# i2c_req_arbiter

i2c_req_arbiter/m3.png
Scale: 4 px per um.
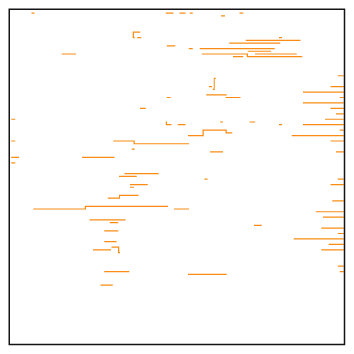

==> src/rtl/i2c_req_arbiter.sv <==
// Round-robin arbiter that shares one single-byte I2C master among N_REQ requesters.
// One transaction in flight at a time; completion or timeout is reported to the granted requester only.
module i2c_req_arbiter #(
    parameter int N_REQ          = 4,
    parameter int TIMEOUT_CYCLES = 4096
) (
    input  logic                 clk,
    input  logic                 rst,
    input  logic [N_REQ-1:0]     req_valid,
    input  logic [7*N_REQ-1:0]   req_addr,
    input  logic [N_REQ-1:0]     req_rw,
    input  logic [8*N_REQ-1:0]   req_wdata,
    output logic [N_REQ-1:0]     req_accept,
    output logic [N_REQ-1:0]     rsp_valid,
    output logic [7:0]           rsp_rdata,
    output logic                 rsp_err,
    output logic                 m_enable,
    output logic [6:0]           m_addr,
    output logic                 m_rw,
    output logic [7:0]           m_wdata,
    input  logic                 m_ready,
    input  logic [7:0]           m_rdata,
    output logic                 busy
);

    localparam int IW = $clog2(N_REQ);
    localparam int TW = $clog2(TIMEOUT_CYCLES + 1);
    localparam logic [TW-1:0] T_LAST   = TW'(TIMEOUT_CYCLES - 1);
    localparam logic [TW-1:0] T_SAT    = TW'(TIMEOUT_CYCLES);
    localparam logic [IW-1:0] LAST_IDX = IW'(N_REQ - 1);

    typedef enum logic [1:0] {
        IDLE      = 2'd0,
        ISSUE     = 2'd1,
        WAIT_DONE = 2'd2,
        RESP      = 2'd3
    } state_t;

    state_t          state, state_nx;
    logic            meta, rdy_s;
    logic [IW-1:0]   rr_ptr, rr_ptr_nx, grant, grant_nx, pick;
    logic            pick_ok;
    logic [TW-1:0]   timer, timer_nx, timer_inc;
    logic            tmo;
    logic [6:0]      addr_arr  [N_REQ];
    logic [7:0]      wdata_arr [N_REQ];

    logic [N_REQ-1:0] accept_nx, rsp_valid_nx;
    logic [7:0]       rsp_rdata_nx, m_wdata_nx;
    logic             rsp_err_nx, m_enable_nx, m_rw_nx;
    logic [6:0]       m_addr_nx;

    for (genvar gi = 0; gi < N_REQ; gi++) begin : g_unpack
        assign addr_arr[gi]  = req_addr[7*gi +: 7];
        assign wdata_arr[gi] = req_wdata[8*gi +: 8];
    end

    assign tmo       = (timer == T_LAST);
    assign timer_inc = (timer == T_SAT) ? timer : timer + TW'(1);
    assign busy      = (state != IDLE);

    // Two-flop synchronizer for the master's ready, which runs on its own clock.
    always_ff @(posedge clk or posedge rst) begin
        if (rst) begin
            meta  <= 1'b0;
            rdy_s <= 1'b0;
        end else begin
            meta  <= m_ready;
            rdy_s <= meta;
        end
    end

    // Round-robin pick: scan from the highest offset down so the lowest offset from rr_ptr wins.
    always_comb begin
        int            idx;
        logic [IW-1:0] idx_b;
        pick    = '0;
        pick_ok = 1'b0;
        idx     = 0;
        idx_b   = '0;
        for (int i = N_REQ - 1; i >= 0; i--) begin
            idx   = (int'(rr_ptr) + i) % N_REQ;
            idx_b = IW'(idx);
            if (req_valid[idx_b]) begin
                pick    = idx_b;
                pick_ok = 1'b1;
            end else begin
                pick_ok = pick_ok;
            end
        end
    end

    // State register.
    always_ff @(posedge clk or posedge rst) begin
        if (rst) begin
            state <= IDLE;
        end else begin
            state <= state_nx;
        end
    end

    // Next-state logic.
    always_comb begin
        state_nx = state;
        case (state)
            IDLE:      if (rdy_s && pick_ok) state_nx = ISSUE;     else state_nx = IDLE;
            ISSUE:     if (tmo)              state_nx = RESP;
                       else if (!rdy_s)      state_nx = WAIT_DONE;
                       else                  state_nx = ISSUE;
            WAIT_DONE: if (rdy_s || tmo)     state_nx = RESP;      else state_nx = WAIT_DONE;
            RESP:      state_nx = IDLE;
            default:   state_nx = IDLE;
        endcase
    end

    // Output and datapath next values; a completed transfer wins over a same-cycle timeout.
    always_comb begin
        accept_nx    = '0;
        rsp_valid_nx = '0;
        rsp_rdata_nx = rsp_rdata;
        rsp_err_nx   = rsp_err;
        m_enable_nx  = m_enable;
        m_addr_nx    = m_addr;
        m_rw_nx      = m_rw;
        m_wdata_nx   = m_wdata;
        grant_nx     = grant;
        rr_ptr_nx    = rr_ptr;
        timer_nx     = timer;
        case (state)
            IDLE: begin
                if (rdy_s && pick_ok) begin
                    grant_nx        = pick;
                    m_addr_nx       = addr_arr[pick];
                    m_rw_nx         = req_rw[pick];
                    m_wdata_nx      = wdata_arr[pick];
                    accept_nx[pick] = 1'b1;
                    m_enable_nx     = 1'b1;
                    timer_nx        = '0;
                end else begin
                    m_enable_nx = 1'b0;
                end
            end
            ISSUE: begin
                timer_nx = timer_inc;
                if (tmo) begin
                    m_enable_nx         = 1'b0;
                    rsp_rdata_nx        = 8'h00;
                    rsp_err_nx          = 1'b1;
                    rsp_valid_nx[grant] = 1'b1;
                end else if (!rdy_s) begin
                    m_enable_nx = 1'b0;
                end else begin
                    m_enable_nx = 1'b1;
                end
            end
            WAIT_DONE: begin
                timer_nx    = timer_inc;
                m_enable_nx = 1'b0;
                if (rdy_s) begin
                    rsp_rdata_nx        = m_rw ? m_rdata : 8'h00;
                    rsp_err_nx          = 1'b0;
                    rsp_valid_nx[grant] = 1'b1;
                end else if (tmo) begin
                    rsp_rdata_nx        = 8'h00;
                    rsp_err_nx          = 1'b1;
                    rsp_valid_nx[grant] = 1'b1;
                end else begin
                    rsp_err_nx = rsp_err;
                end
            end
            RESP: begin
                rr_ptr_nx = (grant == LAST_IDX) ? '0 : grant + IW'(1);
            end
            default: begin
                m_enable_nx = 1'b0;
            end
        endcase
    end

    // Registered outputs and datapath state.
    always_ff @(posedge clk or posedge rst) begin
        if (rst) begin
            req_accept <= '0;
            rsp_valid  <= '0;
            rsp_rdata  <= 8'h00;
            rsp_err    <= 1'b0;
            m_enable   <= 1'b0;
            m_addr     <= 7'h00;
            m_rw       <= 1'b0;
            m_wdata    <= 8'h00;
            grant      <= '0;
            rr_ptr     <= '0;
            timer      <= '0;
        end else begin
            req_accept <= accept_nx;
            rsp_valid  <= rsp_valid_nx;
            rsp_rdata  <= rsp_rdata_nx;
            rsp_err    <= rsp_err_nx;
            m_enable   <= m_enable_nx;
            m_addr     <= m_addr_nx;
            m_rw       <= m_rw_nx;
            m_wdata    <= m_wdata_nx;
            grant      <= grant_nx;
            rr_ptr     <= rr_ptr_nx;
            timer      <= timer_nx;
        end
    end

endmodule

==> config.mk <==
export PLATFORM = sky130hd
export DESIGN_NAME = i2c_req_arbiter
export DESIGN_NICKNAME = d
export VERILOG_FILES = /design/src/rtl/i2c_req_arbiter.sv
export SDC_FILE = /design/constraint.sdc
export NUM_CORES = 1
export LEC_CHECK = 0
export CORE_UTILIZATION = 49
export DETAILED_ROUTE_END_ITERATION = 10
export GPL_ROUTABILITY_DRIVEN = 0
export PLACE_DENSITY = 0.95
export SETUP_SLACK_MARGIN = 0.1
export SYNTH_ARGS = -nofsm -noshare
export SYNTH_HDL_FRONTEND = slang
export SYNTH_SLANG_ARGS = --single-unit
==> constraint.sdc <==
create_clock -name clk -period 2.9 [get_ports clk]
set_input_delay 0.58 -clock clk [delete_from_list [all_inputs] [get_ports clk]]
set_output_delay 0.58 -clock clk [all_outputs]
set_load 0.02 [all_outputs]
# mdu_seq

File: src/rtl/mdu_seq.sv
// mdu_seq: iterative multiply/divide unit for the MIPS datapath.
// Runs MULTU/MULT/DIVU/DIV at one bit per cycle on operand magnitudes.
// A final FIX cycle applies sign correction and writes the HI/LO registers.
// HI/LO can also be written directly with MTHI/MTLO whenever the unit is idle.
module mdu_seq #(
  parameter int WIDTH = 32,
  parameter int CNT_W = $clog2(WIDTH + 1)
) (
  input  logic             clk,
  input  logic             reset,
  input  logic             start,
  input  logic [1:0]       op,
  input  logic [WIDTH-1:0] src_a,
  input  logic [WIDTH-1:0] src_b,
  input  logic             wr_hi,
  input  logic             wr_lo,
  input  logic [WIDTH-1:0] wr_data,
  output logic             busy,
  output logic             done,
  output logic             div_by_zero,
  output logic [WIDTH-1:0] hi,
  output logic [WIDTH-1:0] lo
);

  localparam logic [1:0] S_IDLE = 2'd0;
  localparam logic [1:0] S_CALC = 2'd1;
  localparam logic [1:0] S_FIX  = 2'd2;

  logic [1:0]         state;
  logic [CNT_W-1:0]   cnt;
  logic [WIDTH-1:0]   hi_q, lo_q;
  logic               done_q, dbz_q;

  // Datapath registers, loaded when an operation is accepted.
  logic               is_div;
  logic               neg_q;    // product / quotient is negative
  logic               neg_r;    // remainder is negative
  logic               b_zero;   // divide with a zero divisor
  logic [WIDTH-1:0]   opnd;     // multiplicand or divisor magnitude
  logic [2*WIDTH-1:0] acc;      // {upper, multiplier} or {rem, quot}

  logic [WIDTH-1:0]   a_mag, b_mag;
  logic [WIDTH:0]     add_hi;
  logic [2*WIDTH-1:0] mul_next, div_next, prod_fix;
  logic [WIDTH:0]     rem_sh;
  logic [WIDTH-1:0]   rem_sub, quot_fix, rem_fix;
  logic               no_borrow;

  assign busy        = (state != S_IDLE);
  assign done        = done_q;
  assign div_by_zero = dbz_q;
  assign hi          = hi_q;
  assign lo          = lo_q;

  // Operand magnitudes, one iteration of each algorithm, and the sign fix-up.
  always_comb begin
    a_mag = (op[0] && src_a[WIDTH-1]) ? -src_a : src_a;
    b_mag = (op[0] && src_b[WIDTH-1]) ? -src_b : src_b;

    // Shift-add: conditionally add into the upper half, then shift right with carry.
    add_hi   = {1'b0, acc[2*WIDTH-1:WIDTH]} + (acc[0] ? {1'b0, opnd} : '0);
    mul_next = {add_hi, acc[WIDTH-1:1]};

    // Restoring divide: shifted remainder gets the next dividend bit.
    rem_sh    = {acc[2*WIDTH-1:WIDTH], acc[WIDTH-1]};
    no_borrow = (rem_sh >= {1'b0, opnd});
    rem_sub   = rem_sh[WIDTH-1:0] - opnd;
    div_next  = no_borrow ? {rem_sub, acc[WIDTH-2:0], 1'b1}
                          : {acc[2*WIDTH-2:0], 1'b0};

    // A zero divisor leaves |a| in the remainder, so correcting its sign
    // reproduces the original dividend; only the quotient needs forcing.
    prod_fix = neg_q ? -acc : acc;
    quot_fix = b_zero ? '1 : (neg_q ? -acc[WIDTH-1:0] : acc[WIDTH-1:0]);
    rem_fix  = neg_r ? -acc[2*WIDTH-1:WIDTH] : acc[2*WIDTH-1:WIDTH];
  end

  // Control FSM and architectural HI/LO registers.
  // NOTE: sequential state uses non-blocking assignments so every register
  // samples pre-edge values regardless of statement order.
  always_ff @(posedge clk) begin
    if (reset) begin
      state  <= S_IDLE;
      cnt    <= '0;
      hi_q   <= '0;
      lo_q   <= '0;
      done_q <= 1'b0;
      dbz_q  <= 1'b0;
    end else begin
      done_q <= 1'b0;
      case (state)
        S_IDLE: begin
          if (wr_hi) hi_q <= wr_data;
          if (wr_lo) lo_q <= wr_data;
          if (start) begin
            state <= S_CALC;
            cnt   <= CNT_W'(WIDTH);
            dbz_q <= 1'b0;
          end
        end
        S_CALC: begin
          cnt <= cnt - CNT_W'(1);
          if (cnt == CNT_W'(1)) state <= S_FIX;
        end
        S_FIX: begin
          state  <= S_IDLE;
          done_q <= 1'b1;
          dbz_q  <= b_zero;
          if (is_div) begin
            hi_q <= rem_fix;
            lo_q <= quot_fix;
          end else begin
            {hi_q, lo_q} <= prod_fix;
          end
        end
        default: state <= S_IDLE;
      endcase
    end
  end

  // Datapath: load on accept, iterate while calculating.
  // NOTE: these registers are deliberately not reset; they are always
  // loaded on acceptance before anything reads them.
  always_ff @(posedge clk) begin
    if (state == S_IDLE && start) begin
      is_div <= op[1];
      neg_q  <= op[0] & (src_a[WIDTH-1] ^ src_b[WIDTH-1]);
      neg_r  <= op[0] & op[1] & src_a[WIDTH-1];
      b_zero <= op[1] & (src_b == '0);
      opnd   <= op[1] ? b_mag : a_mag;
      acc    <= op[1] ? {{WIDTH{1'b0}}, a_mag} : {{WIDTH{1'b0}}, b_mag};
    end else if (state == S_CALC) begin
      acc <= is_div ? div_next : mul_next;
    end
  end

endmodule

File: config.mk
export PLATFORM = sky130hd
export DESIGN_NAME = mdu_seq
export DESIGN_NICKNAME = d
export VERILOG_FILES = /design/src/rtl/mdu_seq.sv
export SDC_FILE = /design/constraint.sdc
export NUM_CORES = 1
export LEC_CHECK = 0
export CAP_MARGIN = 20
export CORE_MARGIN = 3
export CORE_UTILIZATION = 25
export CTS_CLUSTER_SIZE = 40
export DETAILED_ROUTE_END_ITERATION = 10
export GPL_TIMING_DRIVEN = 0
export MAX_ROUTING_LAYER = met4
export PLACE_DENSITY = 0.52
export SYNTH_ARGS = -nofsm -noshare
export SYNTH_HDL_FRONTEND = slang
export SYNTH_SLANG_ARGS = --single-unit
File: constraint.sdc
create_clock -name clk -period 3.5 [get_ports clk]
set_clock_uncertainty 0.2 [all_clocks]
set_input_delay 0.525 -clock clk [delete_from_list [all_inputs] [get_ports clk]]
set_output_delay 0.525 -clock clk [all_outputs]
set_load 0.01 [all_outputs]
# pll_reset_sequencer

[src/rtl/pll_reseq_pkg.sv]
// Shared types and constants for the PLL reset sequencer.
// The counter-width helper sizes a counter to hold the largest of three cycle counts.
package pll_reseq_pkg;

  typedef enum logic [1:0] {
    PLL_RST   = 2'd0,
    WAIT_LOCK = 2'd1,
    SDRAM_EN  = 2'd2,
    RUN       = 2'd3
  } pll_state_t;

  localparam int RETRY_SAT = 15;

  function automatic int cnt_w(input int a, input int b, input int c);
    int m;
    m = a;
    if (b > m) m = b;
    if (c > m) m = c;
    return $clog2(m + 1);
  endfunction

endpackage

[src/rtl/pll_reset_sequencer_sync_2ff.sv]
// sync_2ff: single-bit two-flop synchronizer, async active-low reset to 0.
// Output follows the input two clk edges later; no handshake.
module sync_2ff (
  input  logic i_clk,
  input  logic i_rst_n,
  input  logic i_d,
  output logic o_q
);

  logic r_meta;
  logic r_sync;

  always_ff @(posedge i_clk or negedge i_rst_n) begin
    if (!i_rst_n) begin
      r_meta <= 1'b0;
      r_sync <= 1'b0;
    end else begin
      r_meta <= i_d;
      r_sync <= r_meta;
    end
  end

  assign o_q = r_sync;

endmodule

[src/rtl/pll_reset_sequencer.sv]
// pll_reset_sequencer: PLL reset, filtered lock, then SDRAM clock enable, then SoC reset release.
// PLL_RESEQ_RETRY_EN: a lock timeout re-resets the PLL and counts retries; otherwise it only flags.
module pll_reset_sequencer
  import pll_reseq_pkg::*;
#(
  parameter int RST_CYCLES   = 16,
  parameter int LOCK_FILTER  = 64,
  parameter int LOCK_TIMEOUT = 65536,
  parameter int SDRAM_DLY    = 32,
  parameter int CNT_W        = cnt_w(RST_CYCLES, LOCK_TIMEOUT, SDRAM_DLY)
) (
  input  logic       clk,
  input  logic       resetn,
  input  logic       pll_lock,
  output logic       pll_resetb,
  output logic       sdram_clk_en,
  output logic       sys_resetn,
  output logic       lock_ok,
  output logic       lock_timeout,
  output logic [3:0] retry_cnt
);

  localparam int FILT_W = cnt_w(LOCK_FILTER, 1, 1);

  pll_state_t        r_state;
  pll_state_t        w_nxt;
  logic [CNT_W-1:0]  r_cnt;
  logic [FILT_W-1:0] r_filt;
  logic              w_lock_s;
  logic              w_filt_done;
  logic              w_to_set;
  logic              r_pll_resetb;
  logic              r_sdram_clk_en;
  logic              r_sys_resetn;
  logic              r_lock_ok;
  logic              r_lock_timeout;

  sync_2ff u_lock_sync (
    .i_clk   (clk),
    .i_rst_n (resetn),
    .i_d     (pll_lock),
    .o_q     (w_lock_s)
  );

  // Filter completes on the LOCK_FILTER-th consecutive synchronized-high cycle.
  assign w_filt_done = w_lock_s && (r_filt == FILT_W'(LOCK_FILTER - 1));
  assign w_to_set    = (r_state == WAIT_LOCK) && (r_cnt == CNT_W'(LOCK_TIMEOUT - 1));

  always_comb begin
    w_nxt = r_state;
    case (r_state)
      PLL_RST: begin
        if (r_cnt == CNT_W'(RST_CYCLES - 1)) w_nxt = WAIT_LOCK;
      end
      WAIT_LOCK: begin
        if (w_filt_done) begin
          w_nxt = SDRAM_EN;
        end
`ifdef PLL_RESEQ_RETRY_EN
        else if (w_to_set) begin
          w_nxt = PLL_RST;
        end
`endif
      end
      SDRAM_EN: begin
        if (!w_lock_s)                            w_nxt = WAIT_LOCK;
        else if (r_cnt == CNT_W'(SDRAM_DLY - 1))  w_nxt = RUN;
      end
      RUN: begin
        if (!w_lock_s) w_nxt = WAIT_LOCK;
      end
      default: w_nxt = PLL_RST;
    endcase
  end

  always_ff @(posedge clk or negedge resetn) begin
    if (!resetn) begin
      r_state        <= PLL_RST;
      r_cnt          <= '0;
      r_filt         <= '0;
      r_pll_resetb   <= 1'b0;
      r_sdram_clk_en <= 1'b0;
      r_sys_resetn   <= 1'b0;
      r_lock_ok      <= 1'b0;
      r_lock_timeout <= 1'b0;
    end else begin
      r_state <= w_nxt;
      // Counter parks at LOCK_TIMEOUT-1 when a timeout does not leave WAIT_LOCK.
      if (w_nxt != r_state)
        r_cnt <= '0;
      else if ((r_state != RUN) && !w_to_set)
        r_cnt <= r_cnt + 1'b1;
      if ((r_state == WAIT_LOCK) && (w_nxt == WAIT_LOCK) && w_lock_s)
        r_filt <= r_filt + 1'b1;
      else
        r_filt <= '0;
      r_lock_timeout <= r_lock_timeout | w_to_set;
      r_pll_resetb   <= (w_nxt != PLL_RST);
      r_sdram_clk_en <= (w_nxt == SDRAM_EN) || (w_nxt == RUN);
      r_sys_resetn   <= (w_nxt == RUN);
      r_lock_ok      <= (w_nxt == RUN);
    end
  end

`ifdef PLL_RESEQ_RETRY_EN
  logic [3:0] r_retry;

  always_ff @(posedge clk or negedge resetn) begin
    if (!resetn)
      r_retry <= '0;
    else if ((r_state == WAIT_LOCK) && (w_nxt == PLL_RST) && (r_retry != 4'(RETRY_SAT)))
      r_retry <= r_retry + 4'd1;
  end

  assign retry_cnt = r_retry;
`else
  assign retry_cnt = 4'd0;
`endif

  assign pll_resetb   = r_pll_resetb;
  assign sdram_clk_en = r_sdram_clk_en;
  assign sys_resetn   = r_sys_resetn;
  assign lock_ok      = r_lock_ok;
  assign lock_timeout = r_lock_timeout;

endmodule

[config.mk]
export PLATFORM = sky130hd
export DESIGN_NAME = pll_reset_sequencer
export DESIGN_NICKNAME = d
export VERILOG_FILES = /design/src/rtl/pll_reseq_pkg.sv /design/src/rtl/pll_reset_sequencer_sync_2ff.sv /design/src/rtl/pll_reset_sequencer.sv
export SDC_FILE = /design/constraint.sdc
export NUM_CORES = 1
export LEC_CHECK = 0
export CAP_MARGIN = 5
export CORE_MARGIN = 5
export CORE_UTILIZATION = 57
export CTS_CLUSTER_SIZE = 8
export DETAILED_ROUTE_END_ITERATION = 16
export GPL_TIMING_DRIVEN = 0
export PLACE_DENSITY_LB_ADDON = 0.15
export SYNTH_ARGS = -nofsm -noshare
export SYNTH_HDL_FRONTEND = slang
export SYNTH_HIERARCHICAL = 1
export SYNTH_SLANG_ARGS = --single-unit
export TNS_END_PERCENT = 100
[constraint.sdc]
create_clock -name clk -period 3.02 [get_ports clk]
set_clock_uncertainty 0.15 [all_clocks]
set_input_delay 0.302 -clock clk [delete_from_list [all_inputs] [get_ports clk]]
set_output_delay 0.302 -clock clk [all_outputs]
set_load 0.02 [all_outputs]
mdu_seq/m4.png
Scale: 1.5 px per um. Supply wires on this layer in grey.
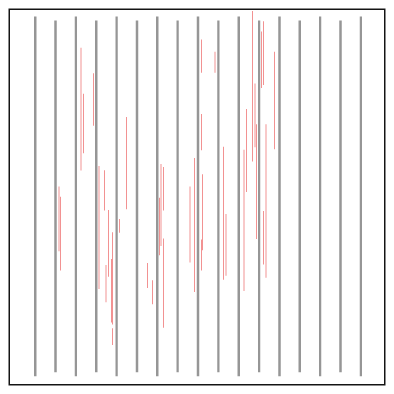
The wires run mostly vertical. The layer carries 1870 um of wire. The longest straight run is 102 um. 33 nets have wire on it.
Post-Route WL: 66100 um
vias post-DR: 15200

==> impl_metrics.json, mdu_seq <==
{
  "status": "complete, but fails checks",
  "violations": "setup timing",
  "dp_hpwl_um": 51600,
  "yosys.area.top_type": "edfxtp_1",
  "ctsResizeCount": 84,
  "drive_gt1_share_pct": 15.3,
  "totalPowerFinal_uw": 12400,
  "setup_slack_ns": -0.0945,
  "setup_viol": 13,
  "synth.logic.top_family": "AND-OR/OR-AND gates",
  "r2r_slack_ns": -0.09,
  "grt_use_met2_pct": 34.0,
  "holdWs_ns": 0.263,
  "slew_headroom_pct": 23.1,
  "clk-power_uw": 2020,
  "cp-endpoint": "acc[56]$_SDFFCE_PP0P_",
  "ant_nets": 0,
  "r2r-end": "acc[56]$_SDFFCE_PP0P_",
  "critPathRequiredTime_ns": 3.49,
  "comb_cell_power_uw": 7380
}
[mdu_seq: layout make-up]
class	count	area (um^2)
fill	6070	38300
multi-input combinational	1456	10600
sequential	174	4480
timing repair buffer	266	2490
tap	765	957
buffer	98	488
clock buffer	18	450
inverter	68	263
clock inverter	14	145
[mdu_seq: placed cells by master, fill, tap and decap left out, types with 31 or more instances in the layout]
master and instances:
a21oi_1 158, dfxtp_1 74, nand2_1 135, clkdlybuf4s50_1 168, o21ai_0 77, ha_1 52
buf_4 86, xor2_1 62, xnor2_1 107, edfxtp_1 100, clkbuf_1 73, a21o_1 31
a211oi_1 37, nor3_1 46, inv_1 57, mux2i_1 90, nor2_1 215
[mdu_seq: sequential cells by signal, summed over array words and instances (netlist names)]
signal and flops:
neg_q 1, opnd 32, cnt 6, lo 32, is_div 1, acc 64
b_zero 1, hi 32, state 2, done 1, neg_r 1, div_by_zero 1
[mdu_seq: through the flow]
stage	setup TNS [ns]	area [um^2]	util, %
4_1_cts	-0.0356	18800	32.4
3_3_place_gp	-121.49	17500	30.0
3_5_place_dp	-36.18	17500	30.1
2_1_floorplan	0	14800	-
5_1_grt	-2.31	19800	34.1
6_report	-0.499	19800	34.1
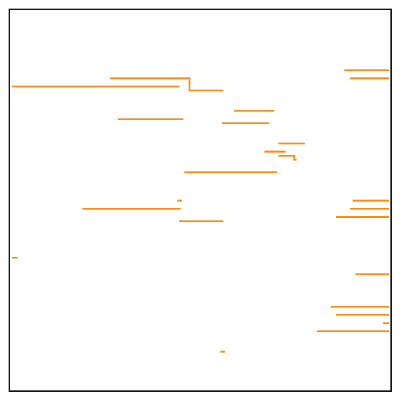
pll_reset_sequencer/m3.png
Scale: 6 px per um.
The longest straight run is 27.6 um. The layer holds 6.5% of the routed length. The wires run mostly horizontal. 18 nets have wire on it.
vias post-DR: 1230
Post-Route WL: 2970 um
global routing usage on met3: 7.10%

==> impl_metrics.json, pll_reset_sequencer <==
{
  "die_x_um": 63.4,
  "min_to": "u_lock_sync/o_q$_DFF_PN0_",
  "cts_buffers": 5,
  "busiest_layer": "met2",
  "comb_cell_power_uw": 31.8,
  "ir_worst_vdd_mv": 0.320,
  "internal-power_uw": 561,
  "fp_util_pct": 59.5,
  "io_pins": 12,
  "synth.top_cell.area_share_pct": 49.3,
  "fin_tns_setup_ns": 0,
  "ys_sh_adder_pct": 2.31,
  "p_switching_uw": 167,
  "clk_latency_ns": 0.34,
  "status": "complete, no violations",
  "cp_top_family": "simple AND/OR/NAND/NOR gates",
  "holdWs_ns": 0.208,
  "totalPowerFinal_uw": 728,
  "grt_start_max_net_pins": 18,
  "fin_nets": 191
}
## pll_reset_sequencer: worst max-delay path by stage
stage | from | to | cells after the start
2_1_floorplan | r_cnt[8]$_DFFE_PN0P_ | r_cnt[13]$_DFFE_PN0P_ | 8
3_3_place_gp | r_cnt[7]$_DFFE_PN0P_ | r_cnt[13]$_DFFE_PN0P_ | 8
3_5_place_dp | r_cnt[7]$_DFFE_PN0P_ | r_cnt[13]$_DFFE_PN0P_ | 8
4_1_cts | r_cnt[7]$_DFFE_PN0P_ | r_cnt[15]$_DFFE_PN0P_ | 8
5_1_grt | r_cnt[7]$_DFFE_PN0P_ | r_cnt[13]$_DFFE_PN0P_ | 8
6_report | r_cnt[7]$_DFFE_PN0P_ | r_cnt[15]$_DFFE_PN0P_ | 8
## pll_reset_sequencer: cell type report
class	instances	area (um^2)	share of cell area (%)
plain buffers	10	70.1	3.83
clock buffers	8	58.8	3.21
inverters	7	26.3	1.43
multi-input cells	121	739	40.4
flip-flops and latches	32	801	43.7
well taps	31	38.8	2.12
repair buffers	8	97.6	5.33
i2c_req_arbiter/placed.png
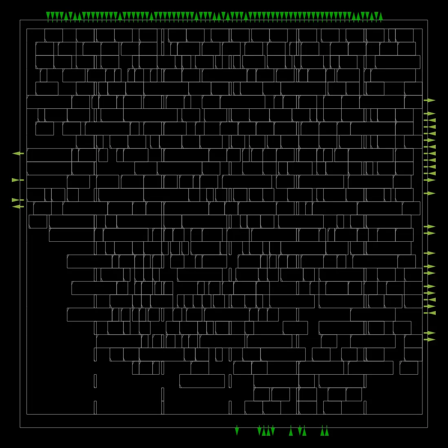
n_taps: 77
flop share of the area: 30.3%
flip-flops: 55

i2c_req_arbiter/m1.png
Scale: 4 px per um. Supply wires on this layer in grey.
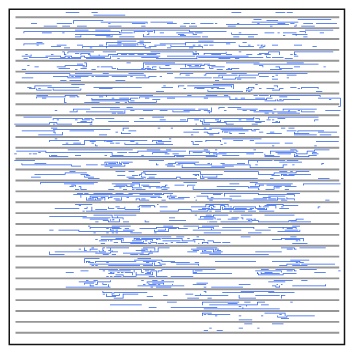
The layer carries 3550 um of wire. The layer holds 40% of the routed length. The wires run mostly horizontal.
Post-Route WL: 8930 um
met1 usage: 32.4%
vias post-DR: 2982

## Picture notes: i2c_req_arbiter/m3.png
The layer holds 4.3% of the routed length. The layer carries 383 um of wire. The longest straight run is 20.5 um. The wires run mostly horizontal. 63 nets have wire on it.

==> impl_metrics.json, i2c_req_arbiter <==
{
  "status": "complete, no violations",
  "yosys.area.top_type": "dfrtp_1",
  "path_cells": "inv_1, ha_1, nand2_1, o41ai_2, nor4_1, a311o_1",
  "cp.buffers_inverters": 1,
  "flop_area_um2": 1380,
  "xor_area_share_pct": 0,
  "critPathRequiredTime_ns": 3.11,
  "holdCritStartpoint": "meta$_DFF_PP0_",
  "ys.flops": 55,
  "die_x_um": 83.4,
  "route.layer.met1.wl_um": 3550,
  "arrival_ns": 2.72,
  "cts_buffers": 5,
  "cts-hold-fix-buffers": 0,
  "avgSynthCellArea_um2": 10.3,
  "cp_max_fo": 14,
  "mux_share_pct": 6.24,
  "synth-seq-area-share_pct": 42.4,
  "reg_top3": "timer (13), m_wdata (8), rsp_rdata (8)",
  "die_area_um2": 6960
}
## i2c_req_arbiter: synthesized netlist by cell type, drive strengths merged, types with 6 or more instances
library cell	n
dfrtp	55
nand2	33
a211oi	32
nor2	24
nor3	19
mux2i	18
buf	12
inv	12
ha	11
nand3	11
a21oi	9
o21ai	9
a22o	8
clkbuf	6
nor3b	6
## i2c_req_arbiter: final timing paths
| kind | slack [ns] | endpoint | depth (start not counted) |
|---|---|---|---|
| setup / recovery | 0.39 | timer[3]$_DFFE_PP0P_ | 6 |
| hold / removal | 0.36 | rdy_s$_DFF_PP0_ | 0 |
| setup reg to reg | 0.39 | timer[3]$_DFFE_PP0P_ | 6 |
| hold reg to reg | 0.36 | rdy_s$_DFF_PP0_ | 0 |
| max in group asynchronous | 1.67 | rsp_valid[0]$_DFF_PP0_ | 3 |
| min in group asynchronous | 0.75 | m_wdata[1]$_DFFE_PP0P_ | 3 |
## i2c_req_arbiter: power breakdown
group	internal [uW]	switching [uW]
combinational	900	1160
sequential	1000	188
clock	285	268

==> gallery <==
Signal wires on met2.
Plate I
Scale: 1 px per um. Cells faint in the background.
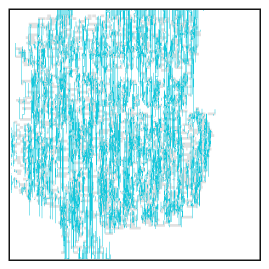
Plate II
Scale: 3 px per um. Cells faint in the background.
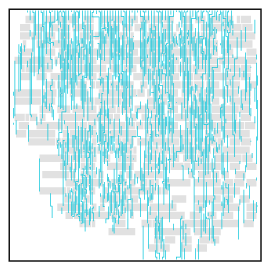
Plate III
Scale: 4 px per um. Cells faint in the background.
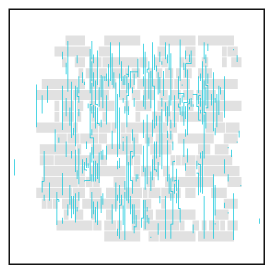
| picture | from |
|---|---|
| Plate III | pll_reset_sequencer |
| Plate I | mdu_seq |
| Plate II | i2c_req_arbiter |
Of these, smallest die: Plate III
Of these, largest die: Plate I


# uart_rx_edge_bit_sampler

uart_rx_edge_bit_sampler/pinout.png
Scale: 4 px per um. Pins as bars across the die edge, other pins in grey.
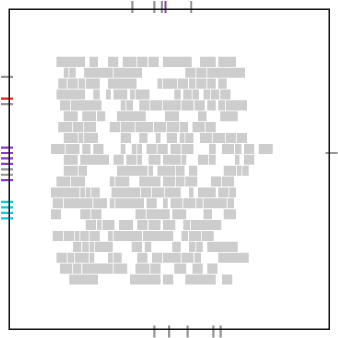

[config.mk]
export PLATFORM = sky130hd
export DESIGN_NAME = uart_rx_edge_bit_sampler
export DESIGN_NICKNAME = d
export VERILOG_FILES = /design/src/rtl/uart_rx_edge_bit_sampler.sv
export SDC_FILE = /design/constraint.sdc
export NUM_CORES = 1
export LEC_CHECK = 0
export CORE_MARGIN = 10
export CORE_UTILIZATION = 45
export DETAILED_ROUTE_END_ITERATION = 6
export GPL_ROUTABILITY_DRIVEN = 0
export PLACE_DENSITY = 0.69
export SYNTH_ARGS = -nofsm -noshare
export SYNTH_HDL_FRONTEND = slang
export SYNTH_SLANG_ARGS = --single-unit
[constraint.sdc]
create_clock -name CLK -period 2 [get_ports CLK]
set_input_delay 0.2 -clock CLK [delete_from_list [all_inputs] [get_ports CLK]]
set_output_delay 0.2 -clock CLK [all_outputs]
set_load 0.1 [all_outputs]
[src/rtl/uart_rx_edge_bit_sampler.sv]
`timescale 1ns/1ps
// uart_rx_edge_bit_sampler
// Oversampling front end of the UART receiver. Generates the per-bit edge
// counter and per-frame bit counter that the RX control FSM decodes, and
// produces a three-sample majority-voted bit around the middle of each bit
// period for the start/data/parity/stop check stages.
module uart_rx_edge_bit_sampler #(
   parameter int PRESCALE_RST = 8,
   parameter int DATA_BITS    = 8
) (
   input  logic       CLK,
   input  logic       RST,
   input  logic       RX_IN,
   input  logic       enable,
   input  logic       dat_samp_en,
   input  logic [5:0] prescale,
   input  logic       PAR_EN,
   output logic [5:0] edge_cnt,
   output logic [3:0] bit_cnt,
   output logic       sampled_bit,
   output logic       sample_valid,
   output logic       sample_noisy
);

   localparam logic [5:0] PRESCALE_RST_L = 6'(PRESCALE_RST);
   localparam logic [3:0] DATA_BITS_L    = 4'(DATA_BITS);

   logic [5:0] prescale_q;
   logic       par_q;
   logic [2:0] samp;
   logic [5:0] half;
   logic [3:0] last_bit;
   logic       edge_wrap;
   logic       vote_bit;
   logic       vote_noisy;

   // Half the oversampling ratio marks the middle of a bit period; the three
   // sample points straddle it and the vote follows one tick later.
   assign half       = {1'b0, prescale_q[5:1]};
   assign last_bit   = DATA_BITS_L + 4'd1 + {3'b000, par_q};
   assign edge_wrap  = (edge_cnt == (prescale_q - 6'd1));
   assign vote_bit   = (samp[0] & samp[1]) | (samp[0] & samp[2]) | (samp[1] & samp[2]);
   assign vote_noisy = (samp != 3'b000) && (samp != 3'b111);

   // Frame configuration is only taken while the receiver is idle so that a
   // mid-frame change of prescale or parity cannot corrupt the current frame.
   always_ff @(posedge CLK) begin
      if (RST) begin
         prescale_q <= PRESCALE_RST_L;
         par_q      <= 1'b0;
      end else if (!enable) begin
         prescale_q <= prescale;
         par_q      <= PAR_EN;
      end
   end

   // Edge and bit counters; dropping enable always wins over a wrap, and the
   // bit counter wraps straight to the start bit to allow back-to-back frames.
   always_ff @(posedge CLK) begin
      if (RST) begin
         edge_cnt <= 6'd0;
         bit_cnt  <= 4'd0;
      end else if (!enable) begin
         edge_cnt <= 6'd0;
         bit_cnt  <= 4'd0;
      end else if (edge_wrap) begin
         edge_cnt <= 6'd0;
         if (bit_cnt == last_bit) begin
            bit_cnt <= 4'd0;
         end else begin
            bit_cnt <= bit_cnt + 4'd1;
         end
      end else begin
         edge_cnt <= edge_cnt + 6'd1;
      end
   end

   // Capture the line at the three ticks around mid-bit; slots not reached
   // while sampling is enabled keep whatever they held before.
   always_ff @(posedge CLK) begin
      if (RST) begin
         samp <= 3'b111;
      end else if (enable && dat_samp_en) begin
         if (edge_cnt == (half - 6'd1)) begin
            samp[0] <= RX_IN;
         end
         if (edge_cnt == half) begin
            samp[1] <= RX_IN;
         end
         if (edge_cnt == (half + 6'd1)) begin
            samp[2] <= RX_IN;
         end
      end
   end

   // Register the majority vote once all three samples are in, flagging a
   // disagreement; sampled_bit then stays stable until the next vote.
   always_ff @(posedge CLK) begin
      if (RST) begin
         sampled_bit  <= 1'b1;
         sample_valid <= 1'b0;
         sample_noisy <= 1'b0;
      end else begin
         sample_valid <= 1'b0;
         sample_noisy <= 1'b0;
         if (dat_samp_en && (edge_cnt == (half + 6'd2))) begin
            sampled_bit  <= vote_bit;
            sample_valid <= 1'b1;
            sample_noisy <= vote_noisy;
         end
      end
   end

endmodule
# mips_bus_arbiter_flat

===== src/rtl/mips_bus_pkg.sv =====
// Shared types for the two-master memory port arbiter.
package mips_bus_pkg;

    typedef enum logic [1:0] {
        IDLE = 2'd0,
        GNT0 = 2'd1,
        GNT1 = 2'd2
    } arb_state_t;

    localparam int ARB_CNT_W = 8;

    // Run-length counter stops at all-ones so a lone master never wraps it.
    function automatic logic [ARB_CNT_W-1:0] cnt_sat_inc(input logic [ARB_CNT_W-1:0] c);
        return (&c) ? c : c + 1'b1;
    endfunction

endpackage


===== src/rtl/mips_bus_arbiter_if.sv =====
// Avalon-MM bus bundle; master modport is the requester side, slave modport the responder side.
interface mips_bus_arbiter_if #(
    parameter int ADDR_W = 32,
    parameter int DATA_W = 32
) ();
    logic [ADDR_W-1:0]   address;
    logic                read;
    logic                write;
    logic [DATA_W-1:0]   writedata;
    logic [DATA_W/8-1:0] byteenable;
    logic [DATA_W-1:0]   readdata;
    logic                waitrequest;

    modport master (
        output address, read, write, writedata, byteenable,
        input  readdata, waitrequest
    );

    modport slave (
        input  address, read, write, writedata, byteenable,
        output readdata, waitrequest
    );
endinterface


===== src/rtl/mips_bus_arbiter.sv =====
// Round-robin two-master arbiter onto one Avalon-MM slave; 1-cycle grant latency from idle,
// grant held through waitrequest stalls and capped at BURST_MAX completions while the peer waits.
module mips_bus_arbiter
    import mips_bus_pkg::*;
#(
    parameter int BURST_MAX = 4,
    parameter int ADDR_W    = 32,
    parameter int DATA_W    = 32
) (
    input  logic               clk,
    input  logic               reset,
    mips_bus_arbiter_if.slave  m0,
    mips_bus_arbiter_if.slave  m1,
    mips_bus_arbiter_if.master s,
    output logic [1:0]         grant
);

    arb_state_t             r_state;
    arb_state_t             w_state_nxt;
    logic [ARB_CNT_W-1:0]   r_cnt;
    logic [ARB_CNT_W-1:0]   w_cnt_nxt;
    logic                   r_last;
    logic                   w_last_nxt;

    logic                   w_req0;
    logic                   w_req1;
    logic                   w_quota_hit;

    logic                   w_m0_sel;
    logic [ADDR_W-1:0]      w_m0_addr;
    logic                   w_m0_rd;
    logic                   w_m0_wr;
    logic [DATA_W-1:0]      w_m0_wd;
    logic [DATA_W/8-1:0]    w_m0_be;

    logic                   w_m1_sel;
    logic [ADDR_W-1:0]      w_m1_addr;
    logic                   w_m1_rd;
    logic                   w_m1_wr;
    logic [DATA_W-1:0]      w_m1_wd;
    logic [DATA_W/8-1:0]    w_m1_be;

    assign w_req0      = m0.read | m0.write;
    assign w_req1      = m1.read | m1.write;
    // Evaluated in 32-bit so a saturated counter still trips the cap.
    assign w_quota_hit = (int'(r_cnt) + 1) >= BURST_MAX;

    always_ff @(posedge clk) begin
        if (reset) begin
            r_state <= IDLE;
            r_cnt   <= '0;
            r_last  <= 1'b1;
        end else begin
            r_state <= w_state_nxt;
            r_cnt   <= w_cnt_nxt;
            r_last  <= w_last_nxt;
        end
    end

    always_comb begin
        w_state_nxt = r_state;
        w_cnt_nxt   = r_cnt;
        w_last_nxt  = r_last;
        case (r_state)
            IDLE: begin
                w_cnt_nxt = '0;
                if (w_req0 && w_req1) begin
                    w_state_nxt = r_last ? GNT0 : GNT1;
                end else if (w_req0) begin
                    w_state_nxt = GNT0;
                end else if (w_req1) begin
                    w_state_nxt = GNT1;
                end
            end
            GNT0: begin
                if (!w_req0) begin
                    w_state_nxt = w_req1 ? GNT1 : IDLE;
                    w_cnt_nxt   = '0;
                    w_last_nxt  = 1'b0;
                end else if (!s.waitrequest) begin
                    if (w_req1 && w_quota_hit) begin
                        w_state_nxt = GNT1;
                        w_cnt_nxt   = '0;
                        w_last_nxt  = 1'b0;
                    end else begin
                        w_cnt_nxt = cnt_sat_inc(r_cnt);
                    end
                end
            end
            GNT1: begin
                if (!w_req1) begin
                    w_state_nxt = w_req0 ? GNT0 : IDLE;
                    w_cnt_nxt   = '0;
                    w_last_nxt  = 1'b1;
                end else if (!s.waitrequest) begin
                    if (w_req0 && w_quota_hit) begin
                        w_state_nxt = GNT0;
                        w_cnt_nxt   = '0;
                        w_last_nxt  = 1'b1;
                    end else begin
                        w_cnt_nxt = cnt_sat_inc(r_cnt);
                    end
                end
            end
            default: begin
                w_state_nxt = IDLE;
                w_cnt_nxt   = '0;
            end
        endcase
    end

    // Each master contributes a masked copy of its request; the slave sees the OR.
    always_comb begin
        w_m0_sel        = (r_state == GNT0);
        w_m0_addr       = w_m0_sel ? m0.address    : '0;
        w_m0_rd         = w_m0_sel & m0.read;
        w_m0_wr         = w_m0_sel & m0.write;
        w_m0_wd         = w_m0_sel ? m0.writedata  : '0;
        w_m0_be         = w_m0_sel ? m0.byteenable : '0;
        m0.waitrequest  = w_m0_sel ? s.waitrequest : 1'b1;
    end

    always_comb begin
        w_m1_sel        = (r_state == GNT1);
        w_m1_addr       = w_m1_sel ? m1.address    : '0;
        w_m1_rd         = w_m1_sel & m1.read;
        w_m1_wr         = w_m1_sel & m1.write;
        w_m1_wd         = w_m1_sel ? m1.writedata  : '0;
        w_m1_be         = w_m1_sel ? m1.byteenable : '0;
        m1.waitrequest  = w_m1_sel ? s.waitrequest : 1'b1;
    end

    assign s.address    = w_m0_addr | w_m1_addr;
    assign s.read       = w_m0_rd   | w_m1_rd;
    assign s.write      = w_m0_wr   | w_m1_wr;
    assign s.writedata  = w_m0_wd   | w_m1_wd;
    assign s.byteenable = w_m0_be   | w_m1_be;

    assign m0.readdata  = s.readdata;
    assign m1.readdata  = s.readdata;

    assign grant        = {w_m1_sel, w_m0_sel};

endmodule


===== src/flat_wrapper.sv =====
// flat-port wrapper written by rule: the top's interface ports become plain ports
module mips_bus_arbiter_flat import mips_bus_pkg::*;
#(
    parameter int BURST_MAX = 4,
    parameter int ADDR_W    = 32,
    parameter int DATA_W    = 32
)
  (clk, reset, grant, m0_address, m0_read, m0_write, m0_writedata, m0_byteenable, m0_readdata, m0_waitrequest, m1_address, m1_read, m1_write, m1_writedata, m1_byteenable, m1_readdata, m1_waitrequest, s_address, s_read, s_write, s_writedata, s_byteenable, s_readdata, s_waitrequest);
  mips_bus_arbiter_if #(.ADDR_W(ADDR_W), .DATA_W(DATA_W)) m0_i ();
  mips_bus_arbiter_if #(.ADDR_W(ADDR_W), .DATA_W(DATA_W)) m1_i ();
  mips_bus_arbiter_if #(.ADDR_W(ADDR_W), .DATA_W(DATA_W)) s_i ();
  input  logic clk;
  input  logic reset;
  output logic [1:0] grant;
  input wire logic [$bits(m0_i.address)-1:0] m0_address;
  input wire logic [$bits(m0_i.read)-1:0] m0_read;
  input wire logic [$bits(m0_i.write)-1:0] m0_write;
  input wire logic [$bits(m0_i.writedata)-1:0] m0_writedata;
  input wire logic [$bits(m0_i.byteenable)-1:0] m0_byteenable;
  output wire logic [$bits(m0_i.readdata)-1:0] m0_readdata;
  output wire logic [$bits(m0_i.waitrequest)-1:0] m0_waitrequest;
  input wire logic [$bits(m1_i.address)-1:0] m1_address;
  input wire logic [$bits(m1_i.read)-1:0] m1_read;
  input wire logic [$bits(m1_i.write)-1:0] m1_write;
  input wire logic [$bits(m1_i.writedata)-1:0] m1_writedata;
  input wire logic [$bits(m1_i.byteenable)-1:0] m1_byteenable;
  output wire logic [$bits(m1_i.readdata)-1:0] m1_readdata;
  output wire logic [$bits(m1_i.waitrequest)-1:0] m1_waitrequest;
  output wire logic [$bits(s_i.address)-1:0] s_address;
  output wire logic [$bits(s_i.read)-1:0] s_read;
  output wire logic [$bits(s_i.write)-1:0] s_write;
  output wire logic [$bits(s_i.writedata)-1:0] s_writedata;
  output wire logic [$bits(s_i.byteenable)-1:0] s_byteenable;
  input wire logic [$bits(s_i.readdata)-1:0] s_readdata;
  input wire logic [$bits(s_i.waitrequest)-1:0] s_waitrequest;
  assign m0_i.address = m0_address;
  assign m0_i.read = m0_read;
  assign m0_i.write = m0_write;
  assign m0_i.writedata = m0_writedata;
  assign m0_i.byteenable = m0_byteenable;
  assign m0_readdata = m0_i.readdata;
  assign m0_waitrequest = m0_i.waitrequest;
  assign m1_i.address = m1_address;
  assign m1_i.read = m1_read;
  assign m1_i.write = m1_write;
  assign m1_i.writedata = m1_writedata;
  assign m1_i.byteenable = m1_byteenable;
  assign m1_readdata = m1_i.readdata;
  assign m1_waitrequest = m1_i.waitrequest;
  assign s_address = s_i.address;
  assign s_read = s_i.read;
  assign s_write = s_i.write;
  assign s_writedata = s_i.writedata;
  assign s_byteenable = s_i.byteenable;
  assign s_i.readdata = s_readdata;
  assign s_i.waitrequest = s_waitrequest;
  mips_bus_arbiter #(.BURST_MAX(BURST_MAX), .ADDR_W(ADDR_W), .DATA_W(DATA_W)) u_core (.clk(clk), .reset(reset), .m0(m0_i), .m1(m1_i), .s(s_i), .grant(grant));
endmodule

===== config.mk =====
export PLATFORM = sky130hd
export DESIGN_NAME = mips_bus_arbiter_flat
export DESIGN_NICKNAME = d
export VERILOG_FILES = /design/src/rtl/mips_bus_pkg.sv /design/src/rtl/mips_bus_arbiter_if.sv /design/src/rtl/mips_bus_arbiter.sv /design/src/flat_wrapper.sv
export SDC_FILE = /design/constraint.sdc
export NUM_CORES = 1
export LEC_CHECK = 0
export CELL_PAD_IN_SITES_DETAIL_PLACEMENT = 0
export CELL_PAD_IN_SITES_GLOBAL_PLACEMENT = 1
export CORE_UTILIZATION = 14
export DETAILED_ROUTE_END_ITERATION = 6
export PLACE_DENSITY = 0.84
export SYNTH_ARGS = -nofsm -noshare
export SYNTH_HDL_FRONTEND = slang
export SYNTH_SLANG_ARGS = --single-unit

===== constraint.sdc =====
create_clock -name clk -period 3.9 [get_ports clk]
set_input_delay 0.78 -clock clk [delete_from_list [all_inputs] [get_ports clk]]
set_output_delay 0.78 -clock clk [all_outputs]
set_load 0.005 [all_outputs]

# axiuart_chanmux

==> src/rtl/axiuart_chanmux.sv <==
// axiuart_chanmux
// Byte-stream multiplexer between one UART (RX/TX byte strobes), a 7-bit
// debug-bus command port and NCHAN 7-bit console channels. Line bit 7 set
// marks command traffic; console traffic is switched between channels
// in-band with ESC_CHAR / SEL_BASE+k escape sequences.
//
// Ports:
//   S_AXI_ACLK, S_AXI_ARESETN   clock, synchronous active-low reset
//   i_rx_stb, i_rx_data         byte received from the UART
//   i_tx_busy                   UART transmitter busy
//   o_tx_stb, o_tx_data         byte to transmit, held until !i_tx_busy
//   o_cmd_stb, o_cmd_data       received command byte (registered)
//   i_cmd_stb, i_cmd_data       command byte to send
//   o_cmd_busy                  command byte not accepted this cycle
//   o_con_stb, o_con_data       one-hot received console strobe, shared data
//   i_con_stb, i_con_data       per-channel console byte to send
//   o_con_busy                  per-channel not-accepted
//   o_rx_err                    pulse on an invalid escape sequence
module axiuart_chanmux #(
  parameter int         NCHAN                       = 4,
  parameter logic       CMD_PORT_OFF_UNTIL_ACCESSED = 1'b1,
  parameter logic [6:0] ESC_CHAR                    = 7'h10,
  parameter logic [6:0] SEL_BASE                    = 7'h20
) (
  input  logic               S_AXI_ACLK,
  input  logic               S_AXI_ARESETN,
  input  logic               i_rx_stb,
  input  logic [7:0]         i_rx_data,
  input  logic               i_tx_busy,
  output logic               o_tx_stb,
  output logic [7:0]         o_tx_data,
  output logic               o_cmd_stb,
  output logic [6:0]         o_cmd_data,
  input  logic               i_cmd_stb,
  input  logic [6:0]         i_cmd_data,
  output logic               o_cmd_busy,
  output logic [NCHAN-1:0]   o_con_stb,
  output logic [6:0]         o_con_data,
  input  logic [NCHAN-1:0]   i_con_stb,
  input  logic [7*NCHAN-1:0] i_con_data,
  output logic [NCHAN-1:0]   o_con_busy,
  output logic               o_rx_err
);

  localparam int unsigned NCH = NCHAN;
  localparam int          CW  = (NCHAN > 1) ? $clog2(NCHAN) : 1;

  typedef enum logic {RX_IDLE, RX_ESC} rx_state_t;
  typedef enum logic [1:0] {PS_SEL_ESC, PS_SEL_CODE, PS_DATA_ESC, PS_DATA} pend_step_t;

  // ---------------------------------------------------------------- RX path
  rx_state_t        rx_state, rx_state_d;
  logic [CW-1:0]    rx_chan, rx_chan_d;
  logic             cmd_seen, cmd_seen_d;
  logic             cmd_active;
  logic             cmd_stb_d, rx_err_d;
  logic [6:0]       cmd_data_d, con_data_d;
  logic [NCHAN-1:0] con_stb_d;
  logic [6:0]       rx_byte, rx_sel_off;
  logic             rx_sel_hit;

  assign cmd_active = !CMD_PORT_OFF_UNTIL_ACCESSED || cmd_seen;
  assign rx_byte    = i_rx_data[6:0];
  assign rx_sel_off = rx_byte - SEL_BASE;
  assign rx_sel_hit = (rx_byte >= SEL_BASE) && (32'(rx_sel_off) < NCH);

  always_comb begin
    rx_state_d = rx_state;
    rx_chan_d  = rx_chan;
    cmd_seen_d = cmd_seen;
    cmd_stb_d  = 1'b0;
    cmd_data_d = o_cmd_data;
    con_stb_d  = '0;
    con_data_d = o_con_data;
    rx_err_d   = 1'b0;
    if (i_rx_stb) begin
      if (i_rx_data[7]) begin
        // Command bytes leave the escape state alone so they may interleave.
        cmd_stb_d  = 1'b1;
        cmd_data_d = rx_byte;
        cmd_seen_d = 1'b1;
      end else begin
        case (rx_state)
          RX_IDLE: begin
            if (rx_byte == ESC_CHAR) begin
              rx_state_d = RX_ESC;
            end else begin
              con_stb_d[rx_chan] = 1'b1;
              con_data_d         = rx_byte;
            end
          end
          default: begin
            rx_state_d = RX_IDLE;
            if (rx_byte == ESC_CHAR) begin
              con_stb_d[rx_chan] = 1'b1;
              con_data_d         = rx_byte;
            end else if (rx_sel_hit) begin
              rx_chan_d = rx_sel_off[CW-1:0];
            end else begin
              rx_err_d = 1'b1;
            end
          end
        endcase
      end
    end
  end

  always_ff @(posedge S_AXI_ACLK) begin
    if (!S_AXI_ARESETN) begin
      rx_state   <= RX_IDLE;
      rx_chan    <= '0;
      cmd_seen   <= 1'b0;
      o_cmd_stb  <= 1'b0;
      o_cmd_data <= '0;
      o_con_stb  <= '0;
      o_con_data <= '0;
      o_rx_err   <= 1'b0;
    end else begin
      rx_state   <= rx_state_d;
      rx_chan    <= rx_chan_d;
      cmd_seen   <= cmd_seen_d;
      o_cmd_stb  <= cmd_stb_d;
      o_cmd_data <= cmd_data_d;
      o_con_stb  <= con_stb_d;
      o_con_data <= con_data_d;
      o_rx_err   <= rx_err_d;
    end
  end

  // ------------------------------------------------------- console arbiter
  logic [CW-1:0] rr, rr_d;
  logic [CW-1:0] grant, arb_idx;
  logic          grant_valid;
  logic [6:0]    grant_data;

  always_comb begin
    grant_valid = 1'b0;
    grant       = '0;
    arb_idx     = '0;
    for (int unsigned i = 0; i < NCH; i++) begin
      arb_idx = CW'((32'(rr) + i) % NCH);
      if (!grant_valid && i_con_stb[arb_idx]) begin
        grant_valid = 1'b1;
        grant       = arb_idx;
      end
    end
    grant_data = i_con_data[7*int'(grant) +: 7];
  end

  // ---------------------------------------------- TX register and pend byte
  logic          ps_full, ps_full_d;
  logic [7:0]    ps_data, ps_data_d;
  logic          pend_valid, pend_valid_d;
  logic [CW-1:0] pend_chan, pend_chan_d;
  logic [6:0]    pend_data, pend_data_d;
  pend_step_t    pend_step, pend_step_d;
  logic [CW-1:0] tx_chan, tx_chan_d;
  logic          tx_chan_valid, tx_chan_valid_d;
  logic [6:0]    pend_byte;
  logic          cmd_load, pend_done, pend_free, con_accept;

  assign cmd_load   = !ps_full && i_cmd_stb && cmd_active;
  assign pend_done  = !ps_full && !cmd_load && pend_valid && (pend_step == PS_DATA);
  // The pend slot frees in the same cycle its data byte loads, so the next
  // console byte can be accepted without a bubble.
  assign pend_free  = !pend_valid || pend_done;
  assign con_accept = pend_free && grant_valid;

  assign o_tx_stb   = ps_full;
  assign o_tx_data  = ps_data;
  assign o_cmd_busy = ps_full;

  always_comb begin
    for (int unsigned k = 0; k < NCH; k++) begin
      o_con_busy[k] = !(con_accept && (grant == CW'(k)));
    end
  end

  always_comb begin
    ps_full_d       = ps_full;
    ps_data_d       = ps_data;
    pend_valid_d    = pend_valid;
    pend_chan_d     = pend_chan;
    pend_data_d     = pend_data;
    pend_step_d     = pend_step;
    tx_chan_d       = tx_chan;
    tx_chan_valid_d = tx_chan_valid;
    rr_d            = rr;
    case (pend_step)
      PS_SEL_ESC:  pend_byte = ESC_CHAR;
      PS_SEL_CODE: pend_byte = SEL_BASE + 7'(pend_chan);
      PS_DATA_ESC: pend_byte = ESC_CHAR;
      default:     pend_byte = pend_data;
    endcase

    if (ps_full) begin
      if (!i_tx_busy) ps_full_d = 1'b0;
    end else if (cmd_load) begin
      ps_full_d = 1'b1;
      ps_data_d = {1'b1, i_cmd_data};
    end else if (pend_valid) begin
      ps_full_d = 1'b1;
      ps_data_d = {1'b0, pend_byte};
      case (pend_step)
        PS_SEL_ESC:  pend_step_d = PS_SEL_CODE;
        PS_SEL_CODE: begin
          tx_chan_d       = pend_chan;
          tx_chan_valid_d = 1'b1;
          pend_step_d     = (pend_data == ESC_CHAR) ? PS_DATA_ESC : PS_DATA;
        end
        PS_DATA_ESC: pend_step_d = PS_DATA;
        default:     pend_valid_d = 1'b0;
      endcase
    end

    if (con_accept) begin
      pend_valid_d = 1'b1;
      pend_chan_d  = grant;
      pend_data_d  = grant_data;
      rr_d         = (32'(grant) == NCH - 1) ? '0 : grant + CW'(1);
      if (!tx_chan_valid || (grant != tx_chan))
        pend_step_d = PS_SEL_ESC;
      else if (grant_data == ESC_CHAR)
        pend_step_d = PS_DATA_ESC;
      else
        pend_step_d = PS_DATA;
    end
  end

  always_ff @(posedge S_AXI_ACLK) begin
    if (!S_AXI_ARESETN) begin
      ps_full       <= 1'b0;
      ps_data       <= '0;
      pend_valid    <= 1'b0;
      pend_chan     <= '0;
      pend_data     <= '0;
      pend_step     <= PS_SEL_ESC;
      tx_chan       <= '0;
      tx_chan_valid <= 1'b0;
      rr            <= '0;
    end else begin
      ps_full       <= ps_full_d;
      ps_data       <= ps_data_d;
      pend_valid    <= pend_valid_d;
      pend_chan     <= pend_chan_d;
      pend_data     <= pend_data_d;
      pend_step     <= pend_step_d;
      tx_chan       <= tx_chan_d;
      tx_chan_valid <= tx_chan_valid_d;
      rr            <= rr_d;
    end
  end

endmodule
==> config.mk <==
export PLATFORM = sky130hd
export DESIGN_NAME = axiuart_chanmux
export DESIGN_NICKNAME = d
export VERILOG_FILES = /design/src/rtl/axiuart_chanmux.sv
export SDC_FILE = /design/constraint.sdc
export NUM_CORES = 1
export LEC_CHECK = 0
export CORE_MARGIN = 2
export CORE_UTILIZATION = 45
export DETAILED_ROUTE_END_ITERATION = 7
export GPL_TIMING_DRIVEN = 0
export PLACE_DENSITY = 0.91
export SETUP_SLACK_MARGIN = 0.05
export SLEW_MARGIN = 20
export SYNTH_ARGS = -nofsm -noshare
export SYNTH_HDL_FRONTEND = slang
export SYNTH_SLANG_ARGS = --single-unit
==> constraint.sdc <==
create_clock -name S_AXI_ACLK -period 2.5 [get_ports S_AXI_ACLK]
set_input_delay 0.25 -clock S_AXI_ACLK [delete_from_list [all_inputs] [get_ports S_AXI_ACLK]]
set_output_delay 0.25 -clock S_AXI_ACLK [all_outputs]
set_load 0.02 [all_outputs]
axiuart_chanmux/m2.png
Scale: 3 px per um. Cells faint in the background.
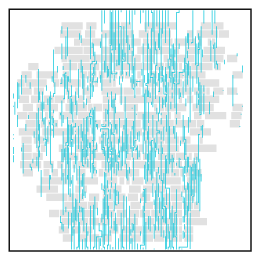
The wires run mostly vertical. The longest straight run is 30.3 um. The layer carries 3240 um of wire. The layer holds 50% of the routed length.
vias post-DR: 2416
Post-Route WL: 6530 um
grt met2 use: 35.8%

==> impl_metrics.json, axiuart_chanmux <==
{
  "remaining_drc_errors": 0,
  "syn_area_um2": 2600,
  "largest_register_ffs": 8,
  "multi_input_comb_cells": 214,
  "status": "complete, no violations",
  "largest_cell_class": "multi-input combinational cells",
  "ys_sh_adder_pct": 4.32,
  "synth-seq-area-share_pct": 38.4,
  "grt_pass1_wl_um": 10700,
  "wire_per_inst_um": 14.3,
  "grt_use_met1_pct": 25.7,
  "synth.logic.top_family": "simple AND/OR/NAND/NOR gates",
  "clkPwrFrac_pct": 27.3,
  "antenna_found_initial": 0,
  "num_rows": 27
}
-- axiuart_chanmux: what timing repair did --
item	CTS	global route
endpoints found under the setup margin	4	0
hold buffers	0	0
gates resized	5	0
setup buffers	4	0
-- axiuart_chanmux: Yosys cell counts, types with 2 or more instances --
cell | instances | area share [%]
dfxtp_1 | 50 | 38
nand2_1 | 41 | 5.9
mux2i_1 | 28 | 11
nand3_1 | 17 | 3.3
nor2b_1 | 16 | 3.8
a21boi_0 | 13 | 3.7
a21oi_1 | 10 | 1.9
clkbuf_1 | 9 | 1.3
ha_1 | 9 | 4.3
o21ai_0 | 9 | 1.7
and2_1 | 8 | 1.9
inv_1 | 7 | 1.0
mux2_2 | 7 | 3.0
o21ai_1 | 7 | 1.3
nor2_1 | 5 | 0.72
o211a_1 | 5 | 1.9
o211ai_1 | 4 | 1.2
and3_1 | 3 | 0.72
nand2b_1 | 3 | 0.72
nor3_1 | 3 | 0.58
a21oi_2 | 2 | 0.67
buf_4 | 2 | 0.58
buf_6 | 2 | 0.86
nand3b_1 | 2 | 0.58
nand4_1 | 2 | 0.48
o21a_1 | 2 | 0.58
o311ai_0 | 2 | 0.67
xnor2_1 | 2 | 0.67
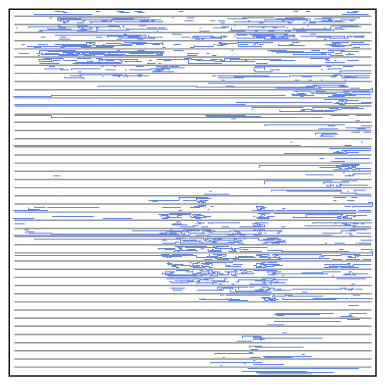
mips_bus_arbiter_flat/m1.png
Scale: 3 px per um. Supply wires on this layer in grey.
The wires run mostly horizontal. The layer carries 5080 um of wire. The layer holds 41% of the routed length. The longest straight run is 95.7 um. 463 nets have wire on it.

==> impl_metrics.json, mips_bus_arbiter_flat <==
{
  "drt-initial-drc-count": 107,
  "nWellTaps": 180,
  "globalRouteOverflowTotal": 0,
  "worstSetupPathType": "register to output port",
  "slew_viol_final": 0,
  "cts-hold-fix-buffers": 0,
  "fp_util_pct": 14.4,
  "port_buffers": 216,
  "largest_cell_class": "non-clock buffers",
  "xor_area_share_pct": 0.436,
  "comb_area_um2": 1200,
  "remaining_drc_errors": 0,
  "antenna_found_initial": 0,
  "cp-startpoint": "u_core.r_state[0]$_SDFFE_PP0P_",
  "htree_num_levels": 1,
  "fp_nets": 435,
  "design.seq.count": 11,
  "min_to": "u_core.r_last$_SDFFE_PP1P_",
  "max_stage_delay_ns": 0.76,
  "seqAreaFraction_pct": 5.58,
  "min_period_over_period_pct": 84.0,
  "fin_tns_setup_ns": 0,
  "synth.logic.top_family": "AND-OR/OR-AND gates",
  "warnings": 31,
  "n_antenna_cell": 0,
  "die_area_um2": 14800,
  "rsz0062_at_grt": "no",
  "p_seq_share_pct": 7.2,
  "cts_buffers": 3,
  "synth-warning-count": 0,
  "swShare_pct": 40.3,
  "clk_pin_slew_ns": 0.04,
  "synthToLayoutAreaGrowth_pct": 96.4,
  "ant_nets": 0,
  "use_met3_pct": 12.7,
  "status": "complete, no violations",
  "clkSinkCount": 11,
  "clkPwrFrac_pct": 9.8
}
## mips_bus_arbiter_flat: per-stage QoR
step / cells / utilization, % / worst slack, ns / power, uW / hold WS (ns)
2_1_floorplan: 254 / - / 1.79 / 827 / 0.502
3_3_place_gp: 567 / 27.7 / 0.967 / 1760 / 0.560
3_5_place_dp: 567 / 27.7 / 0.889 / 1750 / 0.576
4_1_cts: 571 / 28.3 / 0.639 / 1970 / 0.586
5_1_grt: 571 / 28.3 / 0.515 / 2100 / 0.625
6_report: 571 / 28.3 / 0.623 / 1950 / 0.595
## mips_bus_arbiter_flat: cells in the mapped netlist, drive strengths merged (2+ instances only)
cell type / count
o41ai: 6
buf: 68
nor2: 7
a211o: 2
a21oi: 2
nand4: 2
o21ai: 12
nand2b: 2
dfxtp: 11
a22o: 75
o32ai: 2
and3: 3
inv: 5
nand2: 9
nand3: 5
clkbuf: 17
ha: 6
## mips_bus_arbiter_flat: critical path, delay by kind of cell, from the launching register on
kind | cells | cell delay [ns]
AND-OR/OR-AND | 1 | 0.21
buffers and inverters | 3 | 0.95
adder cells (fa/ha/maj) | 1 | 0.76
flip-flops | 1 | 0.32
uart_rx_edge_bit_sampler/m3.png
Scale: 4 px per um.
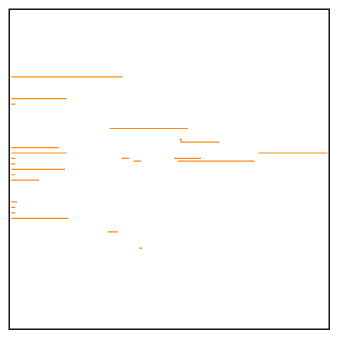
21 nets have wire on it. The longest straight run is 27.6 um. The layer holds 4.6% of the routed length.
global routing usage on met3: 2.70%
vias post-DR: 1405
Post-Route WL: 4020 um

## Picture notes: uart_rx_edge_bit_sampler/pinout.png
Cyan is bit_cnt, pins 4, direction output, edge left. Purple is prescale, pins 6, direction input, edge 5 left, 1 top. Red is sampled_bit, pins 1, direction output, edge left.
Chip Height: 79.6 um
die width: 79.6 um

==> impl_metrics.json, uart_rx_edge_bit_sampler <==
{
  "hold_path_class": "primary input to register",
  "p_seq_share_pct": 50.4,
  "ys.flop_type": "dfxtp_1",
  "pg_seq_uw": 487,
  "drt_pass1_iterations": 4,
  "synthAoiAreaFrac_pct": 13.5,
  "ant_nets": 0,
  "synth.logic.top_family": "simple AND/OR/NAND/NOR gates",
  "cts-hold-fix-buffers": 0,
  "ys_sh_adder_pct": 7.67,
  "slew_headroom_pct": 72.9,
  "wire_per_inst_um": 15.2,
  "synth.top_cell.area_share_pct": 28.8,
  "ctsLongestPathBuffers": 2,
  "tightest_slew_ns": 0.396,
  "xor_area_share_pct": 13.1,
  "clock.fmax_mhz": 518,
  "ys_types": 50,
  "power_leader": "registers",
  "synthTopCellsByArea": "dfxtp_1 (29%), xnor2_1 (8.2%), mux2i_1 (7.5%)",
  "yosys.area.top_type": "dfxtp_1",
  "comb_cell_power_uw": 257,
  "yosys-top-cells-count": "dfxtp_1 (23), xnor2_1 (15), nor2_1 (13)",
  "tritoncts": "done",
  "fin_nets": 241,
  "dp_hpwl_um": 3230,
  "status": "complete, no violations",
  "ir_worst_vdd_mv": 0.264,
  "met3_length_um": 183
}
## uart_rx_edge_bit_sampler: state kept, by name, indices dropped and copies added, names as in the netlist
name / count
edge_cnt: 6
bit_cnt: 4
par_q: 1
samp: 3
sample_valid: 1
sampled_bit: 1
sample_noisy: 1
prescale_q: 6
## uart_rx_edge_bit_sampler: placed cells by master, fill, tap and decap left out, drive strengths merged, types with 5 or more instances in the layout
master,count
dfxtp,23
buf,31
ha,9
xnor2,16
nor2,13
mux2i,12
nand2,9
inv,6
xor2,7
nand2b,5
nand3,8
clkdlybuf4s50,11
nor2b,5
o21ai,7
nor3,6
## uart_rx_edge_bit_sampler: stage by stage
step | util (%) | hold WS (ns) | setup WS, ns
global placement | 57.1 | 0.460 | 0.0729
global route | 59.2 | 0.489 | -0.00759
finish | 59.2 | 0.473 | 0.0702
CTS | 58.3 | 0.472 | 0.00552
floorplan | - | 0.299 | 0.00677
detailed placement | 57.1 | 0.469 | -0.0437
## uart_rx_edge_bit_sampler: cell type report
cell class	instances	area [um^2]
Clock buffer	3	22.5
Clock inverter	1	5.00
Fill cell	283	1380
Inverter	6	22.5
Multi-Input combinational cell	144	1090
Sequential cell	23	472
Tap cell	46	57.6
Timing Repair Buffer	42	343

# rpn_stack_sequencer

rpn_stack_sequencer/placed.png
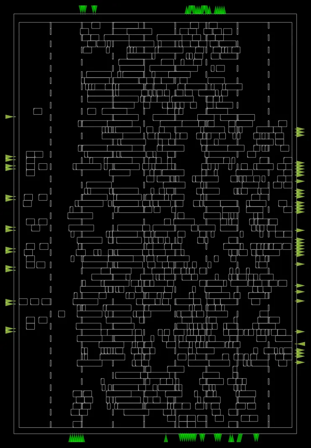

--- src/rtl/rpn_pkg.sv ---
// Shared types and constants for the RPN calculator stack sequencer.
// Status encoding is one-hot per state; err bits are indexed by the ERR_* constants.
package rpn_pkg;

  localparam int N_DEFAULT   = 16;
  localparam int OPW_DEFAULT = 2;

  typedef enum logic [1:0] {
    IDLE  = 2'd0,
    ISSUE = 2'd1,
    WAIT  = 2'd2
  } state_t;

  localparam logic [2:0] STATUS_IDLE  = 3'b001;
  localparam logic [2:0] STATUS_ISSUE = 3'b010;
  localparam logic [2:0] STATUS_WAIT  = 3'b100;

  localparam int ERR_UNDER = 0;
  localparam int ERR_OVER  = 1;
  localparam int ERR_TMO   = 2;

  function automatic logic [2:0] state_status(input state_t s);
    case (s)
      IDLE:    return STATUS_IDLE;
      ISSUE:   return STATUS_ISSUE;
      WAIT:    return STATUS_WAIT;
      default: return STATUS_IDLE;
    endcase
  endfunction

endpackage

--- src/rtl/rpn_operand_stack.sv ---
// Operand storage with a depth counter. Commands: push, pop, and replace (pop two, push one).
// Exposes the top and second entries combinationally; both read 0 when not occupied.
module rpn_operand_stack #(
  parameter int  N     = 16,
  parameter int  DEPTH = 4,
  localparam int DW    = $clog2(DEPTH + 1)
) (
  input  logic          clk,
  input  logic          reset,
  input  logic          push,
  input  logic          pop,
  input  logic          replace,
  input  logic [N-1:0]  din,
  output logic [N-1:0]  top,
  output logic [N-1:0]  second,
  output logic [DW-1:0] depth
);

  logic [N-1:0]     mem_reg [DEPTH];
  logic [DW-1:0]    depth_reg;
  logic [DW-1:0]    depth_next;
  logic [DEPTH-1:0] wr_en;

  // Push writes slot[depth]; replace writes slot[depth-2] with the ALU result.
  generate
    for (genvar gi = 0; gi < DEPTH; gi++) begin : gen_wr
      assign wr_en[gi] = (push && (depth_reg == DW'(gi))) ||
                         (replace && (depth_reg == DW'(gi + 2)));
    end
  endgenerate

  always_comb begin
    depth_next = depth_reg;
    if (push && (depth_reg != DW'(DEPTH)))
      depth_next = depth_reg + DW'(1);
    else if (pop && (depth_reg != '0))
      depth_next = depth_reg - DW'(1);
    else if (replace && (depth_reg >= DW'(2)))
      depth_next = depth_reg - DW'(1);
  end

  always_ff @(posedge clk) begin
    if (reset) begin
      for (int i = 0; i < DEPTH; i++)
        mem_reg[i] <= '0;
      depth_reg <= '0;
    end else begin
      for (int i = 0; i < DEPTH; i++)
        if (wr_en[i])
          mem_reg[i] <= din;
      depth_reg <= depth_next;
    end
  end

  // Constant-index muxes keep the read path free of index-width truncation.
  always_comb begin
    top    = '0;
    second = '0;
    for (int i = 0; i < DEPTH; i++) begin
      if (depth_reg == DW'(i + 1))
        top = mem_reg[i];
      if (depth_reg == DW'(i + 2))
        second = mem_reg[i];
    end
  end

  assign depth = depth_reg;

endmodule

--- src/rtl/rpn_stack_sequencer.sv ---
// RPN calculator controller: pushes operands, issues the two top entries to the ALU via a
// start/done handshake, writes the result back, and aborts the transaction on timeout.
module rpn_stack_sequencer
  import rpn_pkg::*;
#(
  parameter int  N       = N_DEFAULT,
  parameter int  DEPTH   = 4,
  parameter int  OPW     = OPW_DEFAULT,
  parameter int  TIMEOUT = 64,
  localparam int DW      = $clog2(DEPTH + 1)
) (
  input  logic           clk,
  input  logic           reset,
  input  logic           enter_pulse,
  input  logic           undo_pulse,
  input  logic           op_mode,
  input  logic [N-1:0]   data_in,
  input  logic [N-1:0]   alu_result,
  input  logic           alu_done,
  output logic [N-1:0]   alu_a,
  output logic [N-1:0]   alu_b,
  output logic [OPW-1:0] alu_op,
  output logic           alu_start,
  output logic [N-1:0]   tos,
  output logic [DW-1:0]  depth,
  output logic           busy,
  output logic [2:0]     status,
  output logic [2:0]     err
);

  localparam int CW = $clog2(TIMEOUT + 1);

  state_t         state_reg, state_next;
  logic [CW-1:0]  tmo_cnt_reg, tmo_cnt_next;
  logic [2:0]     err_reg, err_next;
  logic [N-1:0]   alu_a_reg, alu_a_next;
  logic [N-1:0]   alu_b_reg, alu_b_next;
  logic [OPW-1:0] alu_op_reg, alu_op_next;

  logic           stk_push, stk_pop, stk_replace;
  logic [N-1:0]   stk_din, stk_top, stk_second;
  logic [DW-1:0]  stk_depth;

  assign stk_din = stk_push ? data_in : alu_result;

  rpn_operand_stack #(
    .N     (N),
    .DEPTH (DEPTH)
  ) u_stack (
    .clk     (clk),
    .reset   (reset),
    .push    (stk_push),
    .pop     (stk_pop),
    .replace (stk_replace),
    .din     (stk_din),
    .top     (stk_top),
    .second  (stk_second),
    .depth   (stk_depth)
  );

  always_ff @(posedge clk) begin
    if (reset) begin
      state_reg   <= IDLE;
      tmo_cnt_reg <= '0;
      err_reg     <= '0;
      alu_a_reg   <= '0;
      alu_b_reg   <= '0;
      alu_op_reg  <= '0;
    end else begin
      state_reg   <= state_next;
      tmo_cnt_reg <= tmo_cnt_next;
      err_reg     <= err_next;
      alu_a_reg   <= alu_a_next;
      alu_b_reg   <= alu_b_next;
      alu_op_reg  <= alu_op_next;
    end
  end

  always_comb begin
    state_next   = state_reg;
    tmo_cnt_next = tmo_cnt_reg;
    err_next     = err_reg;
    alu_a_next   = alu_a_reg;
    alu_b_next   = alu_b_reg;
    alu_op_next  = alu_op_reg;
    stk_push     = 1'b0;
    stk_pop      = 1'b0;
    stk_replace  = 1'b0;

    case (state_reg)
      IDLE: begin
        // Undo takes priority over a simultaneous Enter.
        if (undo_pulse) begin
          if (stk_depth != '0) begin
            stk_pop  = 1'b1;
            err_next = '0;
          end else begin
            err_next[ERR_UNDER] = 1'b1;
          end
        end else if (enter_pulse) begin
          if (!op_mode) begin
            if (stk_depth != DW'(DEPTH)) begin
              stk_push = 1'b1;
              err_next = '0;
            end else begin
              err_next[ERR_OVER] = 1'b1;
            end
          end else if (stk_depth < DW'(2)) begin
            err_next[ERR_UNDER] = 1'b1;
          end else begin
            alu_a_next  = stk_second;
            alu_b_next  = stk_top;
            alu_op_next = data_in[OPW-1:0];
            err_next    = '0;
            state_next  = ISSUE;
          end
        end
      end

      ISSUE: begin
        tmo_cnt_next = '0;
        state_next   = WAIT;
      end

      WAIT: begin
        if (alu_done) begin
          stk_replace = 1'b1;
          state_next  = IDLE;
        end else if (tmo_cnt_reg == CW'(TIMEOUT - 1)) begin
          // Operands stay on the stack so the user can retry.
          err_next[ERR_TMO] = 1'b1;
          state_next        = IDLE;
        end else begin
          tmo_cnt_next = tmo_cnt_reg + CW'(1);
        end
      end

      default: state_next = IDLE;
    endcase
  end

  assign alu_a     = alu_a_reg;
  assign alu_b     = alu_b_reg;
  assign alu_op    = alu_op_reg;
  assign alu_start = (state_reg == ISSUE);
  assign tos       = stk_top;
  assign depth     = stk_depth;
  assign busy      = (state_reg != IDLE);
  assign status    = state_status(state_reg);
  assign err       = err_reg;

endmodule

--- config.mk ---
export PLATFORM = sky130hd
export DESIGN_NAME = rpn_stack_sequencer
export DESIGN_NICKNAME = d
export VERILOG_FILES = /design/src/rtl/rpn_pkg.sv /design/src/rtl/rpn_operand_stack.sv /design/src/rtl/rpn_stack_sequencer.sv
export SDC_FILE = /design/constraint.sdc
export NUM_CORES = 1
export LEC_CHECK = 0
export CAP_MARGIN = 20
export CORE_ASPECT_RATIO = 1.5
export CORE_MARGIN = 2
export CORE_UTILIZATION = 26
export DETAILED_ROUTE_END_ITERATION = 12
export GPL_TIMING_DRIVEN = 0
export HOLD_SLACK_MARGIN = 0.15
export PLACE_DENSITY = 0.44
export SLEW_MARGIN = 10
export SYNTH_ARGS = -nofsm -noshare
export SYNTH_HDL_FRONTEND = slang
export SYNTH_SLANG_ARGS = --single-unit
--- constraint.sdc ---
create_clock -name clk -period 3.5 [get_ports clk]
set_input_delay 0.525 -clock clk [delete_from_list [all_inputs] [get_ports clk]]
set_output_delay 0.525 -clock clk [all_outputs]
set_load 0.01 [all_outputs]
# sensor_ultrasonido_flat

File: src/rtl/sensor_ultrasonido_if.sv
// Signal bundle between a ranging initiator (master) and the emulated
// ultrasonic sensor (slave).
interface sensor_ultrasonido_if;
    logic        Enable;
    logic        Trigger;
    logic [15:0] echo_us;
    logic        Echo;
    logic        busy;
    logic        trig_err;
    logic [7:0]  contador_echos;

    modport master (
        output Enable, Trigger, echo_us,
        input  Echo, busy, trig_err, contador_echos
    );

    modport slave (
        input  Enable, Trigger, echo_us,
        output Echo, busy, trig_err, contador_echos
    );
endinterface

File: src/rtl/sensor_ultrasonido.sv
// Ultrasonic ranging sensor emulator: validates a trigger pulse, waits out the
// burst delay, then drives an echo pulse of the programmed width.
module sensor_ultrasonido #(
    parameter int TICK_DIV    = 50,
    parameter int TRIG_MIN_US = 8,
    parameter int BURST_US    = 200,
    parameter int ECHO_MAX_US = 38000,
    parameter int HOLDOFF_US  = 60
) (
    input  logic                 clk,
    input  logic                 rst_n,
    sensor_ultrasonido_if.slave  sif
);
    localparam int               CNT_W      = (TICK_DIV > 1) ? $clog2(TICK_DIV) : 1;
    localparam logic [CNT_W-1:0] TICK_LAST  = CNT_W'(TICK_DIV - 1);
    localparam logic [4:0]       TRIG_MIN   = 5'(TRIG_MIN_US);
    localparam logic [15:0]      BURST_LAST = 16'(BURST_US - 1);
    localparam logic [15:0]      HOLD_LAST  = 16'(HOLDOFF_US - 1);
    localparam logic [15:0]      ECHO_MAX   = 16'(ECHO_MAX_US);

    typedef enum logic [2:0] {IDLE, ARM, BURST, ECHO, HOLDOFF} state_t;

    state_t           state;
    logic             trig_m, trig_s, trig_d;
    logic [CNT_W-1:0] tick_cnt;
    logic             tick, rise, fall;
    logic [4:0]       trig_cnt;
    logic [15:0]      timer, width;

    // A zero or out-of-range request means "no object": use the maximum width.
    function automatic logic [15:0] clamp_width(input logic [15:0] req);
        return (req == 16'd0 || req > ECHO_MAX) ? ECHO_MAX : req;
    endfunction

    function automatic logic [4:0] sat_inc(input logic [4:0] v);
        return (v == 5'd31) ? v : v + 5'd1;
    endfunction

    assign tick = (tick_cnt == TICK_LAST);
    assign rise = trig_s & ~trig_d;
    assign fall = ~trig_s & trig_d;

    always_ff @(posedge clk or negedge rst_n) begin
        if (!rst_n) begin
            trig_m   <= 1'b0;
            trig_s   <= 1'b0;
            trig_d   <= 1'b0;
            tick_cnt <= '0;
        end else begin
            trig_m   <= sif.Trigger;
            trig_s   <= trig_m;
            trig_d   <= trig_s;
            tick_cnt <= tick ? '0 : tick_cnt + CNT_W'(1);
        end
    end

    always_ff @(posedge clk or negedge rst_n) begin
        if (!rst_n) begin
            state              <= IDLE;
            trig_cnt           <= '0;
            timer              <= '0;
            width              <= '0;
            sif.Echo           <= 1'b0;
            sif.busy           <= 1'b0;
            sif.trig_err       <= 1'b0;
            sif.contador_echos <= '0;
        end else begin
            sif.trig_err <= 1'b0;
            if (!sif.Enable) begin
                state    <= IDLE;
                sif.Echo <= 1'b0;
                sif.busy <= 1'b0;
            end else begin
                case (state)
                    IDLE: begin
                        if (rise) begin
                            state    <= ARM;
                            trig_cnt <= '0;
                            sif.busy <= 1'b1;
                        end
                    end
                    ARM: begin
                        if (fall) begin
                            if (trig_cnt >= TRIG_MIN) begin
                                width <= clamp_width(sif.echo_us);
                                timer <= '0;
                                state <= BURST;
                            end else begin
                                sif.trig_err <= 1'b1;
                                sif.busy     <= 1'b0;
                                state        <= IDLE;
                            end
                        end else if (tick && trig_s) begin
                            trig_cnt <= sat_inc(trig_cnt);
                        end
                    end
                    BURST: begin
                        if (tick) begin
                            if (timer == BURST_LAST) begin
                                timer    <= '0;
                                state    <= ECHO;
                                sif.Echo <= 1'b1;
                            end else begin
                                timer <= timer + 16'd1;
                            end
                        end
                    end
                    ECHO: begin
                        // Entered on a tick edge, so the pulse spans exactly width ticks.
                        if (tick) begin
                            if (timer == width - 16'd1) begin
                                timer              <= '0;
                                state              <= HOLDOFF;
                                sif.Echo           <= 1'b0;
                                sif.contador_echos <= sif.contador_echos + 8'd1;
                            end else begin
                                timer <= timer + 16'd1;
                            end
                        end
                    end
                    HOLDOFF: begin
                        if (tick) begin
                            if (timer == HOLD_LAST) begin
                                timer    <= '0;
                                state    <= IDLE;
                                sif.busy <= 1'b0;
                            end else begin
                                timer <= timer + 16'd1;
                            end
                        end
                    end
                    default: begin
                        state    <= IDLE;
                        sif.Echo <= 1'b0;
                        sif.busy <= 1'b0;
                    end
                endcase
            end
        end
    end
endmodule

File: src/flat_wrapper.sv
// flat-port wrapper written by rule: the top's interface ports become plain ports
module sensor_ultrasonido_flat 
#(
    parameter int TICK_DIV    = 50,
    parameter int TRIG_MIN_US = 8,
    parameter int BURST_US    = 200,
    parameter int ECHO_MAX_US = 38000,
    parameter int HOLDOFF_US  = 60
)
  (clk, rst_n, sif_Enable, sif_Trigger, sif_echo_us, sif_Echo, sif_busy, sif_trig_err, sif_contador_echos);
  sensor_ultrasonido_if sif_i ();
  input  logic clk;
  input  logic rst_n;
  input wire logic [$bits(sif_i.Enable)-1:0] sif_Enable;
  input wire logic [$bits(sif_i.Trigger)-1:0] sif_Trigger;
  input wire logic [$bits(sif_i.echo_us)-1:0] sif_echo_us;
  output wire logic [$bits(sif_i.Echo)-1:0] sif_Echo;
  output wire logic [$bits(sif_i.busy)-1:0] sif_busy;
  output wire logic [$bits(sif_i.trig_err)-1:0] sif_trig_err;
  output wire logic [$bits(sif_i.contador_echos)-1:0] sif_contador_echos;
  assign sif_i.Enable = sif_Enable;
  assign sif_i.Trigger = sif_Trigger;
  assign sif_i.echo_us = sif_echo_us;
  assign sif_Echo = sif_i.Echo;
  assign sif_busy = sif_i.busy;
  assign sif_trig_err = sif_i.trig_err;
  assign sif_contador_echos = sif_i.contador_echos;
  sensor_ultrasonido #(.TICK_DIV(TICK_DIV), .TRIG_MIN_US(TRIG_MIN_US), .BURST_US(BURST_US), .ECHO_MAX_US(ECHO_MAX_US), .HOLDOFF_US(HOLDOFF_US)) u_core (.clk(clk), .rst_n(rst_n), .sif(sif_i));
endmodule
File: config.mk
export PLATFORM = sky130hd
export DESIGN_NAME = sensor_ultrasonido_flat
export DESIGN_NICKNAME = d
export VERILOG_FILES = /design/src/rtl/sensor_ultrasonido_if.sv /design/src/rtl/sensor_ultrasonido.sv /design/src/flat_wrapper.sv
export SDC_FILE = /design/constraint.sdc
export NUM_CORES = 1
export LEC_CHECK = 0
export CAP_MARGIN = 10
export CORE_ASPECT_RATIO = 1.1
export CORE_UTILIZATION = 45
export CTS_BUF_LIST = sky130_fd_sc_hd__clkbuf_2 sky130_fd_sc_hd__clkbuf_4 sky130_fd_sc_hd__clkbuf_8
export CTS_CLUSTER_DIAMETER = 200
export CTS_CLUSTER_SIZE = 25
export DETAILED_ROUTE_END_ITERATION = 12
export PLACE_DENSITY = 0.67
export SLEW_MARGIN = 15
export SYNTH_ARGS = -nofsm -noshare
export SYNTH_HDL_FRONTEND = slang
export SYNTH_SLANG_ARGS = --single-unit
File: constraint.sdc
create_clock -name clk -period 3.3 [get_ports clk]
set_input_delay 0.66 -clock clk [delete_from_list [all_inputs] [get_ports clk]]
set_output_delay 0.66 -clock clk [all_outputs]
set_load 0.02 [all_outputs]
# fetch_unit

## src/rtl/isa_pkg.sv

```systemverilog
// Shared ISA constants for the fetch front end and the fms controller.
package isa_pkg;

  localparam int OPW  = 2;
  localparam int REGW = 2;

  localparam logic [OPW-1:0] OPC_0 = 2'd0;
  localparam logic [OPW-1:0] OPC_1 = 2'd1;
  localparam logic [OPW-1:0] OPC_2 = 2'd2;
  localparam logic [OPW-1:0] OPC_3 = 2'd3;

  // Field MSB offsets counted down from IR[IW-1]; imm runs from its MSB to bit 0.
  localparam int OPC_MSB_OFS = 0;
  localparam int DST_MSB_OFS = OPW;
  localparam int SRC_MSB_OFS = OPW + REGW;
  localparam int IMM_MSB_OFS = OPW + 2 * REGW;

  typedef enum logic [1:0] {
    FS_IDLE  = 2'd0,
    FS_BUSY  = 2'd1,
    FS_STALE = 2'd2
  } fetch_state_e;

endpackage

```

## src/rtl/pc_reg.sv

```systemverilog
// Program counter: load has priority over increment, increment wraps mod 2^AW.
module pc_reg #(
  parameter int AW = 8
) (
  input  logic          clk,
  input  logic          rst_n,
  input  logic          load_i,
  input  logic [AW-1:0] target_i,
  input  logic          inc_i,
  output logic [AW-1:0] pc_o,
  output logic          change_o
);

  logic [AW-1:0] pc_q;
  logic [AW-1:0] pc_d;

  always_comb begin
    pc_d = pc_q;
    if (load_i) begin
      pc_d = target_i;
    end else if (inc_i) begin
      pc_d = pc_q + AW'(1);
    end
  end

  always_ff @(posedge clk or negedge rst_n) begin
    if (!rst_n) begin
      pc_q <= '0;
    end else begin
      pc_q <= pc_d;
    end
  end

  assign pc_o     = pc_q;
  assign change_o = load_i | inc_i;

endmodule

```

## src/rtl/fetch_unit.sv

```systemverilog
// Fetch front end: PC, one-entry prefetch buffer over req/ack, IR and operand decode.
module fetch_unit
  import isa_pkg::*;
#(
  parameter int AW = 8,
  parameter int IW = 16
) (
  input  logic          clk,
  input  logic          rst_n,
  input  logic          enPC,
  input  logic          enIR,
  input  logic          pc_load,
  input  logic [AW-1:0] pc_target,
  output logic          imem_req,
  output logic [AW-1:0] imem_addr,
  input  logic          imem_ack,
  input  logic [IW-1:0] imem_data,
  output logic [1:0]    x,
  output logic [1:0]    dst,
  output logic [1:0]    src,
  output logic [IW-7:0] imm,
  output logic [AW-1:0] pc,
  output logic          stall
);

  fetch_state_e  state_q, state_d;
  logic [IW-1:0] fb_q, fb_d;
  logic          fb_valid_q, fb_valid_d;
  logic [IW-1:0] ir_q, ir_d;
  logic          pending_q, pending_d;
  logic [AW-1:0] req_addr_q, req_addr_d;
  logic          pc_change;
  logic          ack_busy;
  logic          bypass;

  pc_reg #(.AW(AW)) u_pc (
    .clk      (clk),
    .rst_n    (rst_n),
    .load_i   (pc_load),
    .target_i (pc_target),
    .inc_i    (enPC),
    .pc_o     (pc),
    .change_o (pc_change)
  );

  assign ack_busy = (state_q == FS_BUSY) && imem_ack;
  assign bypass   = ack_busy && (pending_q || enIR);

  always_ff @(posedge clk or negedge rst_n) begin
    if (!rst_n) begin
      state_q <= FS_IDLE;
    end else begin
      state_q <= state_d;
    end
  end

  // A request issued while the PC moves already targets a dead address.
  always_comb begin
    state_d = state_q;
    unique case (state_q)
      FS_IDLE: begin
        if (!fb_valid_q) begin
          state_d = pc_change ? FS_STALE : FS_BUSY;
        end
      end
      FS_BUSY: begin
        if (imem_ack) begin
          state_d = FS_IDLE;
        end else if (pc_change) begin
          state_d = FS_STALE;
        end
      end
      FS_STALE: begin
        if (imem_ack) begin
          state_d = FS_IDLE;
        end
      end
      default: state_d = FS_IDLE;
    endcase
  end

  // Request is gated by rst_n so it drops immediately when reset asserts.
  always_comb begin
    imem_req  = 1'b1;
    imem_addr = req_addr_q;
    if (state_q == FS_IDLE) begin
      imem_req  = rst_n & ~fb_valid_q;
      imem_addr = pc;
    end
  end

  always_comb begin
    req_addr_d = req_addr_q;
    if (state_q == FS_IDLE && !fb_valid_q) begin
      req_addr_d = pc;
    end

    fb_d       = fb_q;
    fb_valid_d = fb_valid_q;
    if (pc_change) begin
      fb_valid_d = 1'b0;
    end else if (ack_busy) begin
      fb_d       = imem_data;
      fb_valid_d = 1'b1;
    end

    ir_d      = ir_q;
    pending_d = pending_q;
    if (bypass) begin
      ir_d      = imem_data;
      pending_d = 1'b0;
    end else if (enIR && fb_valid_q) begin
      ir_d = fb_q;
    end else if (enIR) begin
      pending_d = 1'b1;
    end
  end

  always_ff @(posedge clk or negedge rst_n) begin
    if (!rst_n) begin
      fb_q       <= '0;
      fb_valid_q <= 1'b0;
      ir_q       <= '0;
      pending_q  <= 1'b0;
      req_addr_q <= '0;
    end else begin
      fb_q       <= fb_d;
      fb_valid_q <= fb_valid_d;
      ir_q       <= ir_d;
      pending_q  <= pending_d;
      req_addr_q <= req_addr_d;
    end
  end

  assign stall = pending_q | (enIR & ~fb_valid_q);
  assign x     = ir_q[IW-1-OPC_MSB_OFS -: OPW];
  assign dst   = ir_q[IW-1-DST_MSB_OFS -: REGW];
  assign src   = ir_q[IW-1-SRC_MSB_OFS -: REGW];
  assign imm   = ir_q[IW-1-IMM_MSB_OFS:0];

endmodule
```

## config.mk

```make
export PLATFORM = sky130hd
export DESIGN_NAME = fetch_unit
export DESIGN_NICKNAME = d
export VERILOG_FILES = /design/src/rtl/isa_pkg.sv /design/src/rtl/pc_reg.sv /design/src/rtl/fetch_unit.sv
export SDC_FILE = /design/constraint.sdc
export NUM_CORES = 1
export LEC_CHECK = 0
export CAP_MARGIN = 0
export CORE_MARGIN = 1.5
export CORE_UTILIZATION = 48
export CTS_CLUSTER_SIZE = 10
export DETAILED_ROUTE_END_ITERATION = 8
export GPL_ROUTABILITY_DRIVEN = 0
export PLACE_DENSITY = 0.87
export SLEW_MARGIN = 20
export SYNTH_ARGS = -nofsm -noshare
export SYNTH_HDL_FRONTEND = slang
export SYNTH_SLANG_ARGS = --single-unit
```

## constraint.sdc

```tcl
create_clock -name clk -period 2.4 [get_ports clk]
set_clock_uncertainty 0.1 [all_clocks]
set_input_delay 0.48 -clock clk [delete_from_list [all_inputs] [get_ports clk]]
set_output_delay 0.48 -clock clk [all_outputs]
set_load 0.02 [all_outputs]
```

# inst_fetch_unit

`src/rtl/inst_fetch_unit.sv`:
```
// inst_fetch_unit: owns the fetch PC, reads instruction words over req/ack and buffers them for the decoder
//
// Ports:
//   clk              clock, rising edge
//   reset            asynchronous, active-high reset
//   i_redirect_valid load a new fetch target this cycle (flushes buffered words)
//   i_redirect_pc    new fetch target; low two bits are ignored
//   o_mem_req        read request to instruction memory
//   o_mem_addr       word-aligned read address, held until the ack cycle
//   i_mem_ack        request complete; i_mem_rdata valid this cycle
//   i_mem_rdata      returned instruction word
//   o_inst_valid     o_inst_data / o_inst_pc valid to the decoder
//   o_inst_data      instruction word at the buffer head
//   o_inst_pc        address of o_inst_data
//   i_inst_ready     decoder accepts the head word when o_inst_valid=1
//
// Build option:
//   IFU_BYPASS_EN    when defined, an acked word is forwarded straight to the decoder
//                    if the buffer is empty, and is not buffered if the decoder takes it.
module inst_fetch_unit #(
    parameter int                ADDR_W     = 32,
    parameter int                DATA_W     = 32,
    parameter int                FIFO_DEPTH = 4,
    parameter logic [ADDR_W-1:0] RESET_PC   = '0
) (
    input  logic              clk,
    input  logic              reset,
    input  logic              i_redirect_valid,
    input  logic [ADDR_W-1:0] i_redirect_pc,
    output logic              o_mem_req,
    output logic [ADDR_W-1:0] o_mem_addr,
    input  logic              i_mem_ack,
    input  logic [DATA_W-1:0] i_mem_rdata,
    output logic              o_inst_valid,
    output logic [DATA_W-1:0] o_inst_data,
    output logic [ADDR_W-1:0] o_inst_pc,
    input  logic              i_inst_ready
);
    localparam int PTR_W = $clog2(FIFO_DEPTH);
    localparam int CNT_W = PTR_W + 1;
    localparam logic [CNT_W-1:0] FULL = CNT_W'(FIFO_DEPTH);

    typedef enum logic [1:0] {IDLE, REQ, DROP} state_t;

    state_t            r_state, w_next_state;
    logic [ADDR_W-1:0] r_fetch_pc;
    logic [ADDR_W-1:0] r_drop_addr;
    logic [DATA_W-1:0] r_fifo_data [FIFO_DEPTH];
    logic [ADDR_W-1:0] r_fifo_pc   [FIFO_DEPTH];
    logic [PTR_W-1:0]  r_wr_ptr, r_rd_ptr;
    logic [CNT_W-1:0]  r_count, w_count_next;
    logic              w_empty, w_bypass, w_push, w_pop;

    assign w_empty = (r_count == '0);

`ifdef IFU_BYPASS_EN
    assign w_bypass     = w_empty && (r_state == REQ) && i_mem_ack && !i_redirect_valid;
    assign o_inst_valid = !w_empty || w_bypass;
    assign o_inst_data  = w_bypass ? i_mem_rdata : r_fifo_data[r_rd_ptr];
    assign o_inst_pc    = w_bypass ? r_fetch_pc  : r_fifo_pc[r_rd_ptr];
`else
    assign w_bypass     = 1'b0;
    assign o_inst_valid = !w_empty;
    assign o_inst_data  = r_fifo_data[r_rd_ptr];
    assign o_inst_pc    = r_fifo_pc[r_rd_ptr];
`endif

    // A forwarded word the decoder takes immediately never enters the buffer.
    assign w_push       = (r_state == REQ) && i_mem_ack && !i_redirect_valid && !(w_bypass && i_inst_ready);
    assign w_pop        = !w_empty && i_inst_ready;
    assign w_count_next = r_count + CNT_W'(w_push) - CNT_W'(w_pop);

    // DROP keeps presenting the abandoned address until memory finishes it.
    assign o_mem_req  = (r_state != IDLE);
    assign o_mem_addr = (r_state == DROP) ? r_drop_addr : r_fetch_pc;

    always_comb begin
        w_next_state = r_state;
        case (r_state)
            IDLE:    if (i_redirect_valid || r_count < FULL) w_next_state = REQ;
            REQ:     if (i_redirect_valid) w_next_state = i_mem_ack ? REQ : DROP;
                     else if (i_mem_ack) w_next_state = (w_count_next < FULL) ? REQ : IDLE;
            DROP:    if (i_mem_ack) w_next_state = REQ;
            default: w_next_state = IDLE;
        endcase
    end

    always_ff @(posedge clk or posedge reset) begin
        if (reset) begin
            r_state     <= IDLE;
            r_fetch_pc  <= RESET_PC;
            r_drop_addr <= RESET_PC;
        end else begin
            r_state <= w_next_state;
            // Snapshot the outstanding address so it stays frozen once DROP is entered.
            if (r_state != DROP) r_drop_addr <= r_fetch_pc;
            if (i_redirect_valid) r_fetch_pc <= {i_redirect_pc[ADDR_W-1:2], 2'b00};
            else if (r_state == REQ && i_mem_ack) r_fetch_pc <= r_fetch_pc + ADDR_W'(4);
        end
    end

    always_ff @(posedge clk or posedge reset) begin
        if (reset) begin
            r_wr_ptr <= '0;
            r_rd_ptr <= '0;
            r_count  <= '0;
            for (int i = 0; i < FIFO_DEPTH; i++) begin
                r_fifo_data[i] <= '0;
                r_fifo_pc[i]   <= '0;
            end
        end else if (i_redirect_valid) begin
            r_wr_ptr <= '0;
            r_rd_ptr <= '0;
            r_count  <= '0;
        end else begin
            if (w_push) begin
                r_fifo_data[r_wr_ptr] <= i_mem_rdata;
                r_fifo_pc[r_wr_ptr]   <= r_fetch_pc;
                r_wr_ptr              <= r_wr_ptr + PTR_W'(1);
            end
            if (w_pop) r_rd_ptr <= r_rd_ptr + PTR_W'(1);
            r_count <= w_count_next;
        end
    end
endmodule
```
`config.mk`:
```
export PLATFORM = sky130hd
export DESIGN_NAME = inst_fetch_unit
export DESIGN_NICKNAME = d
export VERILOG_FILES = /design/src/rtl/inst_fetch_unit.sv
export SDC_FILE = /design/constraint.sdc
export NUM_CORES = 1
export LEC_CHECK = 0
export CORE_ASPECT_RATIO = 1.4
export CORE_MARGIN = 4
export CORE_UTILIZATION = 35
export CTS_BUF_LIST = sky130_fd_sc_hd__clkbuf_8
export DETAILED_ROUTE_END_ITERATION = 10
export PLACE_DENSITY_LB_ADDON = 0.12
export SYNTH_ARGS = -nofsm -noshare
export SYNTH_HDL_FRONTEND = slang
export SYNTH_SLANG_ARGS = --single-unit
```
`constraint.sdc`:
```
create_clock -name clk -period 14.61 [get_ports clk]
set_input_delay 2.922 -clock clk [delete_from_list [all_inputs] [get_ports clk]]
set_output_delay 2.922 -clock clk [all_outputs]
set_load 0.005 [all_outputs]
```
inst_fetch_unit/placed.png
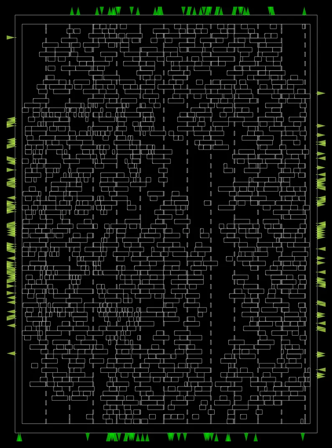
Core Util, Final: 43.4%
flip-flops: 317
Placeable Area: 39500 um^2

==> impl_metrics.json, inst_fetch_unit <==
{
  "stdcell_area_um2": 17100,
  "p_switching_uw": 866,
  "ant_nets": 0,
  "flop_area_um2": 7940,
  "internal-power_uw": 2240,
  "cts-root-buf": "clkbuf_8",
  "n_antenna_cell": 0,
  "avgSynthCellArea_um2": 14.8,
  "grt_pass1_vias": 9206,
  "layout_top_cell": "dfrtp_1",
  "status": "complete, no violations",
  "clk_pin_slew_ns": 0.06,
  "die_y_um": 245,
  "ctsResizeCount": 0,
  "clkPwrFrac_pct": 24.7,
  "endpoint_kind": "output port",
  "ys_types": 44,
  "path_cells": "buf_4, mux4_2, clkdlybuf4s50_1",
  "worstSetupPathType": "register to output port",
  "clk_share_pct": 6.09
}
## inst_fetch_unit: flip-flops by register name (all words and copies together), names as in the netlist
signal	flops
r_fifo_pc	120
r_fetch_pc	30
r_state	2
r_drop_addr	30
r_rd_ptr	2
r_count	3
r_wr_ptr	2
r_fifo_data	128
## inst_fetch_unit: final timing paths
check,start,end,slack (ns),depth (start not counted)
max,r_rd_ptr[0]$_DFFE_PP0P_,o_inst_pc[30],8.40,3
min,r_drop_addr[31]$_DFFE_PP0N_,r_drop_addr[31]$_DFFE_PP0N_,0.49,2
max reg2reg,r_state[1]$_DFFE_PP0P_,r_state[0]$_DFFE_PP0P_,11.32,11
min reg2reg,r_drop_addr[31]$_DFFE_PP0N_,r_drop_addr[31]$_DFFE_PP0N_,0.49,2
max in group asynchronous,reset,r_rd_ptr[0]$_DFFE_PP0P_,9.51,4
min in group asynchronous,reset,r_fifo_data[39]$_DFFE_PP0P_,2.89,2
## inst_fetch_unit: worst min-delay path, delay by kind of cell, from the launching register on
family	cells	cell delay, ns
simple gates	1	0.04
flops	1	0.32
compound gates	1	0.09
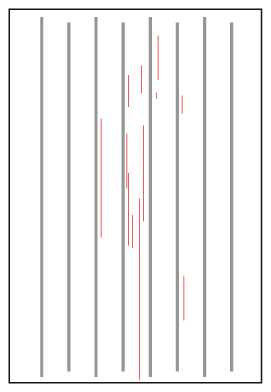
rpn_stack_sequencer/m4.png
Scale: 2 px per um. Supply wires on this layer in grey.
The wires run mostly vertical. The longest straight run is 90.4 um. The layer holds 1.9% of the routed length.

## Picture notes: rpn_stack_sequencer/placed.png
flip-flops: 113
fill count: 2138
Post-Layout Cell Count: 986
n_taps: 272

==> impl_metrics.json, rpn_stack_sequencer <==
{
  "port_buffers": 97,
  "status": "complete, no violations",
  "die_area_um2": 23300,
  "cp.buffers_inverters": 6,
  "core_um2": 21700,
  "p_switching_uw": 2050,
  "grt_pass1_wl_um": 28600,
  "hold_path_class": "primary input to register",
  "pg_seq_uw": 1650,
  "gp_congestion": 0.874,
  "fp_nets": 626,
  "max_stage_delay_ns": 0.52,
  "slew_headroom_pct": 41.2,
  "ir_worst_vdd_mv": 0.389,
  "synth-warning-count": 0,
  "avgSynthCellArea_um2": 9.93
}
## rpn_stack_sequencer: final cells by class
cell class | count | area (um^2)
buffer | 47 | 269
clock buffer | 17 | 425
clock inverter | 15 | 161
fill | 2138 | 13600
inverter | 27 | 104
multi-input combinational | 391 | 2850
sequential | 113 | 2910
tap | 272 | 340
timing repair buffer | 104 | 1030
## rpn_stack_sequencer: cell families after synthesis
family | share of synthesized area [%]
AOI/OAI and AO/OA | 20.1
and+or+nand+nor | 17.4
DFF | 50.6
adders and majority gates | 2.18
buffers and inverters | 5.95
muxes | 3.84
## rpn_stack_sequencer: tightest hold or removal path, cell delays in order
cell and delay, ns:
buf_6 0.10, or4_1 0.11, a21oi_1 0.05
## rpn_stack_sequencer: per-stage QoR
stage	cell area, um^2	util [%]	cells	power (uW)
after CTS	7820	36.0	982	5550
after detailed placement	7070	32.6	948	3720
after floorplan	5740	-	578	2840
after global routing	8090	37.2	986	5990
after global placement	7050	32.5	947	3680
final	8090	37.2	986	5720
## rpn_stack_sequencer: routing by layer
layer	part of all wire [%]	global-route usage [%]	vias up
li1	-	-	2392
met1	40	17.8	2353
met2	55	30.7	131
met3	3.2	2.47	28
met4	1.9	6.98	0
met5	0	0	-
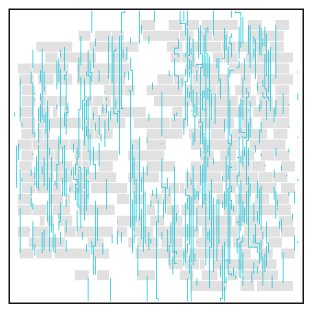
fetch_unit/m2.png
Scale: 4 px per um. Cells faint in the background.
The wires run mostly vertical. The layer carries 2380 um of wire.

fetch_unit/pinout.png
Scale: 4 px per um. Pins as bars across the die edge, other pins in grey.
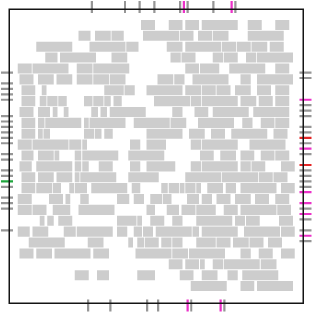
Magenta is imm, pins 10, direction output, edge 6 right, 2 bottom, 2 top. Green is enPC, pins 1, direction input, edge left. Red is x, pins 2, direction output, edge right.
All pins by edge: 25 right, 21 left, 10 top, 8 bottom.
Chip Height: 73.1 um
Port Buf Inserts: 63
die width: 73.1 um

==> impl_metrics.json, fetch_unit <==
{
  "status": "complete, no violations",
  "cts-hold-fix-buffers": 0,
  "synthAoiAreaFrac_pct": 10.6,
  "cp.buffers_inverters": 2,
  "r2r_slack_ns": 0.53,
  "p_seq_share_pct": 41.4,
  "route.met2.wl_um": 2380,
  "syn_inst": 183,
  "synth-simple-area-share_pct": 13.7,
  "synth.top_cell.area_share_pct": 55.2,
  "syn_area_um2": 2360,
  "core_um2": 4720,
  "vias_per_cell": 5.50,
  "r2r-end": "ir_q[3]$_DFFE_PN0P_",
  "cts_buffers": 5,
  "grt_start_max_net_pins": 53,
  "n_antenna_cell": 0,
  "yosysMostFrequentCell": "dfrtp_1",
  "cp-endpoint": "stall",
  "max_stage_delay_ns": 0.61,
  "clock.fmax_mhz": 420,
  "internal-power_uw": 2250,
  "synth.logic.top_family": "multiplexers",
  "cp_max_fo": 3,
  "drt_wl_total_um": 5100,
  "clkPwrFrac_pct": 15.1,
  "path_cells": "clkdlybuf4s50_1, a21o_1, clkdlybuf4s50_1",
  "use_met3_pct": 4.70,
  "warnings": 26,
  "arrival_ns": 1.80,
  "grt_use_met1_pct": 26.9,
  "dp_hpwl_um": 3480,
  "antenna_found_initial": 0,
  "power_leader": "combinational logic",
  "route.layer.met1.wl_um": 2320,
  "xor_area_share_pct": 1.49,
  "cts-root-buf": "clkbuf_8",
  "vias": 1760
}
==> fetch_unit: final cells by class <==
cell class | instances | area [um^2]
Fill cell | 372 | 1540
Sequential cell | 52 | 1300
Multi-Input combinational cell | 119 | 991
Timing Repair Buffer | 73 | 706
Tap cell | 67 | 83.8
Clock buffer | 6 | 82.6
Clock inverter | 1 | 8.76
Inverter | 2 | 7.51
==> fetch_unit: worst reg2reg max path, cell delays in order (launching register included) <==
cell and delay, ns:
dfrtp_1 0.47, nand2_2 0.12, nor3_2 0.82, a221o_1 0.30
==> fetch_unit: stage by stage <==
step,power (uW),hold slack [ns]
CTS,3390,0.223
global route,3540,0.249
finish,3360,0.218
detailed placement,2930,0.388
floorplan,2240,0.0844
global placement,2890,0.380
==> fetch_unit: registers in the layout, indices dropped and copies added (netlist names) <==
register	count
fb_q	16
ir_q	16
req_addr_q	8
state_q	2
pending_q	1
u_pc.pc_o	8
fb_valid_q	1
==> fetch_unit: logic make-up after synthesis <==
group,after synthesis
compound gates,31
xor+xnor,4
fa+ha+maj,1
buf+inv,12
flops,52
mux,33
simple gates,50
sensor_ultrasonido_flat/m4.png
Scale: 4 px per um. Supply wires on this layer in grey.
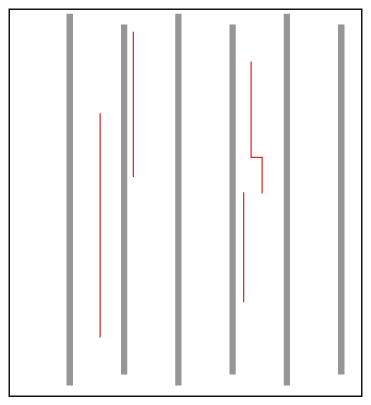
2 nets have wire on it. The layer holds 1.8% of the routed length.
vias post-DR: 3177
Post-Route WL: 8670 um

==> impl_metrics.json, sensor_ultrasonido_flat <==
{
  "skew_ns": 0.00558,
  "multi_input_comb_cells": 296,
  "slew_viol_final": 0,
  "edf_count": 0,
  "drt-initial-drc-count": 259,
  "fp_nets": 409,
  "fp_util_pct": 46.3,
  "warnings": 27,
  "dp_hpwl_um": 6340,
  "antenna_found_initial": 0,
  "r2r_slack_ns": 0.22,
  "status": "complete, no violations",
  "synth-warning-count": 0,
  "totalPowerFinal_uw": 1560,
  "gp_congestion": 0.944,
  "stdcell_area_um2": 4330,
  "buffers": 45,
  "p_seq_share_pct": 47.5,
  "sh_comb_area_pct": 46.8,
  "die_x_um": 87.8,
  "comb_area_um2": 2030,
  "worstSetupPathType": "register to register",
  "top_layer_used": "met4",
  "cp_top_family": "AND-OR/OR-AND gates",
  "hold_path_class": "primary input to async pin",
  "clk_pin_slew_ns": 0.07,
  "critPathRequiredTime_ns": 3.54,
  "cp-endpoint": "u_core.timer[10]$_DFFE_PN0P_",
  "grt_pass1_vias": 2992,
  "globalRouteOverflowTotal": 0,
  "n_antenna_cell": 0,
  "clkPwrFrac_pct": 46.8,
  "tightest_slew_ns": 0.689,
  "design.seq.count": 60,
  "ys_area_um2": 3640,
  "swShare_pct": 23.1,
  "finalHoldViolCount": 0,
  "utilization_pct": 55.0,
  "ir_worst_vdd_mv": 0.222,
  "drt_pass1_iterations": 4,
  "cts-hold-fix-buffers": 0,
  "n_all_inverters": 11,
  "layout_top_cell": "dfrtp_1",
  "async_flop_share_pct": 100
}
-- sensor_ultrasonido_flat: layer usage --
layer | vias up | global-route usage (%)
li1 | 1522 | -
met1 | 1564 | 29.3
met2 | 80 | 37.5
met3 | 11 | 3.77
met4 | 0 | 9.84
met5 | - | 0
-- sensor_ultrasonido_flat: power by group through the flow --
stage                     Clock, uW  Sequential, uW  Combinational [uW]
after floorplan                   0             759                30.3
after detailed placement          0             757                88.3
final                           732             743                87.7
after global routing            787             743                97.7
after CTS                       750             743                89.0
after global placement            0             757                87.0
-- sensor_ultrasonido_flat: cell families (layout without fill, tap and decap cells) --
| logic type | Yosys count | in the layout | share of synthesized area, % |
|---|---|---|---|
| buffers and inverters | 26 | 72 | 3.16 |
| flip-flops | 60 | 60 | 41.2 |
| adder cells (fa/ha/maj) | 7 | 7 | 2.40 |
| AND-OR/OR-AND | 100 | 100 | 20.6 |
| AND/OR/NAND/NOR | 154 | 154 | 23.8 |
| XOR/XNOR | 30 | 30 | 7.21 |
| multiplexers | 5 | 5 | 1.58 |


==> gallery <==
Met1 routing.
(a)
Scale: 2 px per um. Supply wires on this layer in grey.
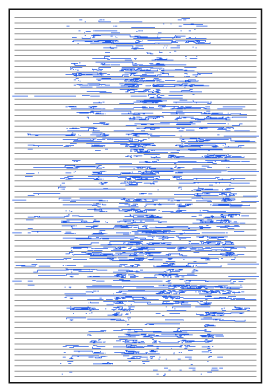
(b)
Scale: 4 px per um. Supply wires on this layer in grey.
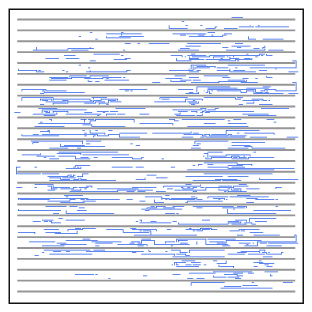
(c)
Scale: 4 px per um. Supply wires on this layer in grey.
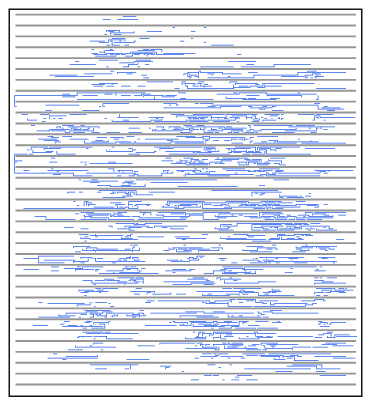
(d)
Scale: 1.5 px per um. Supply wires on this layer in grey.
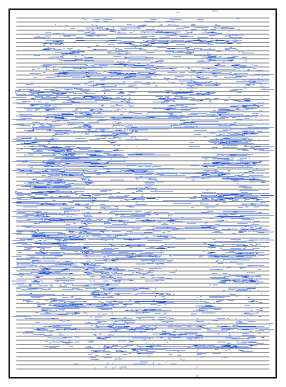
(e)
Scale: 6 px per um. Supply wires on this layer in grey.
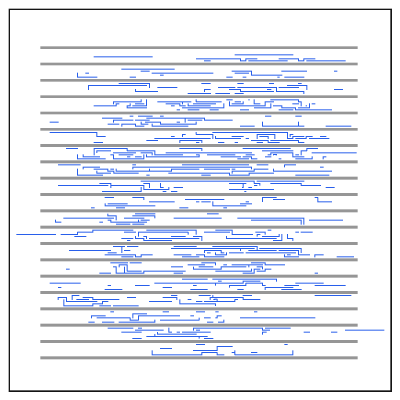
(f)
Scale: 1.5 px per um. Supply wires on this layer in grey.
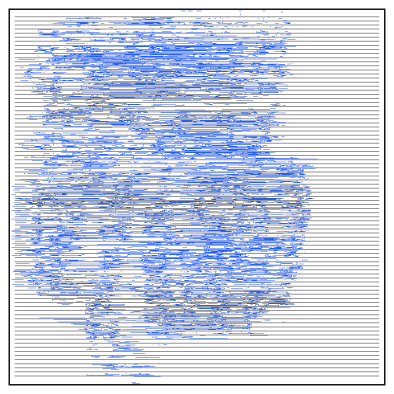
(a) comes from rpn_stack_sequencer.
(d) comes from inst_fetch_unit.
(c) comes from sensor_ultrasonido_flat.
(b) comes from fetch_unit.
(e) comes from pll_reset_sequencer.
(f) comes from mdu_seq.
Of these, smallest die: (e)
Of these, largest die: (f)


==> gallery <==
Signal wires on met2.
picture 1
Scale: 1 px per um. Cells faint in the background.
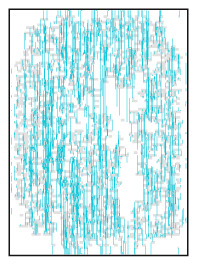
picture 2
Scale: 1.5 px per um. Cells faint in the background.
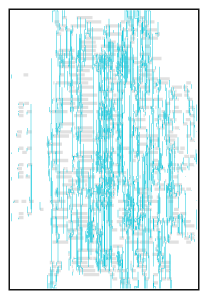
picture 3
Scale: 3 px per um. Cells faint in the background.
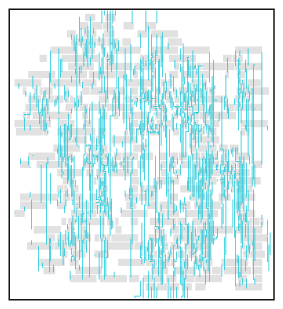
picture 4
Scale: 3 px per um. Cells faint in the background.
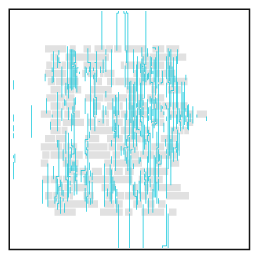
picture 5
Scale: 2 px per um. Cells faint in the background.
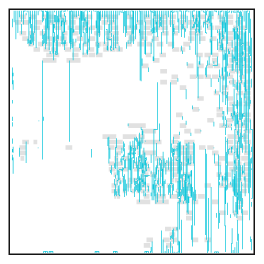
- picture 2 = rpn_stack_sequencer
- picture 3 = sensor_ultrasonido_flat
- picture 1 = inst_fetch_unit
- picture 5 = mips_bus_arbiter_flat
- picture 4 = uart_rx_edge_bit_sampler

Power and IR drop assume default switching activity.
